==================== usb_rx_deserializer
==> src/rtl/usb_rx_deserializer.sv <==
// usb_rx_deserializer
//
// Receive-side deserializer for the USB RX path. It hunts the serial bit
// stream for the SYNC pattern, then assembles LSB-first bytes and keeps a
// rolling history window of recent bytes for the RX control FSM.
//
// Optional feature: define USB_RX_BITSTUFF_EN to enable bit-stuff removal.
// With it, the stuff bit that follows six consecutive data 1s is dropped.
// If that stuff bit is a 1 instead of a 0, a framing error is reported.
//
// Ports:
//   clk          in   system clock, rising edge
//   n_rst        in   asynchronous active-low reset
//   shift_enable in   d_orig is valid this cycle
//   d_orig       in   decoded serial bit
//   eop          in   end-of-packet pulse
//   clear        in   synchronous abort back to IDLE, no strobes
//   rx_byte      out  last completed byte
//   byte_ready   out  strobe: rx_byte/window/byte_count updated
//   sync_found   out  strobe: SYNC matched
//   pkt_done     out  strobe: EOP on a byte boundary
//   byte_err     out  strobe: framing or stuff error
//   byte_count   out  bytes since SYNC, saturating at 255
//   window       out  byte history, newest byte in the low DATA_BITS bits
module usb_rx_deserializer #(
    parameter int unsigned          DATA_BITS    = 8,
    parameter int unsigned          HISTORY      = 3,
    parameter logic [DATA_BITS-1:0] SYNC_PATTERN = DATA_BITS'(8'h80)
) (
    input  logic                           clk,
    input  logic                           n_rst,
    input  logic                           shift_enable,
    input  logic                           d_orig,
    input  logic                           eop,
    input  logic                           clear,
    output logic [DATA_BITS-1:0]           rx_byte,
    output logic                           byte_ready,
    output logic                           sync_found,
    output logic                           pkt_done,
    output logic                           byte_err,
    output logic [7:0]                     byte_count,
    output logic [DATA_BITS*HISTORY-1:0]   window
);

    localparam int unsigned    BCW      = $clog2(DATA_BITS);
    localparam int unsigned    WW       = DATA_BITS * HISTORY;
    localparam logic [BCW-1:0] LAST_BIT = BCW'(DATA_BITS - 1);

    typedef enum logic {
        IDLE,
        ACTIVE
    } state_e;

    state_e                 state_q,     state_d;
    logic [DATA_BITS-1:0]   shiftReg_q,  shiftReg_d;
    logic [BCW-1:0]         bitCnt_q,    bitCnt_d;
    logic [DATA_BITS-1:0]   rxByte_q,    rxByte_d;
    logic [WW-1:0]          window_q,    window_d;
    logic [7:0]             byteCount_q, byteCount_d;
    logic                   byteReady_q, byteReady_d;
    logic                   syncFound_q, syncFound_d;
    logic                   pktDone_q,   pktDone_d;
    logic                   byteErr_q,   byteErr_d;
`ifdef USB_RX_BITSTUFF_EN
    logic [2:0]             onesCnt_q,   onesCnt_d;
`endif

    // Value the shift register takes if the current bit is accepted:
    // new bit enters at the MSB so the first received bit ends up at bit 0.
    logic [DATA_BITS-1:0]   shifted;
    assign shifted = {d_orig, shiftReg_q[DATA_BITS-1:1]};

    // Next-state logic. Priority is clear, then eop, then shift_enable;
    // a bit that arrives together with eop is dropped.
    always_comb begin
        state_d     = state_q;
        shiftReg_d  = shiftReg_q;
        bitCnt_d    = bitCnt_q;
        rxByte_d    = rxByte_q;
        window_d    = window_q;
        byteCount_d = byteCount_q;
        byteReady_d = 1'b0;
        syncFound_d = 1'b0;
        pktDone_d   = 1'b0;
        byteErr_d   = 1'b0;
`ifdef USB_RX_BITSTUFF_EN
        onesCnt_d   = onesCnt_q;
`endif

        if (clear) begin
            state_d  = IDLE;
            bitCnt_d = '0;
`ifdef USB_RX_BITSTUFF_EN
            onesCnt_d = 3'd0;
`endif
        end else if (eop) begin
            if (state_q == ACTIVE) begin
                if (bitCnt_q == '0) begin
                    pktDone_d = 1'b1;
                end else begin
                    byteErr_d = 1'b1;
                end
            end
            state_d  = IDLE;
            bitCnt_d = '0;
`ifdef USB_RX_BITSTUFF_EN
            onesCnt_d = 3'd0;
`endif
        end else if (shift_enable) begin
            if (state_q == IDLE) begin
                shiftReg_d = shifted;
                if (shifted == SYNC_PATTERN) begin
                    syncFound_d = 1'b1;
                    state_d     = ACTIVE;
                    bitCnt_d    = '0;
                    byteCount_d = 8'd0;
                    window_d    = '0;
`ifdef USB_RX_BITSTUFF_EN
                    onesCnt_d   = 3'd0;
`endif
                end
            end else begin
`ifdef USB_RX_BITSTUFF_EN
                // After six data 1s the next bit is a stuff bit: a 0 is
                // dropped without touching the byte, a 1 is a violation.
                if (onesCnt_q == 3'd6) begin
                    onesCnt_d = 3'd0;
                    if (d_orig) begin
                        byteErr_d = 1'b1;
                        state_d   = IDLE;
                        bitCnt_d  = '0;
                    end
                end else begin
                    onesCnt_d = d_orig ? onesCnt_q + 3'd1 : 3'd0;
`endif
                    shiftReg_d = shifted;
                    if (bitCnt_q == LAST_BIT) begin
                        rxByte_d    = shifted;
                        window_d    = (window_q << DATA_BITS) | WW'(shifted);
                        byteCount_d = (byteCount_q == 8'hFF) ? 8'hFF
                                                             : byteCount_q + 8'd1;
                        byteReady_d = 1'b1;
                        bitCnt_d    = '0;
                    end else begin
                        bitCnt_d = bitCnt_q + BCW'(1);
                    end
`ifdef USB_RX_BITSTUFF_EN
                end
`endif
            end
        end
    end

    // State and registered outputs; reset is asynchronous so a reset in the
    // middle of a packet drops back to IDLE without waiting for a clock.
    always_ff @(posedge clk or negedge n_rst) begin
        if (!n_rst) begin
            state_q     <= IDLE;
            shiftReg_q  <= '0;
            bitCnt_q    <= '0;
            rxByte_q    <= '0;
            window_q    <= '0;
            byteCount_q <= 8'd0;
            byteReady_q <= 1'b0;
            syncFound_q <= 1'b0;
            pktDone_q   <= 1'b0;
            byteErr_q   <= 1'b0;
`ifdef USB_RX_BITSTUFF_EN
            onesCnt_q   <= 3'd0;
`endif
        end else begin
            state_q     <= state_d;
            shiftReg_q  <= shiftReg_d;
            bitCnt_q    <= bitCnt_d;
            rxByte_q    <= rxByte_d;
            window_q    <= window_d;
            byteCount_q <= byteCount_d;
            byteReady_q <= byteReady_d;
            syncFound_q <= syncFound_d;
            pktDone_q   <= pktDone_d;
            byteErr_q   <= byteErr_d;
`ifdef USB_RX_BITSTUFF_EN
            onesCnt_q   <= onesCnt_d;
`endif
        end
    end

    assign rx_byte    = rxByte_q;
    assign byte_ready = byteReady_q;
    assign sync_found = syncFound_q;
    assign pkt_done   = pktDone_q;
    assign byte_err   = byteErr_q;
    assign byte_count = byteCount_q;
    assign window     = window_q;

endmodule

==> config.mk <==
export PLATFORM = sky130hd
export DESIGN_NAME = usb_rx_deserializer
export DESIGN_NICKNAME = d
export VERILOG_FILES = /design/src/rtl/usb_rx_deserializer.sv
export SDC_FILE = /design/constraint.sdc
export NUM_CORES = 1
export LEC_CHECK = 0
export CAP_MARGIN = 40
export CORE_MARGIN = 5
export CORE_UTILIZATION = 53
export DETAILED_ROUTE_END_ITERATION = 16
export PLACE_DENSITY = 0.94
export SYNTH_ARGS = -nofsm -noshare
export SYNTH_HDL_FRONTEND = slang
export SYNTH_SLANG_ARGS = --single-unit
==> constraint.sdc <==
create_clock -name clk -period 2.8 [get_ports clk]
set_input_delay 0.28 -clock clk [delete_from_list [all_inputs] [get_ports clk]]
set_output_delay 0.28 -clock clk [all_outputs]
set_load 0.1 [all_outputs]
==================== mem_port_arb
### src/rtl/mem_port_arb_pkg.sv
`default_nettype none
// ============================================================================
// Module : mem_port_arb_pkg
// Brief  : Shared types and helpers for the unified memory-port arbiter:
//          FSM state encoding, owner codes and counter width helper.
// Rev    : 1.0  initial release
// ============================================================================
package mem_port_arb_pkg;

    // Arbiter states (2-bit encoding)
    typedef enum logic [1:0] {
        IDLE  = 2'd0,
        BUS_I = 2'd1,
        BUS_D = 2'd2,
        RESP  = 2'd3
    } arb_state_t;

    // Owner codes: which requester holds (or last held) the port
    localparam logic OWNER_IF = 1'b0;
    localparam logic OWNER_DM = 1'b1;

    // Bits needed to hold values 0..max_val (never less than one bit)
    function automatic int cnt_width(input int max_val);
        if (max_val < 1) begin
            return 1;
        end
        return $clog2(max_val + 1);
    endfunction

endpackage
`default_nettype wire

### src/rtl/arb_sat_cnt.sv
`default_nettype none
// ============================================================================
// Module : arb_sat_cnt
// Brief  : Saturating up-counter with synchronous clear and increment,
//          asynchronous active-low reset. Clear has priority over increment.
// Rev    : 1.0  initial release
// ============================================================================
module arb_sat_cnt #(
    parameter int WIDTH = 4,
    parameter int LIMIT = 15
) (
    input  logic             clk,
    input  logic             clr_n,
    input  logic             clr,
    input  logic             inc,
    output logic [WIDTH-1:0] cnt
);

    localparam logic [WIDTH-1:0] LIMIT_VAL = WIDTH'(LIMIT);

    // Count up on inc, hold at LIMIT, return to zero on clr
    always_ff @(posedge clk or negedge clr_n) begin
        if (!clr_n) begin
            cnt <= '0;
        end else if (clr) begin
            cnt <= '0;
        end else if (inc && (cnt != LIMIT_VAL)) begin
            cnt <= cnt + 1'b1;
        end
    end

endmodule
`default_nettype wire

### src/rtl/mem_port_arb.sv
`default_nettype none
// ============================================================================
// Module : mem_port_arb
// Brief  : Arbitrates the single memory port between instruction fetch and
//          data access. Data wins by default; a starvation counter forces an
//          instruction grant, and every bus transfer is bounded by a timeout.
// Rev    : 1.0  initial release
// ============================================================================
module mem_port_arb
    import mem_port_arb_pkg::*;
#(
    parameter int AW         = 32,
    parameter int DW         = 32,
    parameter int STARVE_MAX = 4,
    parameter int TIMEOUT    = 15
) (
    input  logic          clk,
    input  logic          clr_n,
    input  logic          if_req,
    input  logic [AW-1:0] if_addr,
    output logic [DW-1:0] if_rdata,
    output logic          if_ack,
    input  logic          dm_req,
    input  logic          dm_we,
    input  logic [AW-1:0] dm_addr,
    input  logic [DW-1:0] dm_wdata,
    output logic [DW-1:0] dm_rdata,
    output logic          dm_ack,
    output logic          mem_req,
    output logic          mem_we,
    output logic [AW-1:0] mem_addr,
    output logic [DW-1:0] mem_wdata,
    input  logic [DW-1:0] mem_rdata,
    input  logic          mem_rdy,
    output logic          owner,
    output logic          err
);

    localparam int SW = cnt_width(STARVE_MAX);
    localparam int TW = cnt_width(TIMEOUT - 1);
    localparam logic [SW-1:0] STARVE_LIM = SW'(STARVE_MAX);
    localparam logic [TW-1:0] TMO_LIM    = TW'(TIMEOUT - 1);

    arb_state_t    state;
    arb_state_t    state_nxt;
    logic          grant_if;
    logic          grant_dm;
    logic          bus_done;
    logic [SW-1:0] starve_cnt;
    logic [TW-1:0] tmo_cnt;

    logic [AW-1:0] hold_addr;
    logic [DW-1:0] hold_wdata;
    logic          hold_we;
    logic          owner_q;
    logic          err_q;
    logic [DW-1:0] if_rdata_q;
    logic [DW-1:0] dm_rdata_q;

    // State register; async reset drops any transfer in flight
    always_ff @(posedge clk or negedge clr_n) begin
        if (!clr_n) begin
            state <= IDLE;
        end else begin
            state <= state_nxt;
        end
    end

    // Next state plus grant/completion strobes
    always_comb begin
        state_nxt = state;
        grant_if  = 1'b0;
        grant_dm  = 1'b0;
        bus_done  = 1'b0;
        case (state)
            IDLE: begin
                if (dm_req && !(if_req && (starve_cnt == STARVE_LIM))) begin
                    grant_dm  = 1'b1;
                    state_nxt = BUS_D;
                end else if (if_req) begin
                    grant_if  = 1'b1;
                    state_nxt = BUS_I;
                end
            end
            BUS_I, BUS_D: begin
                if (mem_rdy || (tmo_cnt == TMO_LIM)) begin
                    bus_done  = 1'b1;
                    state_nxt = RESP;
                end
            end
            RESP:    state_nxt = IDLE;
            default: state_nxt = IDLE;
        endcase
    end

    // Holding registers latched at grant; read data and err captured at bus exit
    always_ff @(posedge clk or negedge clr_n) begin
        if (!clr_n) begin
            hold_addr  <= '0;
            hold_wdata <= '0;
            hold_we    <= 1'b0;
            owner_q    <= OWNER_IF;
            err_q      <= 1'b0;
            if_rdata_q <= '0;
            dm_rdata_q <= '0;
        end else begin
            if (grant_dm || grant_if) begin
                hold_addr  <= grant_dm ? dm_addr : if_addr;
                hold_wdata <= grant_dm ? dm_wdata : '0;
                hold_we    <= grant_dm & dm_we;
                owner_q    <= grant_dm ? OWNER_DM : OWNER_IF;
            end
            if (bus_done) begin
                // A timed-out transfer returns zero data, never the bus value
                err_q <= ~mem_rdy;
                if (owner_q == OWNER_DM) begin
                    dm_rdata_q <= mem_rdy ? mem_rdata : '0;
                end else begin
                    if_rdata_q <= mem_rdy ? mem_rdata : '0;
                end
            end
        end
    end

    // Consecutive DM grants while a fetch waits; an IF grant resets the run
    arb_sat_cnt #(
        .WIDTH (SW),
        .LIMIT (STARVE_MAX)
    ) u_starve_cnt (
        .clk   (clk),
        .clr_n (clr_n),
        .clr   (grant_if),
        .inc   (grant_dm & if_req),
        .cnt   (starve_cnt)
    );

    // Bus cycles spent waiting for mem_rdy in the current transfer
    arb_sat_cnt #(
        .WIDTH (TW),
        .LIMIT (TIMEOUT - 1)
    ) u_tmo_cnt (
        .clk   (clk),
        .clr_n (clr_n),
        .clr   (grant_dm | grant_if),
        .inc   (mem_req & ~mem_rdy),
        .cnt   (tmo_cnt)
    );

    // Memory side is driven purely from holding registers while on the bus
    assign mem_req   = (state == BUS_I) || (state == BUS_D);
    assign mem_we    = mem_req & hold_we;
    assign mem_addr  = hold_addr;
    assign mem_wdata = hold_wdata;

    // Requester responses: one-cycle ack in RESP to whichever side owns the port
    assign if_ack   = (state == RESP) && (owner_q == OWNER_IF);
    assign dm_ack   = (state == RESP) && (owner_q == OWNER_DM);
    assign err      = (state == RESP) & err_q;
    assign if_rdata = if_rdata_q;
    assign dm_rdata = dm_rdata_q;
    assign owner    = owner_q;

endmodule
`default_nettype wire

### config.mk
export PLATFORM = sky130hd
export DESIGN_NAME = mem_port_arb
export DESIGN_NICKNAME = d
export VERILOG_FILES = /design/src/rtl/mem_port_arb_pkg.sv /design/src/rtl/arb_sat_cnt.sv /design/src/rtl/mem_port_arb.sv
export SDC_FILE = /design/constraint.sdc
export NUM_CORES = 1
export LEC_CHECK = 0
export CORE_MARGIN = 2
export CORE_UTILIZATION = 44
export DETAILED_ROUTE_END_ITERATION = 8
export PLACE_DENSITY = 0.91
export RECOVER_POWER = 50
export SETUP_SLACK_MARGIN = 0.05
export SYNTH_ARGS = -nofsm -noshare
export SYNTH_HDL_FRONTEND = slang
export SYNTH_SLANG_ARGS = --single-unit
### constraint.sdc
create_clock -name clk -period 4.4 [get_ports clk]
set_input_delay 0.44 -clock clk [delete_from_list [all_inputs] [get_ports clk]]
set_output_delay 0.44 -clock clk [all_outputs]
set_load 0.02 [all_outputs]
==================== viterbi_frame_ctrl
**src/rtl/viterbi_pkg.sv**
```systemverilog
// Shared Viterbi decoder constants and the frame controller state encoding.
// Used by the frame controller, BMC, ACS and traceback blocks.
package viterbi_pkg;

  localparam int K          = 3;
  localparam int TAIL       = K - 1;
  localparam int NUM_STATES = 4;

  typedef enum logic [2:0] {
    IDLE,
    RECV,
    TRACE,
    DRAIN,
    SEND
  } ctrl_state_t;

endpackage

```
**src/rtl/viterbi_dec_buf.sv**
```systemverilog
// Decoded-bit buffer: one write port, asynchronous read, cleared on reset.
// Write lands on the clock edge; read is combinational with no backpressure.
module viterbi_dec_buf #(
  parameter int DEPTH = 16,
  parameter int AW    = $clog2(DEPTH)
) (
  input  logic          clk,
  input  logic          rst_n,
  input  logic          wr_en,
  input  logic [AW-1:0] wr_addr,
  input  logic          wr_dat,
  input  logic [AW-1:0] rd_addr,
  output logic          rd_dat
);

  logic [DEPTH-1:0] mem;

  always_ff @(posedge clk or negedge rst_n) begin
    if (!rst_n) begin
      mem <= '0;
    end else if (wr_en) begin
      mem[wr_addr] <= wr_dat;
    end
  end

  assign rd_dat = mem[rd_addr];

endmodule

```
**src/rtl/viterbi_frame_ctrl.sv**
```systemverilog
// Viterbi frame sequencer: accept FRAME_LEN symbol pairs, run full traceback, stream data bits.
// ACS strobe lags an accept by one cycle; in_ready drops outside RECV and out_valid holds until out_ready.
module viterbi_frame_ctrl
  import viterbi_pkg::*;
#(
  parameter int FRAME_LEN = 16,
  parameter int AW        = $clog2(FRAME_LEN)
) (
  input  logic          clk,
  input  logic          rst_n,
  input  logic          in_valid,
  input  logic [1:0]    in_pair,
  output logic          in_ready,
  output logic          pm_clear,
  output logic [1:0]    bmc_pair,
  output logic          acs_en,
  output logic [AW-1:0] acs_addr,
  output logic          tb_start,
  output logic          tb_en,
  output logic [AW-1:0] tb_addr,
  input  logic          tb_bit,
  output logic          out_valid,
  output logic          out_bit,
  output logic          out_last,
  input  logic          out_ready,
  output logic          busy
);

  localparam int CW       = $clog2(FRAME_LEN + 1);
  localparam int DATA_LEN = FRAME_LEN - TAIL;
  localparam logic [CW-1:0] LAST_SYM = CW'(FRAME_LEN - 1);
  localparam logic [CW-1:0] LAST_OUT = CW'(DATA_LEN - 1);
  localparam logic [AW-1:0] TOP_ADDR = AW'(FRAME_LEN - 1);

  ctrl_state_t   state, state_nxt;
  logic [CW-1:0] sym_cnt, tb_cnt, out_cnt;
  logic          accept, out_hs;
  logic          cap_vld;
  logic [AW-1:0] cap_addr;
  logic          buf_bit;

  assign accept = in_valid && in_ready;
  assign out_hs = out_valid && out_ready;

  always_ff @(posedge clk or negedge rst_n) begin
    if (!rst_n) begin
      state <= IDLE;
    end else begin
      state <= state_nxt;
    end
  end

  always_comb begin
    state_nxt = state;
    in_ready  = 1'b0;
    pm_clear  = 1'b0;
    tb_en     = 1'b0;
    tb_start  = 1'b0;
    tb_addr   = '0;
    out_valid = 1'b0;
    out_bit   = 1'b0;
    out_last  = 1'b0;
    busy      = 1'b1;
    unique case (state)
      IDLE: begin
        // Reset also parks the FSM in IDLE, so keep the pulse quiet while rst_n is low.
        pm_clear  = rst_n;
        busy      = 1'b0;
        state_nxt = RECV;
      end
      RECV: begin
        in_ready = 1'b1;
        if (in_valid && sym_cnt == LAST_SYM) state_nxt = TRACE;
      end
      TRACE: begin
        tb_en    = 1'b1;
        tb_start = (tb_cnt == '0);
        tb_addr  = TOP_ADDR - tb_cnt[AW-1:0];
        if (tb_cnt == LAST_SYM) state_nxt = DRAIN;
      end
      DRAIN: begin
        state_nxt = SEND;
      end
      SEND: begin
        out_valid = 1'b1;
        out_bit   = buf_bit;
        out_last  = (out_cnt == LAST_OUT);
        if (out_ready && out_cnt == LAST_OUT) state_nxt = IDLE;
      end
      default: state_nxt = IDLE;
    endcase
  end

  always_ff @(posedge clk or negedge rst_n) begin
    if (!rst_n) begin
      sym_cnt  <= '0;
      tb_cnt   <= '0;
      out_cnt  <= '0;
      bmc_pair <= '0;
      acs_en   <= 1'b0;
      acs_addr <= '0;
      cap_vld  <= 1'b0;
      cap_addr <= '0;
    end else begin
      acs_en <= accept;
      // tb_bit returns one cycle after its read, so the write address trails tb_addr by one.
      cap_vld  <= tb_en;
      cap_addr <= tb_addr;
      if (accept) begin
        bmc_pair <= in_pair;
        acs_addr <= sym_cnt[AW-1:0];
        sym_cnt  <= sym_cnt + 1'b1;
      end
      if (tb_en)  tb_cnt  <= tb_cnt + 1'b1;
      if (out_hs) out_cnt <= out_cnt + 1'b1;
      if (state == IDLE) begin
        sym_cnt <= '0;
        tb_cnt  <= '0;
        out_cnt <= '0;
      end
    end
  end

  viterbi_dec_buf #(
    .DEPTH (FRAME_LEN),
    .AW    (AW)
  ) u_dec_buf (
    .clk     (clk),
    .rst_n   (rst_n),
    .wr_en   (cap_vld),
    .wr_addr (cap_addr),
    .wr_dat  (tb_bit),
    .rd_addr (out_cnt[AW-1:0]),
    .rd_dat  (buf_bit)
  );

endmodule

```
**config.mk**
```make
export PLATFORM = sky130hd
export DESIGN_NAME = viterbi_frame_ctrl
export DESIGN_NICKNAME = d
export VERILOG_FILES = /design/src/rtl/viterbi_pkg.sv /design/src/rtl/viterbi_dec_buf.sv /design/src/rtl/viterbi_frame_ctrl.sv
export SDC_FILE = /design/constraint.sdc
export NUM_CORES = 1
export LEC_CHECK = 0
export ABC_CLOCK_PERIOD_IN_PS = 3400
export CAP_MARGIN = 20
export CORE_MARGIN = 4
export CORE_UTILIZATION = 59
export CTS_CLUSTER_SIZE = 30
export DETAILED_ROUTE_END_ITERATION = 7
export PLACE_DENSITY = 0.83
export SLEW_MARGIN = 20
export SYNTH_ARGS = -nofsm -noshare
export SYNTH_HDL_FRONTEND = slang
export SYNTH_HIERARCHICAL = 1
export SYNTH_SLANG_ARGS = --single-unit
```
**constraint.sdc**
```tcl
create_clock -name clk -period 3.4 [get_ports clk]
set_input_delay 0.34 -clock clk [delete_from_list [all_inputs] [get_ports clk]]
set_output_delay 0.34 -clock clk [all_outputs]
set_load 0.02 [all_outputs]
```
==================== delta_sigma_decimator
==> src/rtl/delta_sigma_pkg.sv <==
// Shared constants for the sinc^3 bitstream decimator: filter shape, pipeline depth,
// warm-up length and width/midscale helpers.
package delta_sigma_pkg;

  localparam int CIC_ORDER     = 3;
  localparam int COMB_DELAY    = 1;
  localparam int WARMUP_FRAMES = 3;
  localparam int PIPE_LATENCY  = 4;

  // Bit growth of an order-3 CIC is 3*log2(R); one extra bit holds exactly R^3.
  function automatic int cic_width(input int log2r);
    return CIC_ORDER * log2r + 1;
  endfunction

  function automatic int midscale(input int msb);
    return 1 << (msb - 1);
  endfunction

endpackage

==> src/rtl/delta_sigma_decimator_comb_stage.sv <==
// One CIC comb section: registered first difference against the value seen at the
// previous enable, with differential delay 1.
module decim_comb_stage #(
  parameter int W = 19
) (
  input  logic         clk,
  input  logic         rst,
  input  logic         en,
  input  logic [W-1:0] din,
  output logic [W-1:0] dout
);

  logic [W-1:0] prev;

  always_ff @(posedge clk) begin
    if (rst) begin
      prev <= '0;
      dout <= '0;
    end else if (en) begin
      dout <= din - prev;
      prev <= din;
    end
  end

endmodule

==> src/rtl/delta_sigma_decimator.sv <==
// 1-bit delta-sigma bitstream to offset-binary PCM via a sinc^3 decimator, R = 2**LOG2R.
// Optional macro DECIM_SAT_EN adds the SAT port and clamps a full-scale result.
module delta_sigma_decimator
  import delta_sigma_pkg::*;
#(
  parameter int MSB   = 16,
  parameter int LOG2R = 6
) (
  input  logic           CLK,
  input  logic           RESET,
  input  logic           DSMin,
  input  logic           DSMen,
  output logic [MSB-1:0] PCMout,
  output logic           PCMvalid
`ifdef DECIM_SAT_EN
  ,
  output logic           SAT
`endif
);

  localparam int W      = cic_width(LOG2R);
  localparam int SH     = CIC_ORDER * LOG2R - MSB;
  localparam int WARM_W = $clog2(WARMUP_FRAMES + 1);
  localparam logic [WARM_W-1:0] WARM_DONE = WARM_W'(WARMUP_FRAMES);
  localparam logic [MSB-1:0]    MID       = MSB'(midscale(MSB));

  logic [W-1:0]              integ1, integ2, integ3, cap;
  logic [LOG2R-1:0]          frame_cnt;
  logic [WARM_W-1:0]         warm_cnt;
  logic                      emit;
  logic [PIPE_LATENCY-1:0]   vld_pipe;
  logic                      strobe;
  logic [CIC_ORDER:0][W-1:0] comb_d;

  assign strobe = DSMen && (&frame_cnt);

  // Integrators read last cycle's upstream value, so the captured I3 is I3+I2.
  always_ff @(posedge CLK) begin
    if (RESET) begin
      integ1    <= '0;
      integ2    <= '0;
      integ3    <= '0;
      cap       <= '0;
      frame_cnt <= '0;
      warm_cnt  <= '0;
      emit      <= 1'b0;
      vld_pipe  <= '0;
    end else begin
      vld_pipe <= {vld_pipe[PIPE_LATENCY-2:0], strobe};
      if (DSMen) begin
        integ1    <= integ1 + W'(DSMin);
        integ2    <= integ2 + integ1;
        integ3    <= integ3 + integ2;
        frame_cnt <= frame_cnt + 1'b1;
      end
      if (strobe) begin
        cap  <= integ3 + integ2;
        emit <= (warm_cnt == WARM_DONE);
        if (warm_cnt != WARM_DONE) warm_cnt <= warm_cnt + 1'b1;
      end
    end
  end

  assign comb_d[0] = cap;

  for (genvar s = 0; s < CIC_ORDER; s++) begin : g_comb
    decim_comb_stage #(.W(W)) u_stage (
      .clk  (CLK),
      .rst  (RESET),
      .en   (vld_pipe[s]),
      .din  (comb_d[s]),
      .dout (comb_d[s+1])
    );
  end

  logic [W-1:0]   res;
  logic [MSB-1:0] scaled;
  logic           fire;
  logic           unused_res;

  assign res        = comb_d[CIC_ORDER];
  assign scaled     = res[SH +: MSB];
  assign fire       = vld_pipe[PIPE_LATENCY-1] & emit;
  assign unused_res = ^res;

`ifdef DECIM_SAT_EN
  // Only R^3 sets the top bit, so it alone marks the full-scale clamp case.
  logic clamp;
  assign clamp = res[W-1];

  always_ff @(posedge CLK) begin
    if (RESET) begin
      PCMout   <= MID;
      PCMvalid <= 1'b0;
      SAT      <= 1'b0;
    end else begin
      PCMvalid <= fire;
      SAT      <= fire & clamp;
      if (fire) PCMout <= clamp ? '1 : scaled;
    end
  end
`else
  always_ff @(posedge CLK) begin
    if (RESET) begin
      PCMout   <= MID;
      PCMvalid <= 1'b0;
    end else begin
      PCMvalid <= fire;
      if (fire) PCMout <= scaled;
    end
  end
`endif

endmodule

==> config.mk <==
export PLATFORM = sky130hd
export DESIGN_NAME = delta_sigma_decimator
export DESIGN_NICKNAME = d
export VERILOG_FILES = /design/src/rtl/delta_sigma_pkg.sv /design/src/rtl/delta_sigma_decimator_comb_stage.sv /design/src/rtl/delta_sigma_decimator.sv
export SDC_FILE = /design/constraint.sdc
export NUM_CORES = 1
export LEC_CHECK = 0
export CORE_MARGIN = 2
export CORE_UTILIZATION = 60
export CTS_BUF_LIST = sky130_fd_sc_hd__clkbuf_4 sky130_fd_sc_hd__clkbuf_8 sky130_fd_sc_hd__clkbuf_16
export CTS_CLUSTER_DIAMETER = 120
export DETAILED_ROUTE_END_ITERATION = 6
export GPL_ROUTABILITY_DRIVEN = 0
export PLACE_DENSITY = 0.84
export SLEW_MARGIN = 15
export SYNTH_ARGS = -nofsm -noshare
export SYNTH_HDL_FRONTEND = slang
export SYNTH_SLANG_ARGS = --single-unit
==> constraint.sdc <==
create_clock -name CLK -period 3.22 [get_ports CLK]
set_input_delay 0.644 -clock CLK [delete_from_list [all_inputs] [get_ports CLK]]
set_output_delay 0.644 -clock CLK [all_outputs]
set_load 0.03 [all_outputs]

==> screenshots <==
Wiring by layer.
Two of the layers only.
Plate I
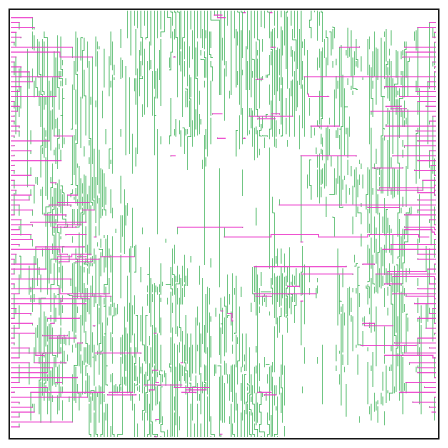
Plate II
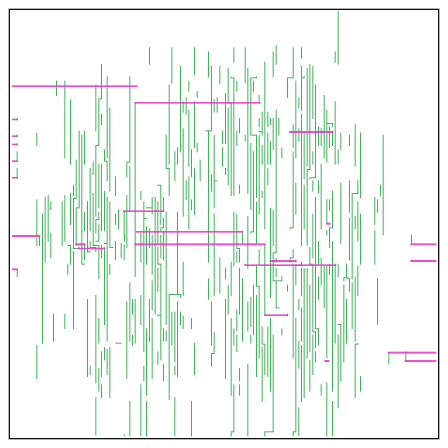
Plate III
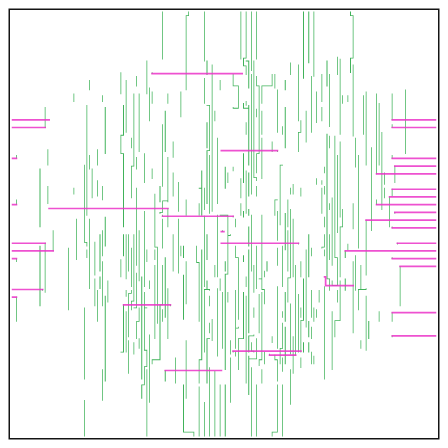
Plate IV
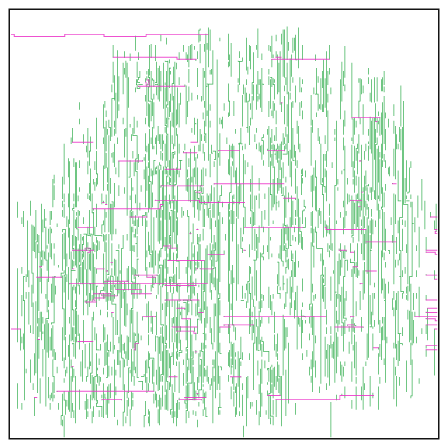
usb_rx_deserializer: Plate III
delta_sigma_decimator: Plate IV
mem_port_arb: Plate I
viterbi_frame_ctrl: Plate II

Key to Plate I:
Key: met2 = green [wire length 9,190 um]; met3 = magenta [wire length 1,540 um]

Figure 1. Routing congestion (mem_port_arb).
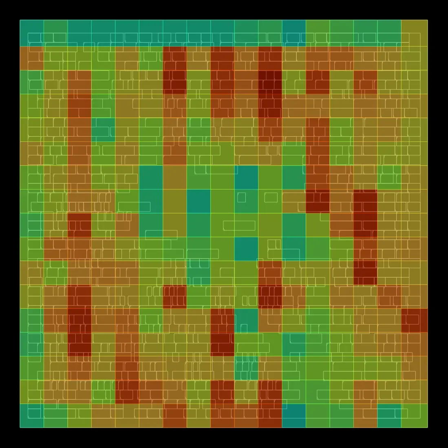
met2 usage in global routing: 44.44%
global-route track usage on met1: 32.60%
Overall Global Routing Usage: 26.59%
GR peak layer: met2
average detailed-routed wire length per instance: 20.05 um

==> flow_summary.yaml, mem_port_arb <==
# implementation run metrics
yosys:
  leading_post_synthesis_cells_by_cell_area: "sky130_fd_sc_hd__dfrtp_1 (61%), sky130_fd_sc_hd__a22o_1 (15%), sky130_fd_sc_hd__a41oi_1 (5.1%)"
  yosys.area_share.xor_xnor_pct: 0
final_timing:
  timing.hold.ws_ns: 0.4921
  slew_limit_fails: 106
setup_path:
  r2r.worst_path.cells: 7
  crit_fanout: 34
  slowest_delay_ns: 0.62
  r2r_setup_slack_ns: 1.51
placed_design:
  gpl.final_weighted_congestion: 0.8075
global_route:
  use_met3_pct: 7.849
status:
  run_status: "complete, but fails checks"
  failed_checks: "capacitance limit, slew limit"
power_and_ir_drop:
  power.sequential.fraction_pct: 31.0
  maxPowerGroup: "combinational logic"
  powerDensity_nw_per_um2: 797.2
floorplan:
  die_w_um: 118.0
drt:
  detailroute.via_count: 5344
  postRouteAntennaNets: 0
job:
  drv_cap: 1
## mem_port_arb: registers in the layout, indices dropped and copies added (netlist names)
register          cells
owner                 1
mem_wdata            32
u_starve_cnt.cnt      3
dm_rdata             32
if_rdata             32
err_q                 1
mem_addr             32
hold_we               1
u_tmo_cnt.cnt         4
state                 2
## mem_port_arb: per-stage QoR
step | power (W) | util, %
2_1_floorplan | 0.004123 | -
3_3_place_gp | 0.005643 | 66.84
3_5_place_dp | 0.005790 | 66.84
4_1_cts | 0.007406 | 71.96
5_1_grt | 0.007617 | 71.89
6_report | 0.007262 | 71.89
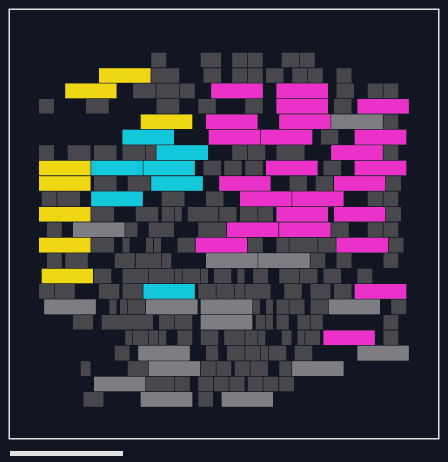
Figure 2: usb_rx_deserializer, register map, names as in the netlist.
Bar = 20 um. Other sequential cells in the stronger grey, the rest of the logic in the fainter grey.
Key: window = magenta [placed flops 24]; shiftReg_q = cyan [placed flops 7]; rx_byte = yellow [placed flops 8]
Another 16 sequential cells are not coloured.

Figure 3. Metal 1 (usb_rx_deserializer).
Bar = 20 um. Supply wires on this layer in grey. Cells faint in the background.
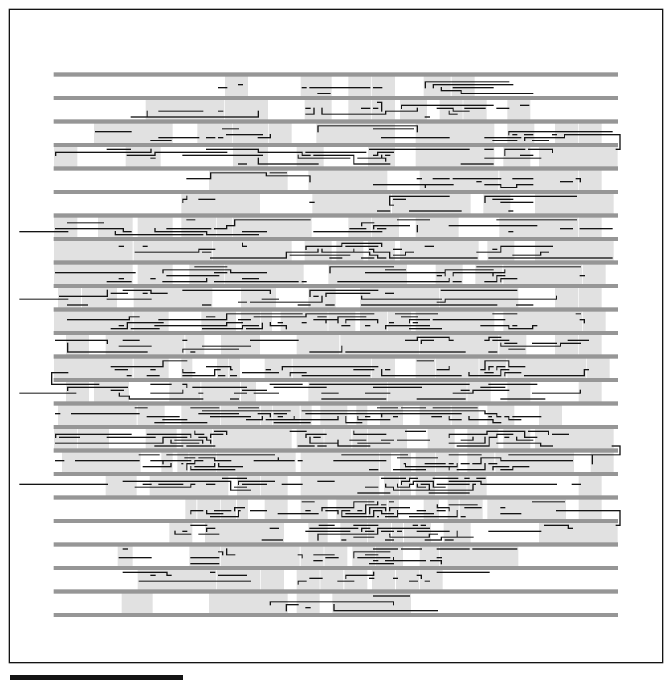
The longest straight run is 21.2 um. The layer holds 45% of the routed length. The wires run mostly horizontal. The layer carries 2,090 um of wire. 195 nets have wire on it.

==> flow_summary.yaml, usb_rx_deserializer <==
# implementation run metrics
status:
  run_status: "finished clean"
yosys:
  leading_post_synthesis_cells_by_cell_area: "sky130_fd_sc_hd__dfrtp_1 (61%), sky130_fd_sc_hd__a22o_1 (9.6%), sky130_fd_sc_hd__mux2_2 (7.4%)"
  post-synth-top-count-cell: "sky130_fd_sc_hd__dfrtp_1"
  yosys.area_share.xor_xnor_pct: 0
  largest_area_cell: "sky130_fd_sc_hd__dfrtp_1"
  ys_ff: 55
  synth_seq_share_pct: 60.61
cts:
  hold_buffers: 1
  clkSlewWorstSetupHoldPaths_ns: 0.10
drt:
  wl_met3_um: 291
  wl_met1_um: 2086
global_route:
  top_usage_layer: "met2"
  grt_first_pass_wirelength_um: 7596
  grt_max_degree: 37
layout:
  layout.area.seq_sq_um: 1376
  fill_count: 306
  final-comb-area_sq_um: 828.3
  final_nets: 231
power_and_ir_drop:
  seq_cell_power_w: 0.000897
  powerClk_w: 0.000447
setup_path:
  critPathBufInv: 1
  crit_top_cell: "sky130_fd_sc_hd__ha_1"
hold_path:
  worst_hold_path_type: "primary input to asynchronous set/reset pin"
-- usb_rx_deserializer: area by class of cell --
class	count	area share, %
clock buffer	5	2.454
clock inverter	3	0.8032
inverter	6	0.8032
multi-input combinational	97	29.54
sequential	55	49.09
tap	50	2.231
timing repair buffer	55	15.08
-- usb_rx_deserializer: logic make-up (layout without fill, tap and decap cells) --
kind of cell,count (synthesis),after routing
fa+ha+maj,5,5
mux,15,15
buf+inv,14,69
flops,55,55
simple gates,31,31
compound gates,46,46
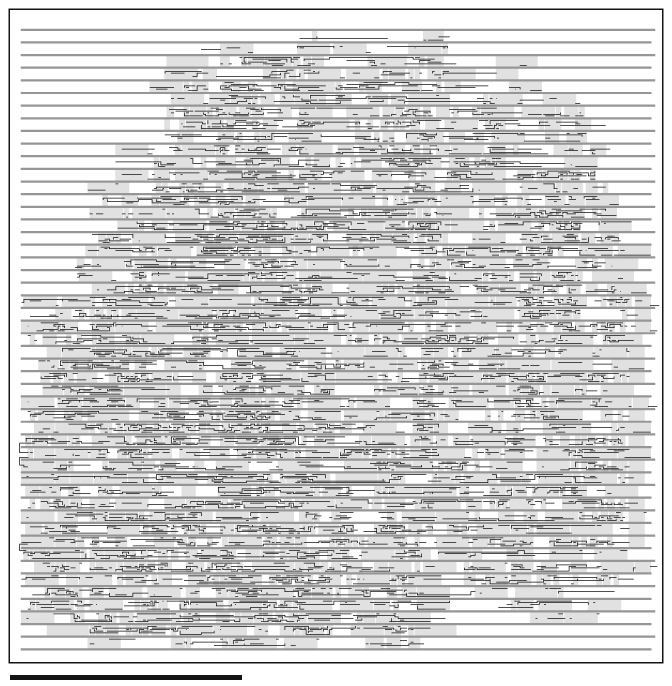
Figure 4: delta_sigma_decimator, metal 1.
Bar = 50 um. Supply wires on this layer in grey. Cells faint in the background.
The layer holds 44% of the routed length. The wires run mostly horizontal. The longest straight run is 23.0 um. 1,332 nets have wire on it.

==> flow_summary.yaml, delta_sigma_decimator <==
# implementation run metrics
status:
  run_status: "finished clean"
yosys:
  synth_largest_type_area_fraction_pct: 37.38
  ys_ff: 208
  synth.lib_cells_used.distinct: 58
  netlist_instances: 1293
  post-synth-top-count-cell: "sky130_fd_sc_hd__dfxtp_1"
cts:
  clock_tree.root_cell: "sky130_fd_sc_hd__clkbuf_16"
  cts_buffer_depth: 3
  clkSlewWorstSetupHoldPaths_ns: 0.06
power_and_ir_drop:
  swShare_pct: 21.56
  comb_power_share_pct: 2.1
  power.sequential.fraction_pct: 49.9
setup_path:
  r2r_setup_slack_ns: 0.52
  worst_r2r_startpoint: "cap[0]"
  critPathKind: "register to register"
  crit_fanout: 3
  crit_top_cell: "sky130_fd_sc_hd__inv_1"
placed_design:
  number_of_input_and_output_port_buffers_inserted: 20
hold_path:
  min-delay-start: "PCMout[11]"
  min_to: "PCMout[11]"
floorplan:
  die_w_um: 140.3
  floorplan.core_area_sq_um: 18090
layout:
  final-comb-area_sq_um: 6524
  buf_share_pct: 2.200
  fill_count: 1422
  layout_top_cells: "sky130_fd_sc_hd__dfxtp_1 (205), sky130_fd_sc_hd__nor2_1 (192), sky130_fd_sc_hd__nand2_1 (114)"
  num_antenna_cells: 0
job:
  drv_cap: 0
drt:
  initialDrtViolationCount: 449
final_timing:
  tightest_slew_ns: 1.031
[delta_sigma_decimator: kinds of logic (layout without fill, tap and decap cells)]
family | Yosys count | after routing | synth area share (%)
simple gates | 406 | 406 | 15.71
compound gates | 266 | 266 | 15.28
buf+inv | 120 | 138 | 4.055
fa+ha+maj | 92 | 92 | 10.60
flops | 208 | 208 | 37.38
mux | 103 | 103 | 9.267
xor+xnor | 98 | 98 | 7.705
[delta_sigma_decimator: metal layers]
layer	track usage (%)	share of wire, %	vias to the layer above
met5	0	0	-
met4	9.304	3.6	0
met3	3.316	3.4	58
met2	41.28	49	171
met1	27.81	44	4066
li1	-	-	4455
Figure 5. Nets reached from selected ports (viterbi_frame_ctrl).
Bar = 20 um.
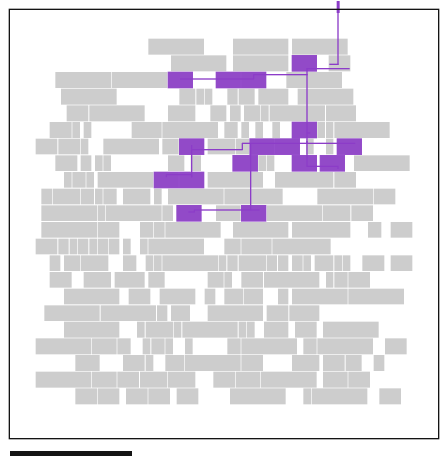
Key: tb_bit = purple [bits 1, direction input, edge top, end cells 16, buffers 1, wire 121 um]

Figure 6. Metal 1 (viterbi_frame_ctrl).
Bar = 20 um. Supply wires on this layer in grey. Cells faint in the background.
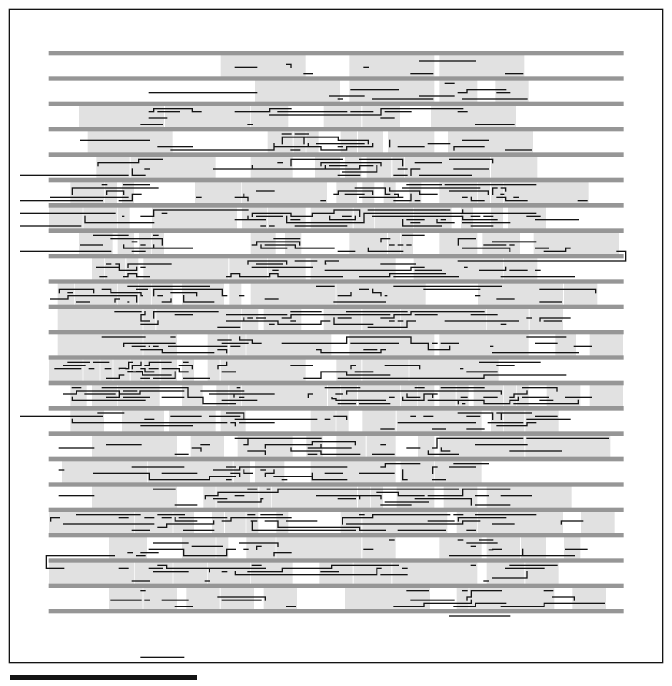
The layer carries 1,960 um of wire. The longest straight run is 19.3 um.

==> flow_summary.yaml, viterbi_frame_ctrl <==
# implementation run metrics
status:
  run_status: "finished clean"
yosys:
  yosys.area_share.xor_xnor_pct: 0.3874
  largest_area_cell: "sky130_fd_sc_hd__dfrtp_1"
  ys_area_sq_um: 2261
  yosys.area_share.simple_pct: 19.15
  netlist_instances: 190
  synth_seq_share_pct: 50.91
final_timing:
  grt_setup_unrepaired: "no"
  final.period_utilization_pct: 79.16
floorplan:
  floorplan.core_area_sq_um: 3689
  dieArea_sq_um: 4887
setup_path:
  crit_fanout: 9
drt:
  detailroute.via_count: 1535
  dr.max_layer_used: "met4"
  initialDrtViolationCount: 132
cts:
  numCtsBuffers: 5
  clkLatencyLatePin_ns: 0.29
  cts_buffer_depth: 2
  total_number_of_h_tree_levels: 2
layout:
  final_util_pct: 71.13
  clkbuf_count: 6
  layout.area.seq_sq_um: 1151
placed_design:
  placedCellCount: 259
## viterbi_frame_ctrl: sequential cells by signal, indices dropped and copies added (netlist names), 2 cells and up
signal / flops
out_cnt: 5
u_dec_buf/mem: 16
tb_cnt: 5
cap_addr: 4
sym_cnt: 5
acs_addr: 4
bmc_pair: 2
state: 3
## viterbi_frame_ctrl: worst max-delay path by stage
stage                    start        to  slack [ns]
finish              out_cnt[0]   out_bit        0.71
global route        out_cnt[0]   out_bit        0.56
CTS                 out_cnt[0]   out_bit        0.70
detailed placement  out_cnt[0]   out_bit        1.04
global placement    out_cnt[0]   out_bit        1.11
floorplan             state[2]  tb_start        1.54

==================== mad_arbiter
Figure 7. Metal 1 (mad_arbiter).
Bar = 20 um. Supply wires on this layer in grey. Cells faint in the background.
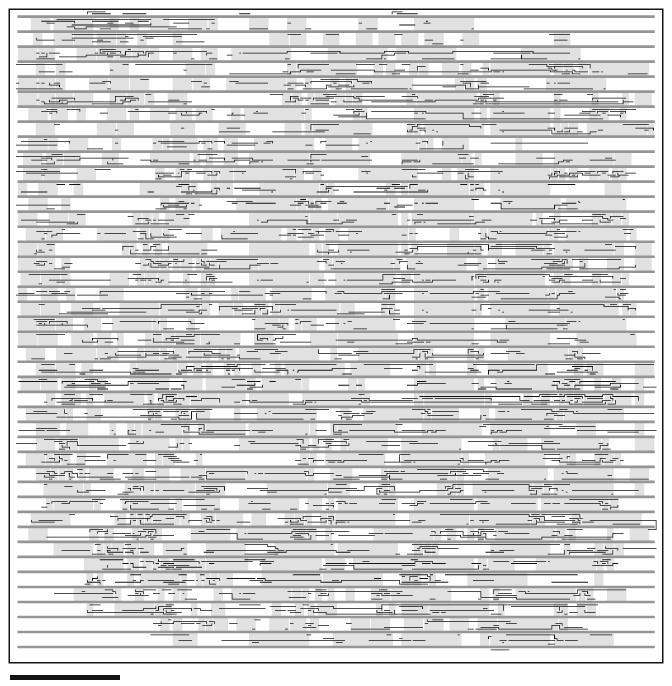

## src/rtl/mad_arbiter_pkg.sv

```systemverilog
// Shared sizes and the in-flight tag type for the two-requester MAD arbiter.
package mad_arbiter_pkg;
  localparam int LATENCY = 4;
  localparam int DEPTH   = 4;
  localparam int OP_W    = 8;
  localparam int RES_W   = 16;

  typedef struct packed {
    logic vld;
    logic id;
  } tag_t;
endpackage

```

## src/rtl/mad_rsp_fifo.sv

```systemverilog
// Per-requester result FIFO: head shown combinationally (0 when empty), simultaneous
// write and pop both take effect, pops on empty are ignored.
module mad_rsp_fifo
  import mad_arbiter_pkg::*;
#(
  parameter int DEPTH = mad_arbiter_pkg::DEPTH,
  parameter int W     = RES_W,
  parameter int CW    = $clog2(DEPTH + 1)
) (
  input  logic          clk,
  input  logic          reset,
  input  logic          i_wr_en,
  input  logic [W-1:0]  i_wr_data,
  input  logic          i_rd_en,
  output logic [W-1:0]  o_rd_data,
  output logic [CW-1:0] o_count
);
  localparam int PW = (DEPTH > 1) ? $clog2(DEPTH) : 1;

  logic [W-1:0]  r_mem [DEPTH];
  logic [PW-1:0] r_wptr;
  logic [PW-1:0] r_rptr;
  logic [CW-1:0] r_count;
  logic          w_wr;
  logic          w_rd;

  function automatic logic [PW-1:0] next_ptr(input logic [PW-1:0] p);
    return (p == PW'(DEPTH - 1)) ? '0 : p + PW'(1);
  endfunction

  assign w_rd = i_rd_en && (r_count != '0);
  // A write into a full FIFO is only accepted when the head leaves in the same cycle.
  assign w_wr = i_wr_en && ((r_count != CW'(DEPTH)) || w_rd);

  always_ff @(posedge clk) begin
    if (reset) begin
      r_wptr  <= '0;
      r_rptr  <= '0;
      r_count <= '0;
    end else begin
      if (w_wr) r_wptr <= next_ptr(r_wptr);
      if (w_rd) r_rptr <= next_ptr(r_rptr);
      case ({w_wr, w_rd})
        2'b10:   r_count <= r_count + CW'(1);
        2'b01:   r_count <= r_count - CW'(1);
        default: r_count <= r_count;
      endcase
    end
  end

  always_ff @(posedge clk) begin
    if (w_wr) r_mem[r_wptr] <= i_wr_data;
  end

  assign o_rd_data = (r_count != '0) ? r_mem[r_rptr] : '0;
  assign o_count   = r_count;
endmodule

```

## src/rtl/mad_arbiter.sv

```systemverilog
// Round-robin share of one MAD pipeline between two requesters; results return LATENCY
// edges after issue into per-requester FIFOs, and a requester stalls at DEPTH outstanding.
module mad_arbiter
  import mad_arbiter_pkg::*;
#(
  parameter int LATENCY = mad_arbiter_pkg::LATENCY,
  parameter int DEPTH   = mad_arbiter_pkg::DEPTH
) (
  input  logic             clk,
  input  logic             reset,
  input  logic             i_req0_valid,
  input  logic [OP_W-1:0]  i_req0_a,
  input  logic [OP_W-1:0]  i_req0_b,
  input  logic [OP_W-1:0]  i_req0_c,
  input  logic             i_req1_valid,
  input  logic [OP_W-1:0]  i_req1_a,
  input  logic [OP_W-1:0]  i_req1_b,
  input  logic [OP_W-1:0]  i_req1_c,
  output logic             o_req0_ready,
  output logic             o_req1_ready,
  output logic [OP_W-1:0]  o_mad_a,
  output logic [OP_W-1:0]  o_mad_b,
  output logic [OP_W-1:0]  o_mad_c,
  input  logic [RES_W-1:0] i_mad_answer,
  output logic             o_rsp0_valid,
  output logic [RES_W-1:0] o_rsp0_data,
  input  logic             i_rsp0_ready,
  output logic             o_rsp1_valid,
  output logic [RES_W-1:0] o_rsp1_data,
  input  logic             i_rsp1_ready,
  output logic             o_busy
);
  localparam int CW = $clog2(DEPTH + 1);

  tag_t             r_tag [LATENCY];
  logic [CW-1:0]    r_out0;
  logic [CW-1:0]    r_out1;
  logic             r_last1;
  logic             w_elig0, w_elig1;
  logic             w_gnt0, w_gnt1, w_issue;
  logic             w_pop0, w_pop1;
  logic             w_wr0, w_wr1;
  logic             w_tag_any;
  logic [CW-1:0]    w_cnt0, w_cnt1;
  logic [RES_W-1:0] w_head0, w_head1;

  function automatic logic [CW-1:0] upd(input logic [CW-1:0] cnt, input logic inc,
                                        input logic dec);
    case ({inc, dec})
      2'b10:   return cnt + CW'(1);
      2'b01:   return cnt - CW'(1);
      default: return cnt;
    endcase
  endfunction

  assign w_elig0 = i_req0_valid && (r_out0 < CW'(DEPTH));
  assign w_elig1 = i_req1_valid && (r_out1 < CW'(DEPTH));
  // r_last1 means requester 1 won last, so requester 0 takes the next tie.
  assign w_gnt0  = !reset && w_elig0 && (!w_elig1 || r_last1);
  assign w_gnt1  = !reset && w_elig1 && !w_gnt0;
  assign w_issue = w_gnt0 || w_gnt1;

  assign o_req0_ready = w_gnt0;
  assign o_req1_ready = w_gnt1;
  assign o_mad_a = w_gnt0 ? i_req0_a : (w_gnt1 ? i_req1_a : '0);
  assign o_mad_b = w_gnt0 ? i_req0_b : (w_gnt1 ? i_req1_b : '0);
  assign o_mad_c = w_gnt0 ? i_req0_c : (w_gnt1 ? i_req1_c : '0);

  assign w_pop0 = (w_cnt0 != '0) && i_rsp0_ready;
  assign w_pop1 = (w_cnt1 != '0) && i_rsp1_ready;
  assign w_wr0  = r_tag[LATENCY-1].vld && !r_tag[LATENCY-1].id;
  assign w_wr1  = r_tag[LATENCY-1].vld &&  r_tag[LATENCY-1].id;

  always_ff @(posedge clk) begin
    if (reset) begin
      for (int i = 0; i < LATENCY; i++) r_tag[i] <= '0;
      r_out0  <= '0;
      r_out1  <= '0;
      r_last1 <= 1'b1;
    end else begin
      r_tag[0] <= '{vld: w_issue, id: w_gnt1};
      for (int i = 1; i < LATENCY; i++) r_tag[i] <= r_tag[i-1];
      r_out0 <= upd(r_out0, w_gnt0, w_pop0);
      r_out1 <= upd(r_out1, w_gnt1, w_pop1);
      if (w_gnt0)      r_last1 <= 1'b0;
      else if (w_gnt1) r_last1 <= 1'b1;
    end
  end

  always_comb begin
    w_tag_any = 1'b0;
    for (int i = 0; i < LATENCY; i++) w_tag_any = w_tag_any | r_tag[i].vld;
  end

  mad_rsp_fifo #(.DEPTH(DEPTH), .W(RES_W), .CW(CW)) u_fifo0 (
    .clk       (clk),
    .reset     (reset),
    .i_wr_en   (w_wr0),
    .i_wr_data (i_mad_answer),
    .i_rd_en   (w_pop0),
    .o_rd_data (w_head0),
    .o_count   (w_cnt0)
  );

  mad_rsp_fifo #(.DEPTH(DEPTH), .W(RES_W), .CW(CW)) u_fifo1 (
    .clk       (clk),
    .reset     (reset),
    .i_wr_en   (w_wr1),
    .i_wr_data (i_mad_answer),
    .i_rd_en   (w_pop1),
    .o_rd_data (w_head1),
    .o_count   (w_cnt1)
  );

  assign o_rsp0_valid = !reset && (w_cnt0 != '0);
  assign o_rsp1_valid = !reset && (w_cnt1 != '0);
  assign o_rsp0_data  = reset ? '0 : w_head0;
  assign o_rsp1_data  = reset ? '0 : w_head1;
  assign o_busy       = !reset && (w_tag_any || (w_cnt0 != '0) || (w_cnt1 != '0));
endmodule

```

## config.mk

```make
export PLATFORM = sky130hd
export DESIGN_NAME = mad_arbiter
export DESIGN_NICKNAME = d
export VERILOG_FILES = /design/src/rtl/mad_arbiter_pkg.sv /design/src/rtl/mad_rsp_fifo.sv /design/src/rtl/mad_arbiter.sv
export SDC_FILE = /design/constraint.sdc
export NUM_CORES = 1
export LEC_CHECK = 0
export ABC_AREA = 1
export CAP_MARGIN = 0
export CORE_MARGIN = 1
export CORE_UTILIZATION = 51
export CTS_BUF_LIST = sky130_fd_sc_hd__clkbuf_8
export CTS_CLUSTER_DIAMETER = 40
export DETAILED_ROUTE_END_ITERATION = 8
export PLACE_DENSITY_LB_ADDON = 0.05
export SLEW_MARGIN = 20
export SYNTH_ARGS = -nofsm -noshare
export SYNTH_HDL_FRONTEND = slang
export SYNTH_SLANG_ARGS = --single-unit
```

## constraint.sdc

```tcl
create_clock -name clk -period 2.54 [get_ports clk]
set_input_delay 0.508 -clock clk [delete_from_list [all_inputs] [get_ports clk]]
set_output_delay 0.508 -clock clk [all_outputs]
set_load 0.02 [all_outputs]
```

==================== decode_issue_stage
==> src/rtl/riscv16_pkg.sv <==
// riscv16_pkg: shared widths, instruction field positions and opcodes of the 16-bit core
package riscv16_pkg;
  localparam int REG_W = 3;
  localparam int DATA_W = 16;
  localparam int NREGS = 1 << REG_W;
  localparam int OP_HI = 15;
  localparam int OP_LO = 12;
  localparam int RD_HI = 11;
  localparam int RD_LO = 9;
  localparam int RS1_HI = 8;
  localparam int RS1_LO = 6;
  localparam int RS2_HI = 5;
  localparam int RS2_LO = 3;
  localparam int IMM6_HI = 5;
  localparam int IMM9_HI = 8;
  typedef enum logic [3:0] {
    OP_ADD  = 4'h0,
    OP_SUB  = 4'h1,
    OP_AND  = 4'h2,
    OP_OR   = 4'h3,
    OP_XOR  = 4'h4,
    OP_SLT  = 4'h5,
    OP_SLL  = 4'h6,
    OP_SRL  = 4'h7,
    OP_ADDI = 4'h8,
    OP_LW   = 4'h9,
    OP_SW   = 4'hA,
    OP_BEQ  = 4'hB,
    OP_JAL  = 4'hC
  } opcode_e;
  function automatic logic [DATA_W-1:0] sext6(input logic [IMM6_HI:0] v);
    return {{(DATA_W-IMM6_HI-1){v[IMM6_HI]}}, v};
  endfunction
  function automatic logic [DATA_W-1:0] sext9(input logic [IMM9_HI:0] v);
    return {{(DATA_W-IMM9_HI-1){v[IMM9_HI]}}, v};
  endfunction
endpackage

==> src/rtl/instr_decoder.sv <==
// instr_decoder: combinational field extraction, source/dest usage and immediate generation
module instr_decoder
  import riscv16_pkg::*;
(
  input  logic [DATA_W-1:0] i_instr,
  output logic [REG_W-1:0]  o_rs1,
  output logic [REG_W-1:0]  o_rs2,
  output logic [REG_W-1:0]  o_rd,
  output logic              o_use_rs1,
  output logic              o_use_rs2,
  output logic              o_writes_rd,
  output logic [DATA_W-1:0] o_imm,
  output logic              o_illegal
);
  logic [3:0] w_op;
  logic       w_rtype;
  logic       w_store_br;
  assign w_op = i_instr[OP_HI:OP_LO];
  assign w_rtype = w_op <= OP_SRL;
  assign w_store_br = w_op == OP_SW || w_op == OP_BEQ;
  always_comb begin
    o_use_rs1 = w_op < OP_JAL;
    o_use_rs2 = w_rtype || w_store_br;
    o_writes_rd = w_op < OP_SW || w_op == OP_JAL;
    o_illegal = w_op > OP_JAL;
    o_rd = i_instr[RD_HI:RD_LO];
    o_rs1 = o_use_rs1 ? i_instr[RS1_HI:RS1_LO] : '0;
    // stores and branches carry their second source in the rd field
    o_rs2 = w_rtype ? i_instr[RS2_HI:RS2_LO] : w_store_br ? i_instr[RD_HI:RD_LO] : '0;
    o_imm = (w_op >= OP_ADDI && w_op <= OP_BEQ) ? sext6(i_instr[IMM6_HI:0]) :
            w_op == OP_JAL ? sext9(i_instr[IMM9_HI:0]) : '0;
  end
endmodule

==> src/rtl/decode_issue_stage.sv <==
// decode_issue_stage: decode, busy scoreboard, writeback bypass and single-entry issue register
module decode_issue_stage
  import riscv16_pkg::*;
(
  input  logic              clk,
  input  logic              rst,
  input  logic              in_valid,
  output logic              in_ready,
  input  logic [DATA_W-1:0] in_instr,
  input  logic [DATA_W-1:0] in_pc,
  output logic [REG_W-1:0]  rs1,
  output logic [REG_W-1:0]  rs2,
  input  logic [DATA_W-1:0] rd1,
  input  logic [DATA_W-1:0] rd2,
  input  logic              wb_we,
  input  logic [REG_W-1:0]  wb_ws,
  input  logic [DATA_W-1:0] wb_wd,
  input  logic              flush,
  output logic              out_valid,
  input  logic              out_ready,
  output logic [3:0]        out_op,
  output logic [REG_W-1:0]  out_ws,
  output logic              out_we,
  output logic [DATA_W-1:0] out_a,
  output logic [DATA_W-1:0] out_b,
  output logic [DATA_W-1:0] out_imm,
  output logic [DATA_W-1:0] out_pc,
  output logic              out_illegal
);
  logic [REG_W-1:0]  w_rs1, w_rs2, w_rd;
  logic              w_use1, w_use2, w_we, w_ill;
  logic [DATA_W-1:0] w_imm, w_a, w_b;
  logic [NREGS-1:0]  w_wb_mask, w_busy_eff, w_rel_mask, w_set_mask, w_busy_nxt;
  logic              w_hazard, w_issue;
  logic [NREGS-1:0]  r_busy;
  logic              r_valid, r_we, r_ill;
  logic [3:0]        r_op;
  logic [REG_W-1:0]  r_ws;
  logic [DATA_W-1:0] r_a, r_b, r_imm, r_pc;
  instr_decoder u_dec (
    .i_instr    (in_instr),
    .o_rs1      (w_rs1),
    .o_rs2      (w_rs2),
    .o_rd       (w_rd),
    .o_use_rs1  (w_use1),
    .o_use_rs2  (w_use2),
    .o_writes_rd(w_we),
    .o_imm      (w_imm),
    .o_illegal  (w_ill)
  );
  assign rs1 = w_rs1;
  assign rs2 = w_rs2;
  always_comb begin
    w_wb_mask = wb_we ? NREGS'(1) << wb_ws : '0;
    // a register being written back this cycle is already available via the bypass
    w_busy_eff = r_busy & ~w_wb_mask;
    w_hazard = (w_use1 && w_busy_eff[w_rs1]) || (w_use2 && w_busy_eff[w_rs2]) || (w_we && w_busy_eff[w_rd]);
    in_ready = !rst && !flush && !w_hazard && (!r_valid || out_ready);
    w_issue = in_valid && in_ready;
    w_a = !w_use1 ? '0 : (wb_we && wb_ws == w_rs1) ? wb_wd : rd1;
    w_b = !w_use2 ? '0 : (wb_we && wb_ws == w_rs2) ? wb_wd : rd2;
    // a flushed instruction that execute never took will never write back
    w_rel_mask = (flush && r_valid && r_we && !out_ready) ? NREGS'(1) << r_ws : '0;
    w_set_mask = (w_issue && w_we) ? NREGS'(1) << w_rd : '0;
    w_busy_nxt = (r_busy & ~w_wb_mask & ~w_rel_mask) | w_set_mask;
  end
  always_ff @(posedge clk) begin
    if (rst) begin
      r_busy <= '0;
      r_valid <= 1'b0;
      r_op <= '0;
      r_ws <= '0;
      r_we <= 1'b0;
      r_a <= '0;
      r_b <= '0;
      r_imm <= '0;
      r_pc <= '0;
      r_ill <= 1'b0;
    end else begin
      r_busy <= w_busy_nxt;
      if (w_issue) begin
        r_valid <= 1'b1;
        r_op <= in_instr[OP_HI:OP_LO];
        r_ws <= w_we ? w_rd : '0;
        r_we <= w_we;
        r_a <= w_a;
        r_b <= w_b;
        r_imm <= w_imm;
        r_pc <= in_pc;
        r_ill <= w_ill;
      end else if (flush || out_ready) begin
        r_valid <= 1'b0;
      end
    end
  end
  assign out_valid = r_valid;
  assign out_op = r_op;
  assign out_ws = r_ws;
  assign out_we = r_we;
  assign out_a = r_a;
  assign out_b = r_b;
  assign out_imm = r_imm;
  assign out_pc = r_pc;
  assign out_illegal = r_ill;
endmodule

==> config.mk <==
export PLATFORM = sky130hd
export DESIGN_NAME = decode_issue_stage
export DESIGN_NICKNAME = d
export VERILOG_FILES = /design/src/rtl/riscv16_pkg.sv /design/src/rtl/instr_decoder.sv /design/src/rtl/decode_issue_stage.sv
export SDC_FILE = /design/constraint.sdc
export NUM_CORES = 1
export LEC_CHECK = 0
export ABC_CLOCK_PERIOD_IN_PS = 4050
export CORE_ASPECT_RATIO = 1.25
export CORE_MARGIN = 2
export CORE_UTILIZATION = 31
export CTS_BUF_LIST = sky130_fd_sc_hd__clkbuf_4 sky130_fd_sc_hd__clkbuf_8
export CTS_CLUSTER_DIAMETER = 100
export DETAILED_ROUTE_END_ITERATION = 8
export GPL_TIMING_DRIVEN = 0
export SLEW_MARGIN = 15
export SYNTH_ARGS = -nofsm -noshare
export SYNTH_HDL_FRONTEND = slang
export SYNTH_HIERARCHICAL = 1
export SYNTH_SLANG_ARGS = --single-unit
==> constraint.sdc <==
create_clock -name clk -period 4.05 [get_ports clk]
set_clock_uncertainty 0.05 [all_clocks]
set_input_delay 1.215 -clock clk [delete_from_list [all_inputs] [get_ports clk]]
set_output_delay 1.215 -clock clk [all_outputs]
set_load 0.05 [all_outputs]
Figure 8. Metal 1 (decode_issue_stage).
Bar = 20 um. Supply wires on this layer in grey. Cells faint in the background.
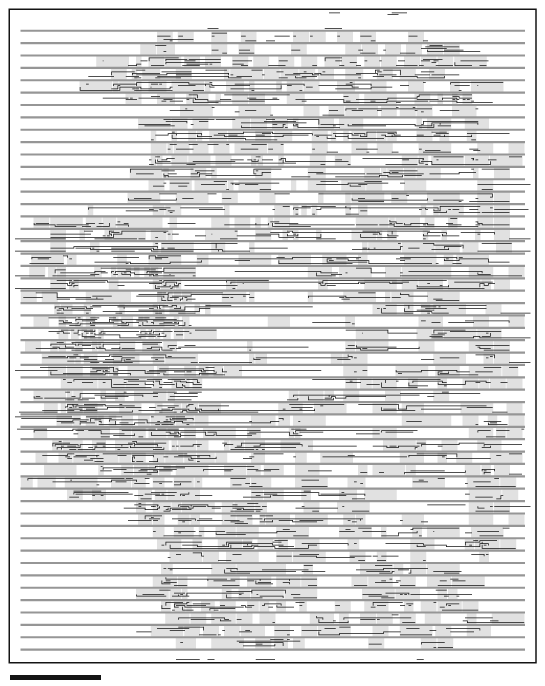
The layer carries 6,440 um of wire. 689 nets have wire on it. The longest straight run is 38.2 um. The wires run mostly horizontal.

Figure 9. Register map, names as in the netlist (decode_issue_stage).
Bar = 20 um. Other sequential cells in the stronger grey, the rest of the logic in the fainter grey.
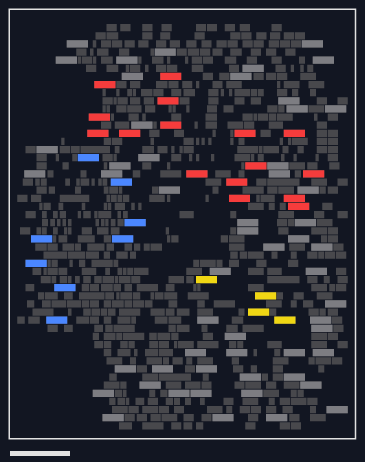
Key: out_b = red [placed flops 16]; r_busy = blue [placed flops 8, where middle left]; out_op = yellow [placed flops 4]
Another 54 sequential cells are not coloured.

==> flow_summary.yaml, decode_issue_stage <==
# implementation run metrics
yosys:
  largest_area_cell: "sky130_fd_sc_hd__dfxtp_1"
  async_sr_flop_fraction_pct: 0
  synth_area_sq_um: 4811
  avgSynthCellArea_sq_um: 10.06
  enable_flop_cells: 0
  leading_post_synthesis_cells_by_cell_area: "sky130_fd_sc_hd__dfxtp_1 (34%), sky130_fd_sc_hd__mux2_4 (17%), sky130_fd_sc_hd__nor2b_1 (8.2%)"
drt:
  wire_per_inst_um: 17.40
final_timing:
  tightest_slew_ns: 0.7783
  setup_viol_count_final: 1
  setup_slack_ns: -0.002210
cts:
  tritoncts: "yes"
  clock_tree.root_cell: "sky130_fd_sc_hd__clkbuf_8"
  cts_setup_buffers: 3
  clkLatencyLatePin_ns: 0.37
setup_path:
  critPathBufInv: 2
  crit_fanout: 10
  r2r_setup_slack_ns: 1.64
power_and_ir_drop:
  power.ir.vdd_worst_v: 0.0001635
  maxPowerGroup: "registers"
  powerDensity_nw_per_um2: 293.6
  switchingPower_w: 0.0006498
layout:
  nonClockBufferCount: 227
  seq_share_pct: 22.18
  buf_share_pct: 29.94
  final-comb-area_sq_um: 3013
status:
  run_status: "complete, but fails checks"
  failed_checks: "setup timing"
placed_design:
  placedCellCount: 851
[decode_issue_stage: logic make-up (layout without fill, tap and decap cells)]
group,count (synthesis),in the layout,share of synthesized area (%)
AOI/OAI and AO/OA,39,39,6.502
buffers and inverters,47,251,7.230
muxes,106,106,28.27
and+or+nand+nor,198,198,22.78
DFF,82,82,34.12
xor gates and xnor gates,6,6,1.092
[decode_issue_stage: worst paths after layout]
path,cells after the start,start,to
worst max register to register,9,r_busy[0],out_op[0]
worst max-delay path,7,wb_ws[2],in_ready
worst min-delay path,2,out_a[5],out_a[5]
worst min register to register,2,out_a[5],out_a[5]
Figure 10. Wiring by layer (mad_arbiter).
Two of the layers only.
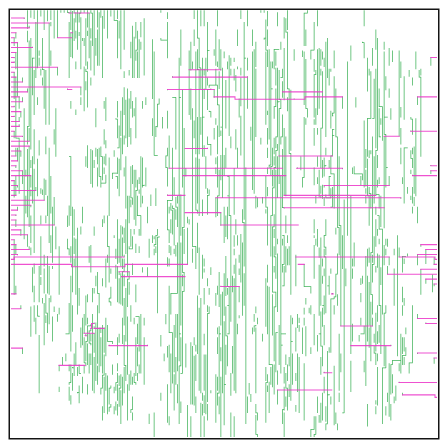
Key: met2 = green [wire length 7,880 um]; met3 = magenta [wire length 831 um]

## Picture notes: Figure 7
The wires run mostly horizontal. The longest straight run is 37.7 um.

==> flow_summary.yaml, mad_arbiter <==
# implementation run metrics
status:
  run_status: "finished clean"
final_timing:
  tightest_slew_ns: 0.5928
  grt_setup_unrepaired: "no"
cts:
  cts_setup_buffers: 2
  clkLatencyLatePin_ns: 0.44
  numCtsBuffers: 17
  clock_sinks: 161
setup_path:
  r2r_end: "r_out1[2]"
  cp_data_required_time_ns: 2.03
  slowest_delay_ns: 0.42
global_route:
  grt_first_pass_wirelength_um: 23980
  grt_max_degree: 33
  globalRouteOverflowTotal: 0
  initial_antenna_violation_count: 0
  vias_in_the_first_global_route: 4904
floorplan:
  die_w_um: 118.2
  floorplan.initialDensity_pct: 52.16
  dieArea_sq_um: 13960
power_and_ir_drop:
  seq_cell_power_w: 0.00299
  p_leak_nw: 3.436
yosys:
  synth_largest_type_area_fraction_pct: 55.86
  synth.cellmix.compoundShare_pct: 12.49
  synth_area_in_adders_pct: 3.346
  count_of_synthesis_stage_warnings_from_yosys: 0
  synth.lib_cells_used.distinct: 29
hold_path:
  instance_count_along_the_most_critical_hold_path: 2
  min_to: "r_tag[1][0]"
layout:
  post-route-cell-area_sq_um: 8708
  nonClockBufferCount: 157
  flops: 161
  layout_top_cells: "sky130_fd_sc_hd__nor2_1 (161), sky130_fd_sc_hd__edfxtp_1 (128), sky130_fd_sc_hd__o21ai_0 (76)"
  fill_count: 1038
  buf_share_pct: 15.76
drt:
  route.met2.wl_um: 7876
  detailroute.via_count: 4919
  postRouteAntennaNets: 0
job:
  number_of_warnings_the_tools_reported: 32
mad_arbiter: worst max path at each step:
stage	end	cells after the start
2_1_floorplan	o_rsp0_data[10]	5
3_3_place_gp	o_mad_c[0]	8
3_5_place_dp	o_mad_b[6]	8
4_1_cts	o_mad_a[6]	8
5_1_grt	o_rsp1_data[2]	7
6_report	o_rsp1_data[12]	6
mad_arbiter: critical path, delay by kind of cell:
family | cells | cell delay, ns
buffers and inverters | 4 | 1.06
AOI/OAI and AO/OA | 1 | 0.18
and+or+nand+nor | 1 | 0.17

==> gallery <==
Nets reached from selected ports.
Bar = 20 um.
shot_01.png
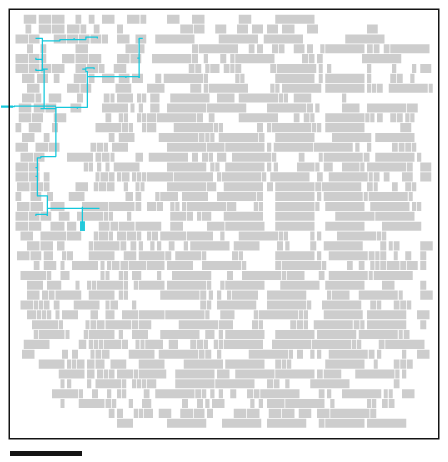
shot_02.png
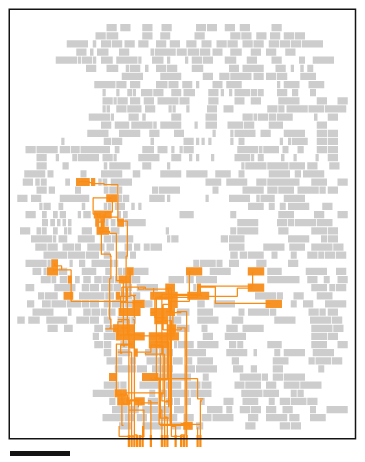
shot_02.png is decode_issue_stage.
shot_01.png is mad_arbiter.
Of these, largest die: shot_02.png

Key to shot_01.png:
Key: o_req0_ready = cyan [bits 1, direction output, edge left, end cells 1, buffers 2, wire 174 um]


==================== sensor_serializer
Figure 11. Register map, names as in the netlist (sensor_serializer).
Bar = 10 um. Other sequential cells in the stronger grey, the rest of the logic in the fainter grey.
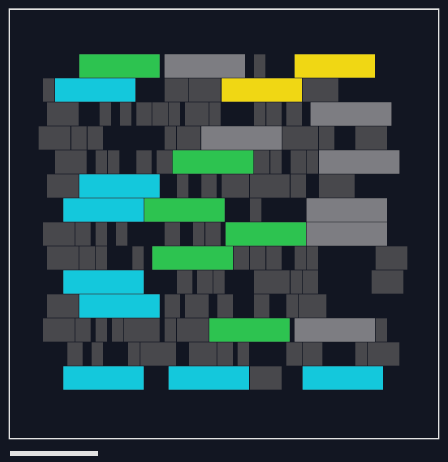

$ cat src/rtl/sensor_ser_pkg.sv
// Shared types and constants for the sensor output serializer.
// The SENSOR_SER_UNDERRUN_CNT_EN build option uses UNDERRUN_CNT_W.
package sensor_ser_pkg;

  typedef enum logic [0:0] {
    ST_IDLE  = 1'b0,
    ST_SHIFT = 1'b1
  } ser_state_e;

  localparam int UNDERRUN_CNT_W = 16;

  // Beat counter width, kept at least one bit wide.
  function automatic int beat_cnt_width(input int beats);
    return (beats > 1) ? $clog2(beats) : 1;
  endfunction

endpackage

$ cat src/rtl/sensor_ser_hold.sv
// One-entry holding register that sits in front of the serializer shifter.
// It accepts a word when empty and is emptied when the shifter takes it.
module sensor_ser_hold #(
  parameter int WIDTH = 8
) (
  input  logic             clk,
  input  logic             reset_n,
  input  logic [WIDTH-1:0] in_data,
  input  logic             in_valid,
  output logic             in_ready,
  input  logic             take,
  output logic             hold_valid,
  output logic [WIDTH-1:0] hold_data
);

  assign in_ready = !hold_valid;

  // A take only happens while full and a transfer only while empty.
  always_ff @(posedge clk or negedge reset_n) begin
    if (!reset_n) begin
      hold_valid <= 1'b0;
      hold_data  <= '0;
    end else if (in_valid && in_ready) begin
      hold_valid <= 1'b1;
      hold_data  <= in_data;
    end else if (take) begin
      hold_valid <= 1'b0;
    end
  end

endmodule

$ cat src/rtl/sensor_serializer.sv
// Parallel-to-serial converter emitting LANES bits per clock with framing and underrun flag.
// Optional SENSOR_SER_UNDERRUN_CNT_EN adds a saturating underrun counter with clear.
module sensor_serializer
  import sensor_ser_pkg::*;
#(
  parameter int WIDTH     = 8,
  parameter int LANES     = 2,
  parameter bit MSB_FIRST = 1'b0,
  parameter bit IDLE_BIT  = 1'b0
) (
  input  logic                      clk,
  input  logic                      reset_n,
  input  logic [WIDTH-1:0]          in_data,
  input  logic                      in_valid,
  output logic                      in_ready,
  output logic [LANES-1:0]          out,
  output logic                      out_valid,
  output logic                      frame,
  output logic                      underrun
`ifdef SENSOR_SER_UNDERRUN_CNT_EN
  ,
  input  logic                      cnt_clr,
  output logic [UNDERRUN_CNT_W-1:0] underrun_cnt
`endif
);

  localparam int N  = WIDTH / LANES;
  localparam int BW = beat_cnt_width(N);
  localparam logic [BW-1:0]    LAST_BEAT = BW'(N - 1);
  localparam logic [LANES-1:0] IDLE_PAT  = {LANES{IDLE_BIT}};

  ser_state_e       state, state_d;
  logic [BW-1:0]    beat, beat_d;
  logic [WIDTH-1:0] shifter, shifter_d;
  logic [LANES-1:0] out_d;
  logic             out_valid_d, frame_d, underrun_d;
  logic             take;
  logic             hold_valid;
  logic [WIDTH-1:0] hold_data;

  // The next beat always sits at the leaving end of the shifter.
  function automatic logic [LANES-1:0] first_beat(input logic [WIDTH-1:0] w);
    logic [LANES-1:0] b;
    b = '0;
    for (int i = 0; i < LANES; i++) begin
      b[i] = MSB_FIRST ? w[WIDTH-1-i] : w[i];
    end
    return b;
  endfunction

  function automatic logic [WIDTH-1:0] advance(input logic [WIDTH-1:0] w);
    return MSB_FIRST ? (w << LANES) : (w >> LANES);
  endfunction

  sensor_ser_hold #(
    .WIDTH(WIDTH)
  ) u_hold (
    .clk       (clk),
    .reset_n   (reset_n),
    .in_data   (in_data),
    .in_valid  (in_valid),
    .in_ready  (in_ready),
    .take      (take),
    .hold_valid(hold_valid),
    .hold_data (hold_data)
  );

  always_ff @(posedge clk or negedge reset_n) begin
    if (!reset_n) begin
      state     <= ST_IDLE;
      beat      <= '0;
      shifter   <= '0;
      out       <= IDLE_PAT;
      out_valid <= 1'b0;
      frame     <= 1'b0;
      underrun  <= 1'b0;
    end else begin
      state     <= state_d;
      beat      <= beat_d;
      shifter   <= shifter_d;
      out       <= out_d;
      out_valid <= out_valid_d;
      frame     <= frame_d;
      underrun  <= underrun_d;
    end
  end

  // Outputs are computed one beat ahead so that they leave a register.
  always_comb begin
    state_d     = state;
    beat_d      = beat;
    shifter_d   = shifter;
    out_d       = IDLE_PAT;
    out_valid_d = 1'b0;
    frame_d     = 1'b0;
    underrun_d  = 1'b0;
    take        = 1'b0;
    case (state)
      ST_IDLE: begin
        if (hold_valid) take = 1'b1;
      end
      ST_SHIFT: begin
        if (beat == LAST_BEAT) begin
          if (hold_valid) begin
            take = 1'b1;
          end else begin
            state_d    = ST_IDLE;
            underrun_d = 1'b1;
          end
        end else begin
          beat_d      = beat + 1'b1;
          out_d       = first_beat(shifter);
          shifter_d   = advance(shifter);
          out_valid_d = 1'b1;
        end
      end
      default: state_d = ST_IDLE;
    endcase
    if (take) begin
      state_d     = ST_SHIFT;
      beat_d      = '0;
      out_d       = first_beat(hold_data);
      shifter_d   = advance(hold_data);
      out_valid_d = 1'b1;
      frame_d     = 1'b1;
    end
  end

`ifdef SENSOR_SER_UNDERRUN_CNT_EN
  always_ff @(posedge clk or negedge reset_n) begin
    if (!reset_n) begin
      underrun_cnt <= '0;
    end else if (cnt_clr) begin
      underrun_cnt <= '0;
    end else if (underrun_d && (underrun_cnt != '1)) begin
      underrun_cnt <= underrun_cnt + 1'b1;
    end
  end
`endif

endmodule
$ cat config.mk
export PLATFORM = sky130hd
export DESIGN_NAME = sensor_serializer
export DESIGN_NICKNAME = d
export VERILOG_FILES = /design/src/rtl/sensor_ser_pkg.sv /design/src/rtl/sensor_ser_hold.sv /design/src/rtl/sensor_serializer.sv
export SDC_FILE = /design/constraint.sdc
export NUM_CORES = 1
export LEC_CHECK = 0
export ABC_AREA = 1
export CORE_MARGIN = 3
export CORE_UTILIZATION = 53
export DETAILED_ROUTE_END_ITERATION = 12
export GPL_TIMING_DRIVEN = 0
export PLACE_DENSITY = 0.79
export RECOVER_POWER = 25
export SLEW_MARGIN = 40
export SYNTH_ARGS = -nofsm -noshare
export SYNTH_HDL_FRONTEND = slang
export SYNTH_SLANG_ARGS = --single-unit
$ cat constraint.sdc
create_clock -name clk -period 3.7 [get_ports clk]
set_clock_uncertainty 0.2 [all_clocks]
set_input_delay 1.11 -clock clk [delete_from_list [all_inputs] [get_ports clk]]
set_output_delay 1.11 -clock clk [all_outputs]
set_load 0.05 [all_outputs]
==================== alu_sequencer
<file path="config.mk">
export PLATFORM = sky130hd
export DESIGN_NAME = alu_sequencer
export DESIGN_NICKNAME = d
export VERILOG_FILES = /design/src/rtl/alu_sequencer.sv
export SDC_FILE = /design/constraint.sdc
export NUM_CORES = 1
export LEC_CHECK = 0
export ABC_AREA = 1
export CAP_MARGIN = 20
export CORE_MARGIN = 2
export CORE_UTILIZATION = 45
export CTS_CLUSTER_SIZE = 25
export DETAILED_ROUTE_END_ITERATION = 16
export PLACE_DENSITY_LB_ADDON = 0.15
export SYNTH_ARGS = -nofsm -noshare
export SYNTH_HDL_FRONTEND = slang
export SYNTH_SLANG_ARGS = --single-unit
export TNS_END_PERCENT = 50
</file>
<file path="constraint.sdc">
create_clock -name Clk -period 3.5 [get_ports Clk]
set_input_delay 0.35 -clock Clk [delete_from_list [all_inputs] [get_ports Clk]]
set_output_delay 0.35 -clock Clk [all_outputs]
set_load 0.01 [all_outputs]
</file>
<file path="src/rtl/alu_sequencer.sv">
`default_nettype none
// ============================================================================
// Module   : alu_sequencer
// Brief    : Multi-cycle issue controller for the 8-bit datapath ALU. Accepts
//            9-bit instruction words over valid/ready, reads operands from an
//            internal register file, drives the ALU, and writes the result
//            back. The ALU equality flag is reported as a one-cycle EqHit
//            pulse for compare ops.
// Options  : ALU_SEQ_BYPASS_EN - drop the READ state; operands are captured
//            on the transfer edge (3-cycle issue instead of 4).
// Revision : 1.0 - initial release
// ============================================================================
module alu_sequencer #(
   parameter int W   = 8,
   parameter int Ops = 2,
   parameter int RA  = 3
) (
   input  logic              Clk,
   input  logic              Reset_n,
   input  logic              InstrValid,
   output logic              InstrReady,
   input  logic [Ops+2*RA:0] Instr,
   output logic [W-1:0]      AluA,
   output logic [W-1:0]      AluB,
   output logic [W-1:0]      AluC,
   output logic [Ops-1:0]    AluOP,
   input  logic [W-1:0]      AluOut,
   input  logic              AluEq,
   output logic              Done,
   output logic              EqHit,
   input  logic [RA-1:0]     DbgAddr,
   output logic [W-1:0]      DbgData
);

   localparam int             c_nregs  = 1 << RA;
   // Opcode whose equality result is forwarded as a branch event.
   localparam logic [Ops-1:0] c_op_cmp = Ops'(2);

   typedef enum logic [1:0] {
      S_IDLE = 2'd0,
      S_READ = 2'd1,
      S_EXEC = 2'd2,
      S_WB   = 2'd3
   } state_t;

   state_t          r_state;
   state_t          w_state_next;
   logic            w_xfer;

   // Instruction word fields; bit 0 is reserved and carries no meaning.
   logic [Ops-1:0]  w_f_op;
   logic [RA-1:0]   w_f_rd;
   logic [RA-1:0]   w_f_rs;
   logic            w_unused_rsvd;

   // Register file and per-instruction pipeline state.
   logic [W-1:0]    r_regs [0:c_nregs-1];
   logic [RA-1:0]   r_rd;
`ifndef ALU_SEQ_BYPASS_EN
   logic [RA-1:0]   r_rs;
   logic [Ops-1:0]  r_op;
`endif
   logic [W-1:0]    r_opa;
   logic [W-1:0]    r_opb;
   logic [W-1:0]    r_opc;
   logic [Ops-1:0]  r_aluop;
   logic [W-1:0]    r_res;
   logic            r_eq;

   assign w_f_op        = Instr[Ops+2*RA : 2*RA+1];
   assign w_f_rd        = Instr[2*RA : RA+1];
   assign w_f_rs        = Instr[RA : 1];
   assign w_unused_rsvd = Instr[0];

   // The ALU always sees the operand registers, so its inputs stay stable
   // from EXEC until the next operand capture.
   assign AluA    = r_opa;
   assign AluB    = r_opb;
   assign AluC    = r_opc;
   assign AluOP   = r_aluop;
   assign DbgData = r_regs[DbgAddr];

   // State register; reset abandons any instruction in flight.
   always_ff @(posedge Clk) begin
      if (!Reset_n) begin
         r_state <= S_IDLE;
      end else begin
         r_state <= w_state_next;
      end
   end

   // Next-state decode and handshake/event outputs, all derived from state.
   always_comb begin
      w_state_next = r_state;
      InstrReady   = 1'b0;
      w_xfer       = 1'b0;
      Done         = 1'b0;
      EqHit        = 1'b0;
      case (r_state)
         S_IDLE: begin
            InstrReady = 1'b1;
            w_xfer     = InstrValid;
            if (InstrValid) begin
`ifdef ALU_SEQ_BYPASS_EN
               w_state_next = S_EXEC;
`else
               w_state_next = S_READ;
`endif
            end
         end
         S_READ: begin
            w_state_next = S_EXEC;
         end
         S_EXEC: begin
            w_state_next = S_WB;
         end
         S_WB: begin
            Done         = 1'b1;
            EqHit        = (r_aluop == c_op_cmp) && r_eq;
            w_state_next = S_IDLE;
         end
         default: begin
            w_state_next = S_IDLE;
         end
      endcase
   end

   // Instruction latch and operand capture. All reads see the register file
   // before this instruction's writeback, so rd==rs and rd==0 alias safely.
   always_ff @(posedge Clk) begin
      if (!Reset_n) begin
         r_rd    <= '0;
`ifndef ALU_SEQ_BYPASS_EN
         r_rs    <= '0;
         r_op    <= '0;
`endif
         r_opa   <= '0;
         r_opb   <= '0;
         r_opc   <= '0;
         r_aluop <= '0;
      end else begin
`ifdef ALU_SEQ_BYPASS_EN
         if (w_xfer) begin
            r_rd    <= w_f_rd;
            r_opa   <= r_regs[w_f_rd];
            r_opb   <= r_regs[w_f_rs];
            r_opc   <= r_regs[0];
            r_aluop <= w_f_op;
         end
`else
         if (w_xfer) begin
            r_rd <= w_f_rd;
            r_rs <= w_f_rs;
            r_op <= w_f_op;
         end
         if (r_state == S_READ) begin
            r_opa   <= r_regs[r_rd];
            r_opb   <= r_regs[r_rs];
            r_opc   <= r_regs[0];
            r_aluop <= r_op;
         end
`endif
      end
   end

   // ALU result capture; the result is taken as-is, modulo 2^W.
   always_ff @(posedge Clk) begin
      if (!Reset_n) begin
         r_res <= '0;
         r_eq  <= 1'b0;
      end else if (r_state == S_EXEC) begin
         r_res <= AluOut;
         r_eq  <= AluEq;
      end
   end

   // Register file: cleared on reset, written once per instruction in WB.
   always_ff @(posedge Clk) begin
      if (!Reset_n) begin
         for (int i = 0; i < c_nregs; i++) begin
            r_regs[i] <= '0;
         end
      end else if (r_state == S_WB) begin
         r_regs[r_rd] <= r_res;
      end
   end

endmodule
`default_nettype wire

</file>
==================== filter_mode_sequencer
### src/rtl/filter_ctrl_pkg.sv
// Shared definitions for the averaging-filter control path: mode encodings,
// sequencer states and the per-mode settle length.
package filter_ctrl_pkg;

    localparam int MODE_W = 3;
    localparam int CNT_W  = 5;

    typedef enum logic [MODE_W-1:0] {
        BYPASS  = 3'd0,
        AVG2    = 3'd1,
        AVG4    = 3'd2,
        AVG8    = 3'd3,
        AVG16   = 3'd4,
        WGT4    = 3'd5,
        WGT5    = 3'd6,
        WGT_DEF = 3'd7
    } filt_mode_t;

    typedef enum logic {
        ST_RUN    = 1'b0,
        ST_SETTLE = 1'b1
    } seq_state_t;

    // SETTLE_TAB: filter tap count plus the extra samples for output register latency.
    function automatic logic [CNT_W-1:0] settle_tab(input logic [MODE_W-1:0] mode, input int extra);
        int taps;
        taps = 1;
        case (mode)
            BYPASS:  taps = 1;
            AVG2:    taps = 2;
            AVG4:    taps = 4;
            AVG8:    taps = 8;
            AVG16:   taps = 16;
            WGT4:    taps = 4;
            WGT5:    taps = 5;
            WGT_DEF: taps = 4;
            default: taps = 1;
        endcase
        return CNT_W'(taps + extra);
    endfunction

endpackage

### src/rtl/filter_mode_sequencer_settle_counter.sv
// Flush length counter: loads a sample count, counts down on sample strobes
// and saturates at zero.
module settle_counter
    import filter_ctrl_pkg::*;
(
    input  logic             clk,
    input  logic             reset_n,
    input  logic             load,
    input  logic [CNT_W-1:0] load_val,
    input  logic             dec,
    output logic             zero,
    output logic             last
);

    logic [CNT_W-1:0] count_reg;

    always_ff @(posedge clk) begin
        if (!reset_n) begin
            count_reg <= '0;
        end else if (load) begin
            count_reg <= load_val;
        end else if (dec && (count_reg != '0)) begin
            count_reg <= count_reg - 1'b1;
        end
    end

    assign zero = (count_reg == '0);
    assign last = (count_reg == CNT_W'(1));

endmodule

### src/rtl/filter_mode_sequencer.sv
// Switches the averaging filter mode and freezes the output while the filter
// pipeline refills, so a mode change never produces an audible click.
module filter_mode_sequencer
    import filter_ctrl_pkg::*;
#(
    parameter int BIT_WIDTH    = 24,
    parameter int SETTLE_EXTRA = 2
)
(
    input  logic                        clk,
    input  logic                        reset_n,
    input  logic                        sample_en,
    input  logic                        req_valid,
    input  logic [MODE_W-1:0]           req_mode,
    output logic                        req_ready,
    output logic [MODE_W-1:0]           filt_sel,
    input  logic signed [BIT_WIDTH-1:0] q_in,
    output logic signed [BIT_WIDTH-1:0] q_out,
    output logic                        settling,
    output logic                        done
);

    seq_state_t                  state_reg, state_next;
    logic [MODE_W-1:0]           filt_sel_reg, filt_sel_next;
    logic signed [BIT_WIDTH-1:0] q_out_reg, q_out_next;
    logic                        done_reg, done_next;

    logic             accept;
    logic             mode_change;
    logic             cnt_dec;
    logic             cnt_zero;
    logic             cnt_last;
    logic             finish;
    logic [CNT_W-1:0] settle_len;

    assign accept      = req_valid && (state_reg == ST_RUN);
    assign mode_change = accept && (req_mode != filt_sel_reg);
    assign settle_len  = settle_tab(req_mode, SETTLE_EXTRA);
    // The accept edge itself never decrements: the counter is only enabled in SETTLE.
    assign cnt_dec     = sample_en && (state_reg == ST_SETTLE);
    assign finish      = cnt_dec && (cnt_last || cnt_zero);

    settle_counter u_settle_counter (
        .clk      (clk),
        .reset_n  (reset_n),
        .load     (mode_change),
        .load_val (settle_len),
        .dec      (cnt_dec),
        .zero     (cnt_zero),
        .last     (cnt_last)
    );

    always_comb begin
        state_next    = state_reg;
        filt_sel_next = filt_sel_reg;
        q_out_next    = q_out_reg;
        done_next     = 1'b0;
        case (state_reg)
            ST_RUN: begin
                // Old-mode data is still valid on the accept cycle.
                if (sample_en) begin
                    q_out_next = q_in;
                end
                if (mode_change) begin
                    filt_sel_next = req_mode;
                    state_next    = ST_SETTLE;
                end else if (accept) begin
                    done_next = 1'b1;
                end
            end
            ST_SETTLE: begin
                if (finish) begin
                    state_next = ST_RUN;
                    done_next  = 1'b1;
                end
            end
            default: begin
                state_next = ST_RUN;
            end
        endcase
    end

    always_ff @(posedge clk) begin
        if (!reset_n) begin
            state_reg    <= ST_RUN;
            filt_sel_reg <= '0;
            q_out_reg    <= '0;
            done_reg     <= 1'b0;
        end else begin
            state_reg    <= state_next;
            filt_sel_reg <= filt_sel_next;
            q_out_reg    <= q_out_next;
            done_reg     <= done_next;
        end
    end

    assign req_ready = (state_reg == ST_RUN);
    assign settling  = (state_reg == ST_SETTLE);
    assign filt_sel  = filt_sel_reg;
    assign q_out     = q_out_reg;
    assign done      = done_reg;

endmodule

### config.mk
export PLATFORM = sky130hd
export DESIGN_NAME = filter_mode_sequencer
export DESIGN_NICKNAME = d
export VERILOG_FILES = /design/src/rtl/filter_ctrl_pkg.sv /design/src/rtl/filter_mode_sequencer_settle_counter.sv /design/src/rtl/filter_mode_sequencer.sv
export SDC_FILE = /design/constraint.sdc
export NUM_CORES = 1
export LEC_CHECK = 0
export ABC_CLOCK_PERIOD_IN_PS = 2500
export CAP_MARGIN = 20
export CORE_AREA = 2 2 61 63
export DETAILED_ROUTE_END_ITERATION = 8
export DIE_AREA = 0 0 63 65
export GPL_TIMING_DRIVEN = 0
export PLACE_DENSITY = 0.82
export SYNTH_ARGS = -nofsm -noshare
export SYNTH_HDL_FRONTEND = slang
export SYNTH_SLANG_ARGS = --single-unit
### constraint.sdc
create_clock -name clk -period 2.5 [get_ports clk]
set_clock_uncertainty 0.05 [all_clocks]
set_input_delay 0.5 -clock clk [delete_from_list [all_inputs] [get_ports clk]]
set_output_delay 0.5 -clock clk [all_outputs]
set_load 0.005 [all_outputs]
==================== enc_arbiter
File: src/rtl/enc_arb_pkg.sv
// enc_arb_pkg: shared constants and FSM state type for the encoder/decoder arbiter
package enc_arb_pkg;
  localparam int N_REQ = 8;
  localparam int IDX_W = 3;
  typedef enum logic {IDLE, GRANT} state_e;
endpackage

File: src/rtl/rr_priority_enc.sv
// rr_priority_enc: combinational round-robin pick; in req,ptr; out any (some req set), idx (first set bit from ptr upward, mod 8)
module rr_priority_enc
  import enc_arb_pkg::*;
(
  input  logic [N_REQ-1:0] req,
  input  logic [IDX_W-1:0] ptr,
  output logic             any,
  output logic [IDX_W-1:0] idx
);
  logic [IDX_W-1:0] j;
  always_comb begin
    any = |req;
    idx = '0;
    j = '0;
    for (int k = N_REQ - 1; k >= 0; k--) begin
      j = ptr + IDX_W'(k);
      if (req[j]) idx = j;
    end
  end
endmodule

File: src/rtl/enc_arbiter.sv
// enc_arbiter: round-robin 8-way grant FSM with hold timeout; in clk,rst_n,req,done; out gnt,gnt_idx,gnt_valid,timeout (all registered)
module enc_arbiter
  import enc_arb_pkg::*;
#(
  parameter int HOLD_MAX = 15
) (
  input  logic             clk,
  input  logic             rst_n,
  input  logic [N_REQ-1:0] req,
  input  logic             done,
  output logic [N_REQ-1:0] gnt,
  output logic [IDX_W-1:0] gnt_idx,
  output logic             gnt_valid,
  output logic             timeout
);
  localparam logic [7:0] HMAX = 8'(HOLD_MAX);
  state_e           state_q;
  logic [IDX_W-1:0] ptr_q, idx_q, win;
  logic [7:0]       hold_q;
  logic [N_REQ-1:0] gnt_q;
  logic             valid_q, timeout_q, any, max_hit, rel;
  rr_priority_enc u_enc (.req(req), .ptr(ptr_q), .any(any), .idx(win));
  assign max_hit = hold_q == HMAX;
  assign rel = done | ~req[idx_q] | max_hit;
  always_ff @(posedge clk or negedge rst_n) begin
    if (!rst_n) begin
      state_q   <= IDLE;
      ptr_q     <= '0;
      hold_q    <= '0;
      gnt_q     <= '0;
      idx_q     <= '0;
      valid_q   <= 1'b0;
      timeout_q <= 1'b0;
    end else begin
      timeout_q <= 1'b0;
      if (state_q == IDLE) begin
        if (any) begin
          state_q <= GRANT;
          gnt_q   <= N_REQ'(1) << win;
          idx_q   <= win;
          valid_q <= 1'b1;
          hold_q  <= '0;
        end
      end else if (rel) begin
        state_q   <= IDLE;
        gnt_q     <= '0;
        idx_q     <= '0;
        valid_q   <= 1'b0;
        ptr_q     <= idx_q + 1'b1;
        timeout_q <= max_hit & ~done & req[idx_q];
      end else begin
        hold_q <= hold_q + 8'd1;
      end
    end
  end
  assign gnt       = gnt_q;
  assign gnt_idx   = idx_q;
  assign gnt_valid = valid_q;
  assign timeout   = timeout_q;
endmodule

File: config.mk
export PLATFORM = sky130hd
export DESIGN_NAME = enc_arbiter
export DESIGN_NICKNAME = d
export VERILOG_FILES = /design/src/rtl/enc_arb_pkg.sv /design/src/rtl/rr_priority_enc.sv /design/src/rtl/enc_arbiter.sv
export SDC_FILE = /design/constraint.sdc
export NUM_CORES = 1
export LEC_CHECK = 0
export CAP_MARGIN = 5
export CORE_ASPECT_RATIO = 0.6
export CORE_MARGIN = 4
export CORE_UTILIZATION = 40
export DETAILED_ROUTE_END_ITERATION = 8
export HOLD_SLACK_MARGIN = 0.02
export PLACE_DENSITY = 0.64
export SLEW_MARGIN = 20
export SYNTH_ARGS = -nofsm -noshare
export SYNTH_HDL_FRONTEND = slang
export SYNTH_SLANG_ARGS = --single-unit
File: constraint.sdc
create_clock -name clk -period 3.5 [get_ports clk]
set_clock_uncertainty 0.05 [all_clocks]
set_input_delay 0.35 -clock clk [delete_from_list [all_inputs] [get_ports clk]]
set_output_delay 0.35 -clock clk [all_outputs]
set_load 0.005 [all_outputs]
==================== gate_vector_sequencer
**src/rtl/gate_seq_pkg.sv**
```systemverilog
// Shared constants for the gate-block self-test sequencer: FSM encoding,
// the golden truth table and the bit layout of the gate return bus.
package gate_seq_pkg;

   typedef enum logic [1:0] {
      IDLE   = 2'd0,
      DRIVE  = 2'd1,
      FINISH = 2'd2
   } state_t;

   // Golden capture, byte idx holds the eight gate outputs for {A,B}=idx
   localparam logic [31:0] EXP_TABLE = 32'h95595AAA;

   // Bit positions on the gate return bus
   localparam int BUF_BIT  = 0;
   localparam int NOT_BIT  = 1;
   localparam int AND_BIT  = 2;
   localparam int NAND_BIT = 3;
   localparam int OR_BIT   = 4;
   localparam int NOR_BIT  = 5;
   localparam int XOR_BIT  = 6;
   localparam int XNOR_BIT = 7;

   // Expected gate byte for one vector, taken from the golden table
   function automatic logic [7:0] exp_byte(input logic [1:0] idx);
      return EXP_TABLE[8*idx +: 8];
   endfunction

   // Gate byte derived from boolean behaviour; Buf/Not observe operand A
   function automatic logic [7:0] gate_ref(input logic a, input logic b);
      logic [7:0] r;
      r           = '0;
      r[BUF_BIT]  = a;
      r[NOT_BIT]  = ~a;
      r[AND_BIT]  = a & b;
      r[NAND_BIT] = ~(a & b);
      r[OR_BIT]   = a | b;
      r[NOR_BIT]  = ~(a | b);
      r[XOR_BIT]  = a ^ b;
      r[XNOR_BIT] = ~(a ^ b);
      return r;
   endfunction

endpackage

```
**src/rtl/dwell_timer.sv**
```systemverilog
// Dwell counter: counts while enabled, flags the last cycle of each dwell
// window and wraps to zero there so back-to-back windows need no clear.
module dwell_timer
#(
   parameter int DWELL = 4,
   parameter int CNT_W = 8
)
(
   input  logic clk,
   input  logic rst_n,
   input  logic clr,
   input  logic en,
   output logic tc
);

   if (DWELL < 1 || DWELL > 255) begin : g_bad_dwell
      $error("dwell_timer: DWELL must lie in 1..255");
   end
   if ((64'd1 << CNT_W) <= 64'(DWELL)) begin : g_bad_cnt_w
      $error("dwell_timer: CNT_W too narrow for DWELL");
   end

   localparam logic [CNT_W-1:0] TC_VAL = CNT_W'(DWELL - 1);

   logic [CNT_W-1:0] cnt;

   // Terminal count only meaningful while the window is running
   assign tc = en && (cnt == TC_VAL);

   // Counter: clear on launch, wrap at terminal count, otherwise increment
   always_ff @(posedge clk or negedge rst_n) begin
      if (!rst_n)
         cnt <= '0;
      else if (clr)
         cnt <= '0;
      else if (en)
         cnt <= tc ? '0 : cnt + 1'b1;
   end

endmodule

```
**src/rtl/gate_vector_sequencer.sv**
```systemverilog
// Gate-block self-test: walks {A,B} through 00,01,10,11, holds each vector
// for DWELL cycles, captures the eight gate outputs at the end of each dwell
// and grades the captured truth table against the golden one.
module gate_vector_sequencer
   import gate_seq_pkg::*;
#(
   parameter int DWELL = 4,
   parameter int CNT_W = 8
)
(
   input  logic        clk,
   input  logic        rst_n,
   input  logic        start,
   input  logic [7:0]  gate_in,
   output logic        A,
   output logic        B,
   output logic        busy,
   output logic        done,
   output logic [31:0] table_out,
   output logic [3:0]  err_mask,
   output logic        pass
);

   if (DWELL < 1 || DWELL > 255) begin : g_bad_dwell
      $error("gate_vector_sequencer: DWELL must lie in 1..255");
   end

   // The literal golden table must agree with the boolean gate definitions
   for (genvar g = 0; g < 4; g++) begin : g_exp_chk
      if (gate_ref(1'(g / 2), 1'(g % 2)) != EXP_TABLE[8*g +: 8]) begin : g_bad
         $error("gate_vector_sequencer: EXP_TABLE inconsistent with gate map");
      end
   end

   state_t     state, state_nxt;
   logic [1:0] idx;
   logic       accept;
   logic       tc;
   logic       sample;
   logic [3:0] err_upd;

   dwell_timer #(
      .DWELL (DWELL),
      .CNT_W (CNT_W)
   ) u_timer (
      .clk   (clk),
      .rst_n (rst_n),
      .clr   (accept),
      .en    (state == DRIVE),
      .tc    (tc)
   );

   // State register
   always_ff @(posedge clk or negedge rst_n) begin
      if (!rst_n)
         state <= IDLE;
      else
         state <= state_nxt;
   end

   // Next state; start is only honoured in IDLE, so no run is ever queued
   always_comb begin
      state_nxt = state;
      accept    = 1'b0;
      unique case (state)
         IDLE: begin
            if (start) begin
               state_nxt = DRIVE;
               accept    = 1'b1;
            end
         end
         DRIVE:   if (tc && idx == 2'd3) state_nxt = FINISH;
         FINISH:  state_nxt = IDLE;
         default: state_nxt = IDLE;
      endcase
   end

   assign sample = (state == DRIVE) && tc;
   assign busy   = (state == DRIVE);
   assign done   = (state == FINISH);

   // The vector index is the stimulus itself: A is the high bit, B the low
   assign A = idx[1];
   assign B = idx[0];

   // Error mask with the current vector's verdict merged in; also feeds pass
   always_comb begin
      err_upd      = err_mask;
      err_upd[idx] = (gate_in != exp_byte(idx));
   end

   // Capture/grade datapath; results hold from done until the next launch
   always_ff @(posedge clk or negedge rst_n) begin
      if (!rst_n) begin
         idx       <= '0;
         table_out <= '0;
         err_mask  <= '0;
         pass      <= 1'b0;
      end else if (accept) begin
         idx       <= '0;
         table_out <= '0;
         err_mask  <= '0;
         pass      <= 1'b0;
      end else if (sample) begin
         table_out[8*idx +: 8] <= gate_in;
         err_mask              <= err_upd;
         if (idx != 2'd3)
            idx <= idx + 2'd1;
         else
            pass <= (err_upd == 4'd0);
      end
   end

endmodule
```
**config.mk**
```make
export PLATFORM = sky130hd
export DESIGN_NAME = gate_vector_sequencer
export DESIGN_NICKNAME = d
export VERILOG_FILES = /design/src/rtl/gate_seq_pkg.sv /design/src/rtl/dwell_timer.sv /design/src/rtl/gate_vector_sequencer.sv
export SDC_FILE = /design/constraint.sdc
export NUM_CORES = 1
export LEC_CHECK = 0
export ABC_CLOCK_PERIOD_IN_PS = 3240
export CAP_MARGIN = 10
export CELL_PAD_IN_SITES_DETAIL_PLACEMENT = 1
export CELL_PAD_IN_SITES_GLOBAL_PLACEMENT = 1
export CORE_MARGIN = 2
export CORE_UTILIZATION = 28
export DETAILED_ROUTE_END_ITERATION = 8
export PLACE_DENSITY = 0.63
export SYNTH_ARGS = -nofsm -noshare
export SYNTH_HDL_FRONTEND = slang
export SYNTH_SLANG_ARGS = --single-unit
```
**constraint.sdc**
```tcl
create_clock -name clk -period 3.24 [get_ports clk]
set_input_delay 0.648 -clock clk [delete_from_list [all_inputs] [get_ports clk]]
set_output_delay 0.648 -clock clk [all_outputs]
set_load 0.05 [all_outputs]
```
Figure 12. Wiring by layer (gate_vector_sequencer).
Two of the layers only.
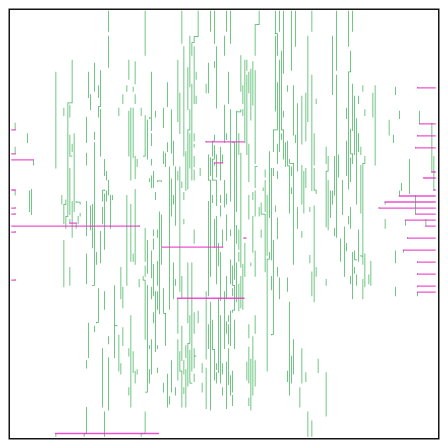
Key: met3 = magenta [wire length 195 um]; met2 = green [wire length 3,090 um]

Figure 13. Nets reached from selected ports (gate_vector_sequencer).
Bar = 20 um.
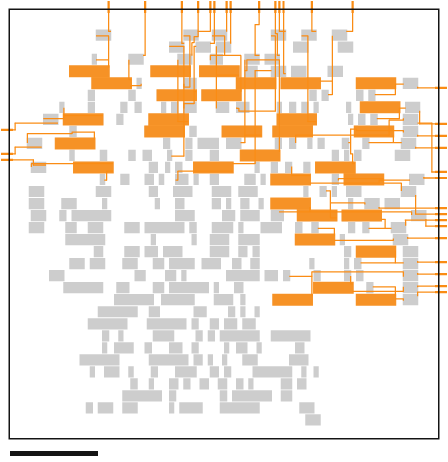
Key: table_out = orange [bits 32, direction output, edge 15 right, 14 top, 3 left, end cells 32, buffers 32, wire 873 um]

==> flow_summary.yaml, gate_vector_sequencer <==
# implementation run metrics
status:
  run_status: "finished clean"
floorplan:
  dieArea_sq_um: 9374
  floorplan.core_area_sq_um: 8299
setup_path:
  worst_r2r_startpoint: "idx[0]"
  cp_data_required_time_ns: 2.59
drt:
  wl_met1_um: 3580
  wire_per_inst_um: 17.44
  route.met2.wl_um: 3088
yosys:
  flop_cell: "sky130_fd_sc_hd__dfrtp_1"
  synthTopLogicFamily: "simple AND/OR/NAND/NOR gates"
cts:
  clock_tree.root_cell: "sky130_fd_sc_hd__clkbuf_8"
  tritoncts: "yes"
global_route:
  use_met3_pct: 2.601
  gr-usage-met1_pct: 22.01
layout:
  post-route-cell-area_sq_um: 3128
  final_util_pct: 37.69
-- gate_vector_sequencer: cell type report --
class / instances / area share (%)
clock inverters: 3 / 0.6800
clock buffers: 5 / 2.200
flip-flops and latches: 49 / 39.20
well taps: 105 / 4.200
repair buffers: 55 / 17.12
inverters: 6 / 0.7200
multi-input cells: 175 / 35.88
-- gate_vector_sequencer: report_power, final --
part	internal [W]	switching [W]	total, W
clock network	0.000154	0.000215	0.000368
registers	0.000755	0.000143	0.000898
logic	0.000466	0.000934	0.00140
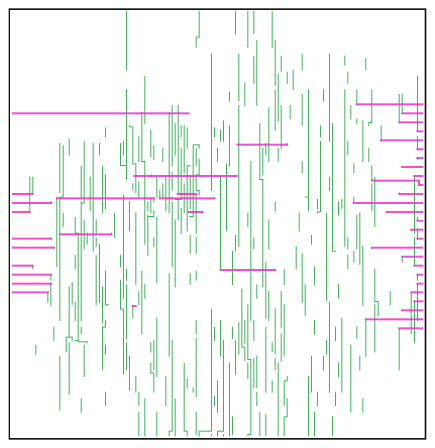
Figure 14: filter_mode_sequencer, wiring by layer.
Two of the layers only.
Key: met3 = magenta [wire length 228 um]; met2 = green [wire length 1,540 um]

Figure 15. Register map, names as in the netlist (filter_mode_sequencer).
Bar = 20 um. Other sequential cells in the stronger grey, the rest of the logic in the fainter grey.
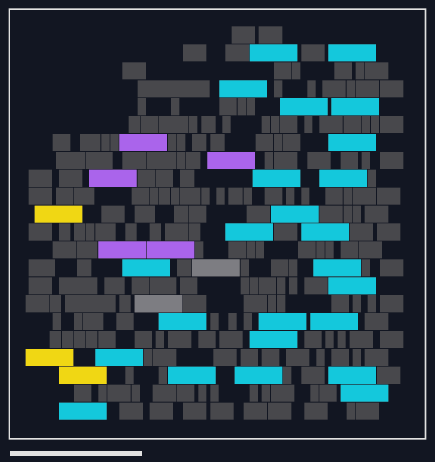
Key: u_settle_counter.count_reg = purple [placed flops 5]; q_out = cyan [placed flops 24]; filt_sel = yellow [placed flops 3]
Another 2 sequential cells are not coloured.

==> flow_summary.yaml, filter_mode_sequencer <==
# implementation run metrics
setup_path:
  worst_path_slowest_cell: "sky130_fd_sc_hd__dfxtp_1"
  crit_arrival_ns: 1.37
  worstSetupStartpointType: "register"
  cpLargestDelayFamily: "buffers and inverters"
power_and_ir_drop:
  seq_cell_power_w: 0.000611
global_route:
  grt_max_degree: 11
  use_met3_pct: 5.556
  initial_antenna_violation_count: 0
yosys:
  ys_ff: 34
  avgSynthCellArea_sq_um: 8.505
  yosys.area_share.xor_xnor_pct: 3.388
layout:
  num_antenna_cells: 0
  comb_area_share_pct: 33.89
  clkbuf_count: 7
  clock_network_area_share_pct: 3.367
  lay_top_count: "sky130_fd_sc_hd__clkdlybuf4s50_1"
job:
  drv_cap: 0
  number_of_warnings_the_tools_reported: 27
final_timing:
  tightest_slew_ns: 0.4917
floorplan:
  rows: 22
  floorplan.initialDensity_pct: 43.31
status:
  run_status: "finished clean"
drt:
  wire_per_inst_um: 11.38
==> filter_mode_sequencer: worst reg2reg max path, stage by stage (launching register included) <==
cell	delay [ns]
sky130_fd_sc_hd__dfxtp_1	0.36
sky130_fd_sc_hd__inv_1	0.07
sky130_fd_sc_hd__ha_1	0.21
sky130_fd_sc_hd__nor4b_1	0.44
sky130_fd_sc_hd__or2_2	0.21
sky130_fd_sc_hd__nand2_1	0.06
sky130_fd_sc_hd__a32o_1	0.23
Figure 16. Nets reached from selected ports (enc_arbiter).
Bar = 20 um.
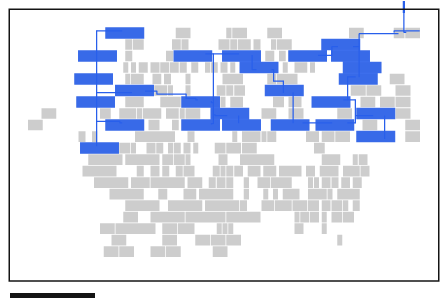
Key: rst_n = blue [bits 1, direction input, edge top, end cells 25, buffers 2, wire 186 um]

==> flow_summary.yaml, enc_arbiter <==
# implementation run metrics
status:
  run_status: "finished clean"
yosys:
  flop_cell: "sky130_fd_sc_hd__dfrtp_1"
  synthTopLogicFamily: "multiplexers"
  synth.lib_cells_used.distinct: 51
  commonest_cells_post_synth: "sky130_fd_sc_hd__dfrtp_1 (25), sky130_fd_sc_hd__nor2_1 (18), sky130_fd_sc_hd__nand2_1 (14), sky130_fd_sc_hd__o21ai_0 (14), sky130_fd_sc_hd__mux4_2 (13)"
  leading_post_synthesis_cells_by_cell_area: "sky130_fd_sc_hd__dfrtp_1 (30%), sky130_fd_sc_hd__mux4_2 (14%), sky130_fd_sc_hd__a32o_1 (3.8%)"
  post-synth-top-count-cell: "sky130_fd_sc_hd__dfrtp_1"
layout:
  flow.area_growth_from_synthesis_pct: 16.27
  flops: 25
  fill_count: 483
  nonClockBufferCount: 28
  comb_area_share_pct: 56.74
  multi_input_comb_cells: 161
placed_design:
  gpl.final_weighted_congestion: 0.8759
  placedCellCount: 287
cts:
  total_number_of_h_tree_levels: 1
  clock_sinks: 25
hold_path:
  worst_hold_path_type: "primary input to asynchronous set/reset pin"
drt:
  wire_per_inst_um: 17.88
  routed_via_density: 6.100
setup_path:
  slowest_delay_ns: 0.56
  cell_breakdown_of_the_critical_path: "inv_1 > ha_1 > mux2i_1 > mux4_2 > and2b_1 > o22ai_2 > a2111oi_2 > nor2_1 > a32o_1"
  worst_r2r_startpoint: "ptr_q[1]"
global_route:
  globalRouteOverflowTotal: 0
floorplan:
  floorplan.initialDensity_pct: 41.24
  floorplan.core_area_sq_um: 5055
power_and_ir_drop:
  seq_cell_power_w: 0.000462
final_timing:
  max_slew_margin_pct: 30.11
## enc_arbiter: flip-flops by register name, indices dropped and copies added, names as in the netlist
register	cells
hold_q	8
ptr_q	3
timeout	1
gnt_valid	1
gnt_idx	3
state_q	1
gnt	8
## enc_arbiter: routing by layer
layer  routed length, um  global-route usage (%)
met3                 419                   4.798
met1                2675                   28.15
met4                  15                   1.327
met2                2092                   22.88
met5                   0                       0
Figure 17. Metal 1 (sensor_serializer).
Bar = 10 um. Supply wires on this layer in grey. Cells faint in the background.
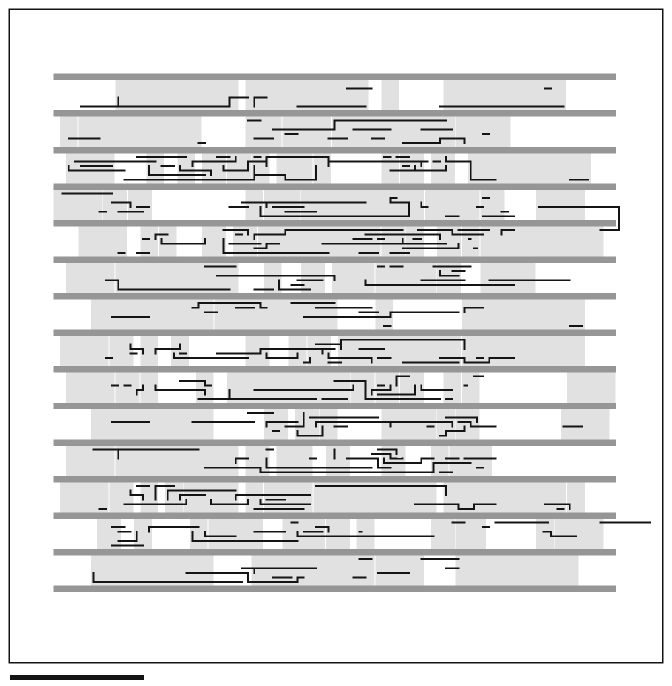
The layer carries 705 um of wire. The longest straight run is 12.9 um. 110 nets have wire on it. The layer holds 44% of the routed length.

Notes on Figure 11 above:
Key: shifter = green [placed flops 6, where centre]; u_hold.hold_data = cyan [placed flops 8]; beat = yellow [placed flops 2]
Another 7 sequential cells are not coloured.

==> flow_summary.yaml, sensor_serializer <==
# implementation run metrics
cts:
  clkSlewWorstSetupHoldPaths_ns: 0.12
  tritoncts: "yes"
  clkLatencyLatePin_ns: 0.31
floorplan:
  floorplan.initialDensity_pct: 60.05
  tap_cells: 24
  die_w_um: 48.50
layout:
  fill_count: 117
  layout.area.seq_sq_um: 575.6
  lay_top_count: "sky130_fd_sc_hd__nand2_1"
  clkbuf_count: 3
  flops: 23
  nonClockBufferCount: 20
yosys:
  avgSynthCellArea_sq_um: 10.08
  synth_seq_share_pct: 60.13
  largest_area_cell: "sky130_fd_sc_hd__dfrtp_1"
  ys_area_sq_um: 957.2
  yosysCellCount: 95
  enable_flop_cells: 0
  netlist_instances: 95
  synth_largest_type_area_fraction_pct: 60.13
setup_path:
  r2r_end: "shifter[3]"
  worst_r2r_startpoint: "beat[0]"
  critPathKind: "register to output port"
  cp-startpoint: "u_hold.hold_valid"
global_route:
  top_usage_layer: "met2"
  grt_first_pass_wirelength_um: 2925
final_timing:
  grt_setup_unrepaired: "no"
  timing.final.hold_violations: 0
status:
  run_status: "finished clean"
job:
  drv_cap: 0
hold_path:
  min_to: "u_hold.hold_data[5]"
power_and_ir_drop:
  power.ir.vdd_worst_v: 0.0005201
drt:
  postRouteAntennaNets: 0
  drt_drc_violations_left: 0
-- sensor_serializer: flip-flops by register name, indices dropped and copies added (netlist names) --
signal and flops:
frame 1, state 1, u_hold.hold_data 8, beat 2
u_hold.hold_valid 1, underrun 1, out_valid 1, out 2
shifter 6
-- sensor_serializer: power by group --
group          internal [W]  switching (W)
Combinational      0.000178       0.000318
Sequential         0.000354      0.0000494
Clock             0.0000404      0.0000751
-- sensor_serializer: tightest hold or removal path, delay by kind of cell, from the launching register on --
family / cells / cell delay, ns
DFF: 1 / 0.37
and+or+nand+nor: 2 / 0.09
Figure 18. Register map, names as in the netlist (alu_sequencer).
Bar = 20 um. Other sequential cells in the stronger grey, the rest of the logic in the fainter grey.
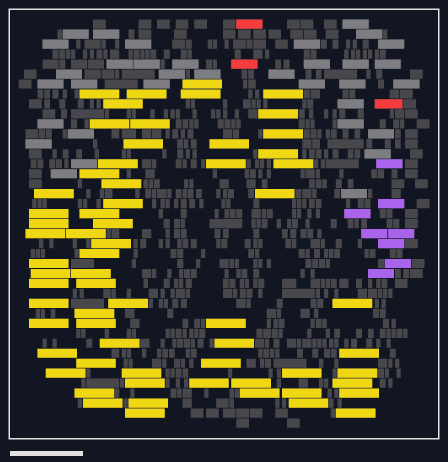
Key: r_rd = red [placed flops 3]; AluB = purple [placed flops 8, where middle right]; r_regs = yellow [placed flops 64, where all over the die]
Another 34 sequential cells are not coloured.

Figure 19. Wiring by layer (alu_sequencer).
Two of the layers only.
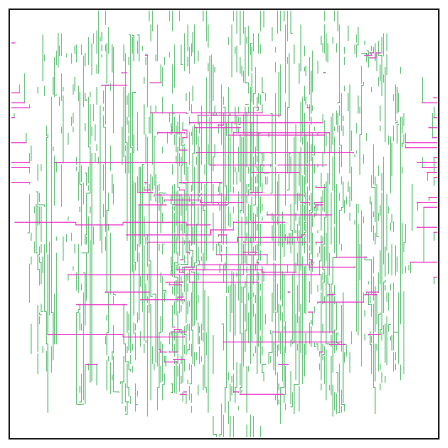
Key: met2 = green [wire length 7,950 um]; met3 = magenta [wire length 1,100 um]

==> flow_summary.yaml, alu_sequencer <==
# implementation run metrics
power_and_ir_drop:
  powerDensity_nw_per_um2: 658.9
final_timing:
  final.period_utilization_pct: 75.43
  max_slew_margin_pct: 50.87
  grt_setup_unrepaired: "no"
  timing.final.hold_violations: 0
placed_design:
  postPlaceCellArea_sq_um: 6340
  number_of_input_and_output_port_buffers_inserted: 59
job:
  drv_cap: 0
drt:
  detailroute.via_count: 5099
  wire_per_inst_um: 18.30
setup_path:
  crit_top_cell: "sky130_fd_sc_hd__clkdlybuf4s50_1"
  critPathKind: "primary input to output port"
  worst_r2r_startpoint: "r_rd[0]"
  cell_breakdown_of_the_critical_path: "clkdlybuf4s50_1 > inv_1 > a21oi_1 > o21ai_0 > nand3_1 > o21a_1 > clkdlybuf4s50_1"
  critPathBufInv: 3
hold_path:
  min-delay-start: "r_op[1]"
  instance_count_along_the_most_critical_hold_path: 2
yosys:
  synth.lib_cells_used.distinct: 24
  count_of_synthesis_stage_warnings_from_yosys: 0
  mux_share_pct: 0
  synth_area_sq_um: 5720
  avgSynthCellArea_sq_um: 7.815
  yosysCellCount: 732
  yosys.area_share.xor_xnor_pct: 0
  syn-num-nets: 761
  flop_cell: "sky130_fd_sc_hd__edfxtp_1"
cts:
  clkSlewWorstSetupHoldPaths_ns: 0.07
  total_number_of_h_tree_levels: 3
  cts_buffer_depth: 2
status:
  run_status: "finished clean"
floorplan:
  die_h_um: 116.8
global_route:
  grt_max_degree: 62
alu_sequencer: sequential cells by signal, summed over array words and instances, names as in the netlist:
signal,cells
AluOP,2
AluC,8
r_res,8
r_rs,3
r_rd,3
r_eq,1
r_state,2
AluA,8
AluB,8
r_op,2
r_regs,64
alu_sequencer: layer usage:
metal | track usage (%) | up-vias
met1 | 36.65 | 2369
met5 | 0 | -
met3 | 3.217 | 32
met2 | 41.27 | 192
met4 | 11.84 | 0
li1 | - | 2506

==> gallery <==
Routing congestion.
(a)
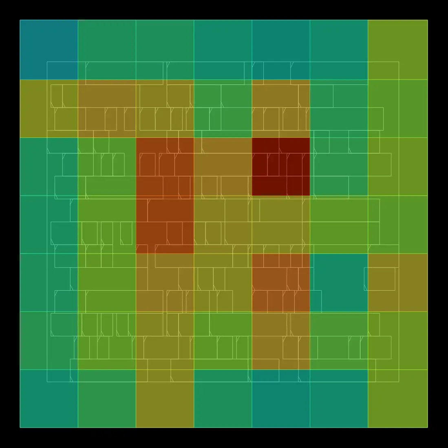
(b)
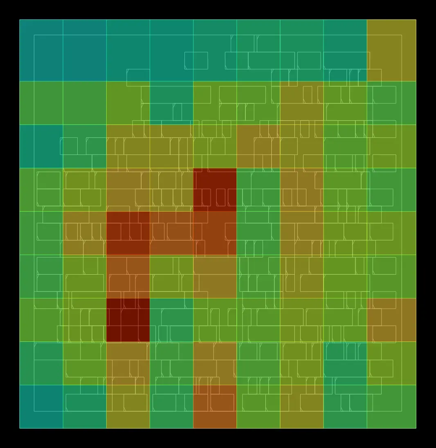
(c)
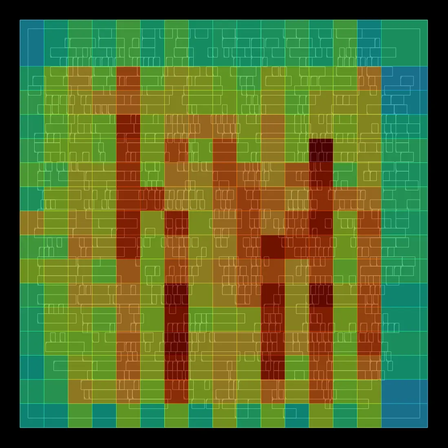
(d)
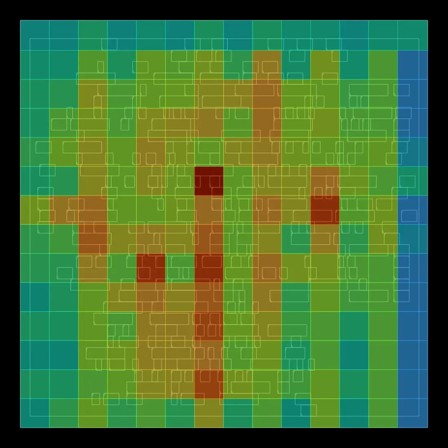
(e)
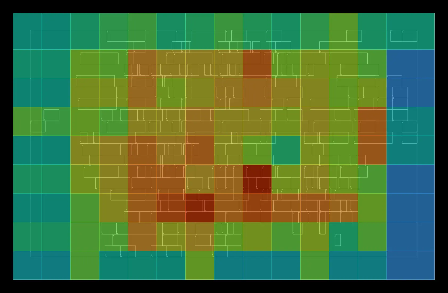
- highest track usage: (c)
- lowest utilization: (d)
| picture | from |
|---|---|
| (c) | alu_sequencer |
| (e) | enc_arbiter |
| (d) | gate_vector_sequencer |
| (a) | sensor_serializer |
| (b) | filter_mode_sequencer |


==================== event_quota_detector
Figure 20. Nets reached from selected ports (event_quota_detector).
Bar = 10 um.
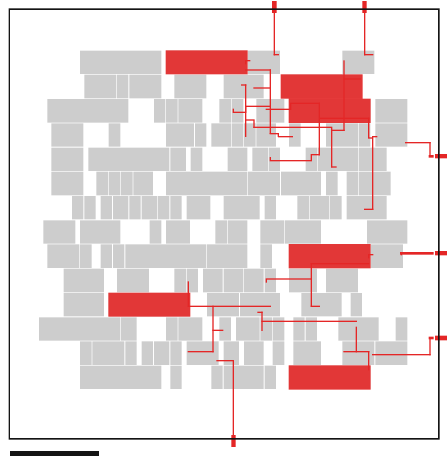
Figure 21. Register map, names as in the netlist (event_quota_detector).
Bar = 10 um. Other sequential cells in the stronger grey, the rest of the logic in the fainter grey.
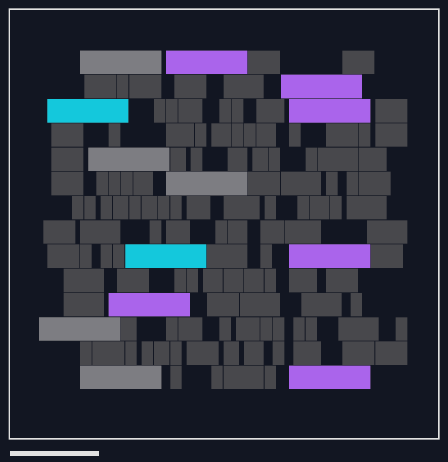
$ cat config.mk
export PLATFORM = sky130hd
export DESIGN_NAME = event_quota_detector
export DESIGN_NICKNAME = d
export VERILOG_FILES = /design/src/rtl/event_quota_detector_pkg.sv /design/src/rtl/event_quota_detector_channel.sv /design/src/rtl/event_quota_detector.sv
export SDC_FILE = /design/constraint.sdc
export NUM_CORES = 1
export LEC_CHECK = 0
export ABC_AREA = 1
export CORE_MARGIN = 3
export CORE_UTILIZATION = 50
export CTS_CLUSTER_SIZE = 8
export DETAILED_ROUTE_END_ITERATION = 8
export PLACE_DENSITY_LB_ADDON = 0.25
export RECOVER_POWER = 25
export SLEW_MARGIN = 10
export SYNTH_ARGS = -nofsm -noshare
export SYNTH_HDL_FRONTEND = slang
export SYNTH_SLANG_ARGS = --single-unit
$ cat constraint.sdc
create_clock -name clk -period 3.2 [get_ports clk]
set_input_delay 0.8 -clock clk [delete_from_list [all_inputs] [get_ports clk]]
set_output_delay 0.8 -clock clk [all_outputs]
set_load 0.01 [all_outputs]
$ cat src/rtl/event_quota_detector_pkg.sv
// Shared types for the event quota detector.
// FSM state encoding used by the top and debug.
package event_quota_detector_pkg;

  typedef enum logic [1:0] {
    Q_ARMED = 2'd0,
    Q_DONE  = 2'd1,
    Q_HOLD  = 2'd2
  } q_state_t;

  localparam int Q_STATE_W = 2;

endpackage

$ cat src/rtl/event_quota_detector_channel.sv
// One event channel: edge detect, saturating counter,
// met compare and sticky overflow flag.
module quota_channel #(
  parameter int CNT_W = 3
) (
  input  logic             clk,
  input  logic             reset,
  input  logic             clear,
  input  logic             ev,
  input  logic [CNT_W-1:0] target,
  input  logic             armed,
  input  logic             reload,
  output logic [CNT_W-1:0] count,
  output logic             met,
  output logic             overflow
);

  logic prev_ev;
  logic ev_edge;

  assign ev_edge = ev & ~prev_ev;
  assign met     = (count >= target);

  // prev_ev ignores clear so a held input is not recounted
  always_ff @(posedge clk or posedge reset) begin
    if (reset) begin
      prev_ev  <= 1'b0;
      count    <= '0;
      overflow <= 1'b0;
    end else begin
      prev_ev <= ev;
      if (clear) begin
        count    <= '0;
        overflow <= 1'b0;
      end else if (reload) begin
        count <= CNT_W'(ev_edge);
      end else if (ev_edge) begin
        if (armed && !met) begin
          count <= count + CNT_W'(1);
        end else begin
          overflow <= 1'b1;
        end
      end
    end
  end

endmodule

$ cat src/rtl/event_quota_detector.sv
// N-channel event quota detector: per-channel counters
// plus a completion FSM (sticky or auto-restart).
module event_quota_detector
  import event_quota_detector_pkg::*;
#(
  parameter int NUM_CH       = 2,
  parameter int CNT_W        = 3,
  parameter bit AUTO_RESTART = 1'b0
) (
  input  logic                    clk,
  input  logic                    reset,
  input  logic                    clear,
  input  logic [NUM_CH-1:0]       ev_in,
  input  logic [NUM_CH*CNT_W-1:0] target,
  output logic [NUM_CH*CNT_W-1:0] count,
  output logic [NUM_CH-1:0]       ch_met,
  output logic [NUM_CH-1:0]       overflow,
  output logic                    done,
  output logic                    done_pulse,
  output logic [Q_STATE_W-1:0]    state
);

  q_state_t          st_q;
  q_state_t          st_d;
  logic [NUM_CH-1:0] ev_q;
  logic              seen_q;
  logic              any_edge;
  logic              armed;
  logic              reload;

  assign any_edge = |(ev_in & ~ev_q);
  assign armed    = (st_q == Q_ARMED);
  assign reload   = (st_q == Q_DONE) && AUTO_RESTART;

  for (genvar g = 0; g < NUM_CH; g++) begin : g_ch
    quota_channel #(
      .CNT_W(CNT_W)
    ) u_ch (
      .clk     (clk),
      .reset   (reset),
      .clear   (clear),
      .ev      (ev_in[g]),
      .target  (target[g*CNT_W +: CNT_W]),
      .armed   (armed),
      .reload  (reload),
      .count   (count[g*CNT_W +: CNT_W]),
      .met     (ch_met[g]),
      .overflow(overflow[g])
    );
  end

  // seen_q keeps all-zero targets from completing
  // before any event has been observed
  always_ff @(posedge clk or posedge reset) begin
    if (reset) begin
      st_q   <= Q_ARMED;
      ev_q   <= '0;
      seen_q <= 1'b0;
    end else begin
      st_q <= st_d;
      ev_q <= ev_in;
      if (clear) begin
        seen_q <= 1'b0;
      end else if (any_edge) begin
        seen_q <= 1'b1;
      end
    end
  end

  always_comb begin
    st_d = st_q;
    case (st_q)
      Q_ARMED: begin
        if ((&ch_met) && seen_q) begin
          st_d = Q_DONE;
        end
      end
      Q_DONE: begin
        st_d = AUTO_RESTART ? Q_ARMED : Q_HOLD;
      end
      Q_HOLD: begin
        st_d = Q_HOLD;
      end
      default: begin
        st_d = Q_ARMED;
      end
    endcase
    if (clear) begin
      st_d = Q_ARMED;
    end
  end

  assign done       = (st_q == Q_DONE) || (st_q == Q_HOLD);
  assign done_pulse = (st_q == Q_DONE);
  assign state      = st_q;

endmodule

==> flow_summary.yaml <==
# implementation run metrics
layout:
  fill_count: 135
  final_util_pct: 72.70
  top_area_cell_class: "combinational gates"
  layout_top_cells: "sky130_fd_sc_hd__nand2_1 (25), sky130_fd_sc_hd__inv_1 (19), sky130_fd_sc_hd__clkdlybuf4s50_1 (19)"
  final-comb-area_sq_um: 439.2
  clock_network_area_share_pct: 2.293
yosys:
  synth_area_sq_um: 883.3
  ys_ff: 13
  ys_area_sq_um: 883.3
  netlist_instances: 107
  synthTopLogicFamily: "simple AND/OR/NAND/NOR gates"
  synth_largest_type_area_fraction_pct: 36.83
final_timing:
  setup_viol_count_final: 0
  worst_clock_skew_ns: 0.0004247
  final.period_utilization_pct: 89.38
  sum_of_negative_setup_slack_ns: 0
status:
  run_status: "finished clean"
floorplan:
  tap_cells: 16
cts:
  numCtsBuffers: 3
  clkSlewWorstSetupHoldPaths_ns: 0.08
power_and_ir_drop:
  power.ir.vdd_worst_v: 0.0004648
  swShare_pct: 38.48
  internal_power_w: 0.0003911
  powerDensity_nw_per_um2: 554.7
hold_path:
  worst_hold_path_type: "register to register"
drt:
  initialDrtViolationCount: 4
  detailroute.via_count: 737
setup_path:
  r2r_setup_slack_ns: 1.66
  critPathKind: "primary input to output port"
placed_design:
  worst_slack_at_placement_ns: 0.02091
  detailed_place_hpwl_um: 1409
  placedCellCount: 144
global_route:
  grt_max_degree: 14
## Picture notes: Figure 20
Key: count = red [bits 6, direction output, edge 3 right, 2 top, 1 bottom, end cells 6, buffers 6, wire 188 um]

## Picture notes: Figure 21
Key: g_ch.u_ch.count = purple [placed flops 6]; state = cyan [placed flops 2]
Another 5 sequential cells are not coloured.

## layer usage
metal | routed length [um] | track usage (%) | vias to the layer above
li1 | - | - | 387
met1 | 785 | 20.23 | 323
met2 | 827 | 29.55 | 22
met3 | 87 | 2.632 | 5
met4 | 38 | 10.75 | 0
met5 | 0 | 0 | -
## critical path, delay by kind of cell
kind | cells | cell delay (ns)
compound gates | 1 | 0.23
fa+ha+maj | 1 | 0.31
buf+inv | 3 | 0.66
simple gates | 1 | 0.07
## registers in the layout (all words and copies together) (netlist names)
signal,flops
state,2
g_ch.u_ch.count,6
seen_q,1
ev_q,2
g_ch.u_ch.overflow,2


==> notes/layouts.md <==
Pictures saved along the way, in no particular order.

Nets reached from selected ports.
picture 1
Bar = 20 um.
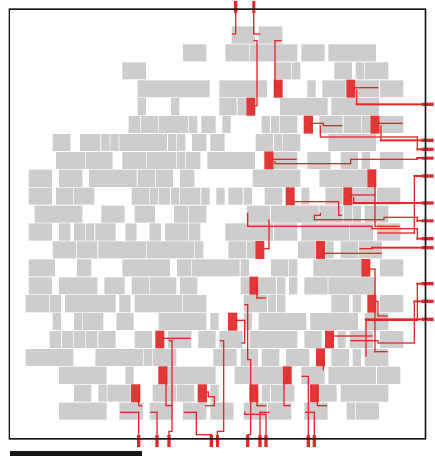
picture 2
Bar = 20 um.
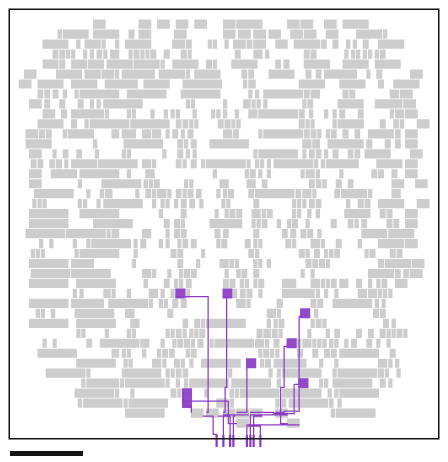
picture 3
Bar = 50 um.
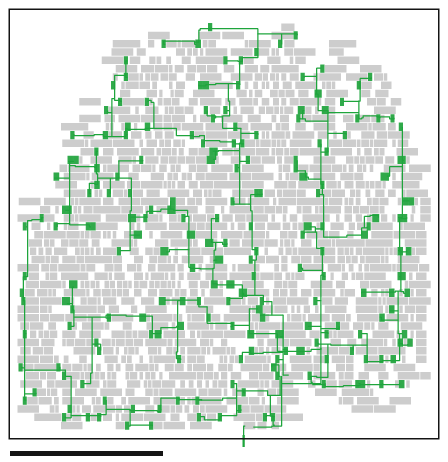
picture 4
Bar = 10 um.
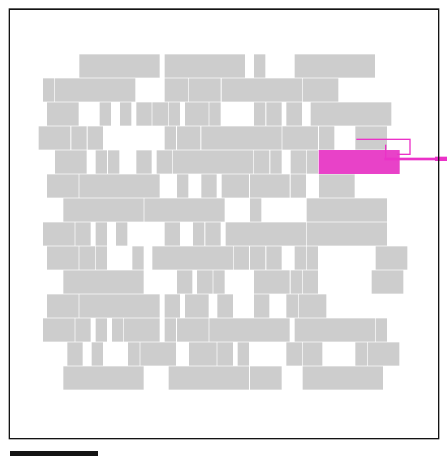
picture 5
Bar = 20 um.
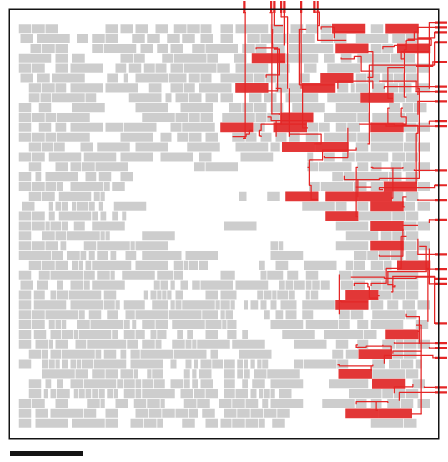
picture 6
Bar = 20 um.
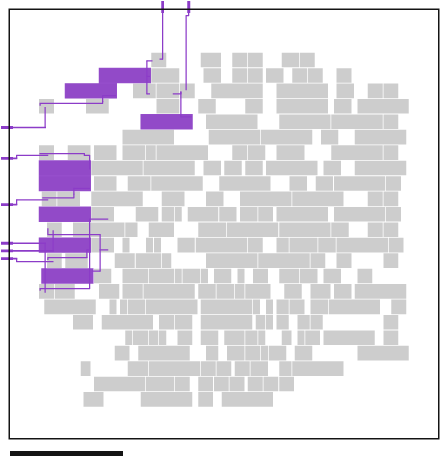
picture 6: usb_rx_deserializer
picture 1: filter_mode_sequencer
picture 3: delta_sigma_decimator
picture 2: alu_sequencer
picture 5: mem_port_arb
picture 4: sensor_serializer
The one with the most cells is picture 3.
The one with the smallest die is picture 4.


==> gallery <==
Wiring by layer.
Two of the layers only.
panel A
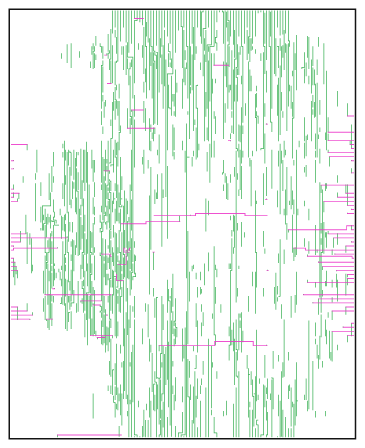
panel B
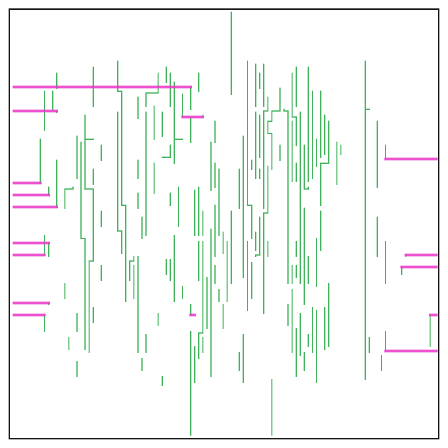
panel C
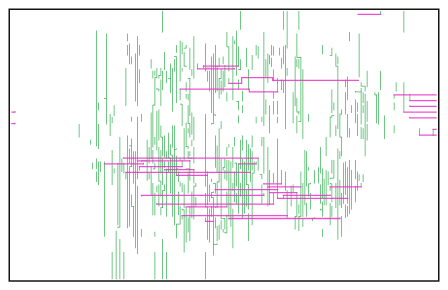
panel D
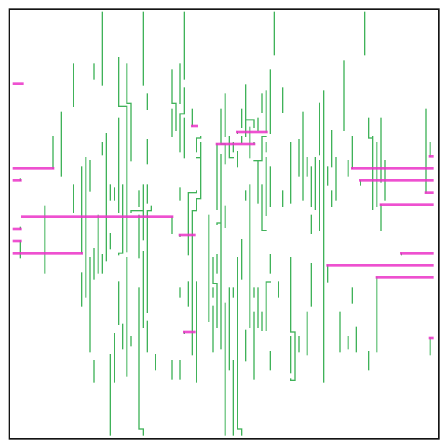
- most wire: panel A
Panel A is decode_issue_stage.
Panel C is enc_arbiter.
Panel B is sensor_serializer.
Panel D is event_quota_detector.

Key to panel C:
Key: met3 = magenta [wire length 419 um]; met2 = green [wire length 2,090 um]

No activity file was given, so power comes from the tool's default toggle rates.
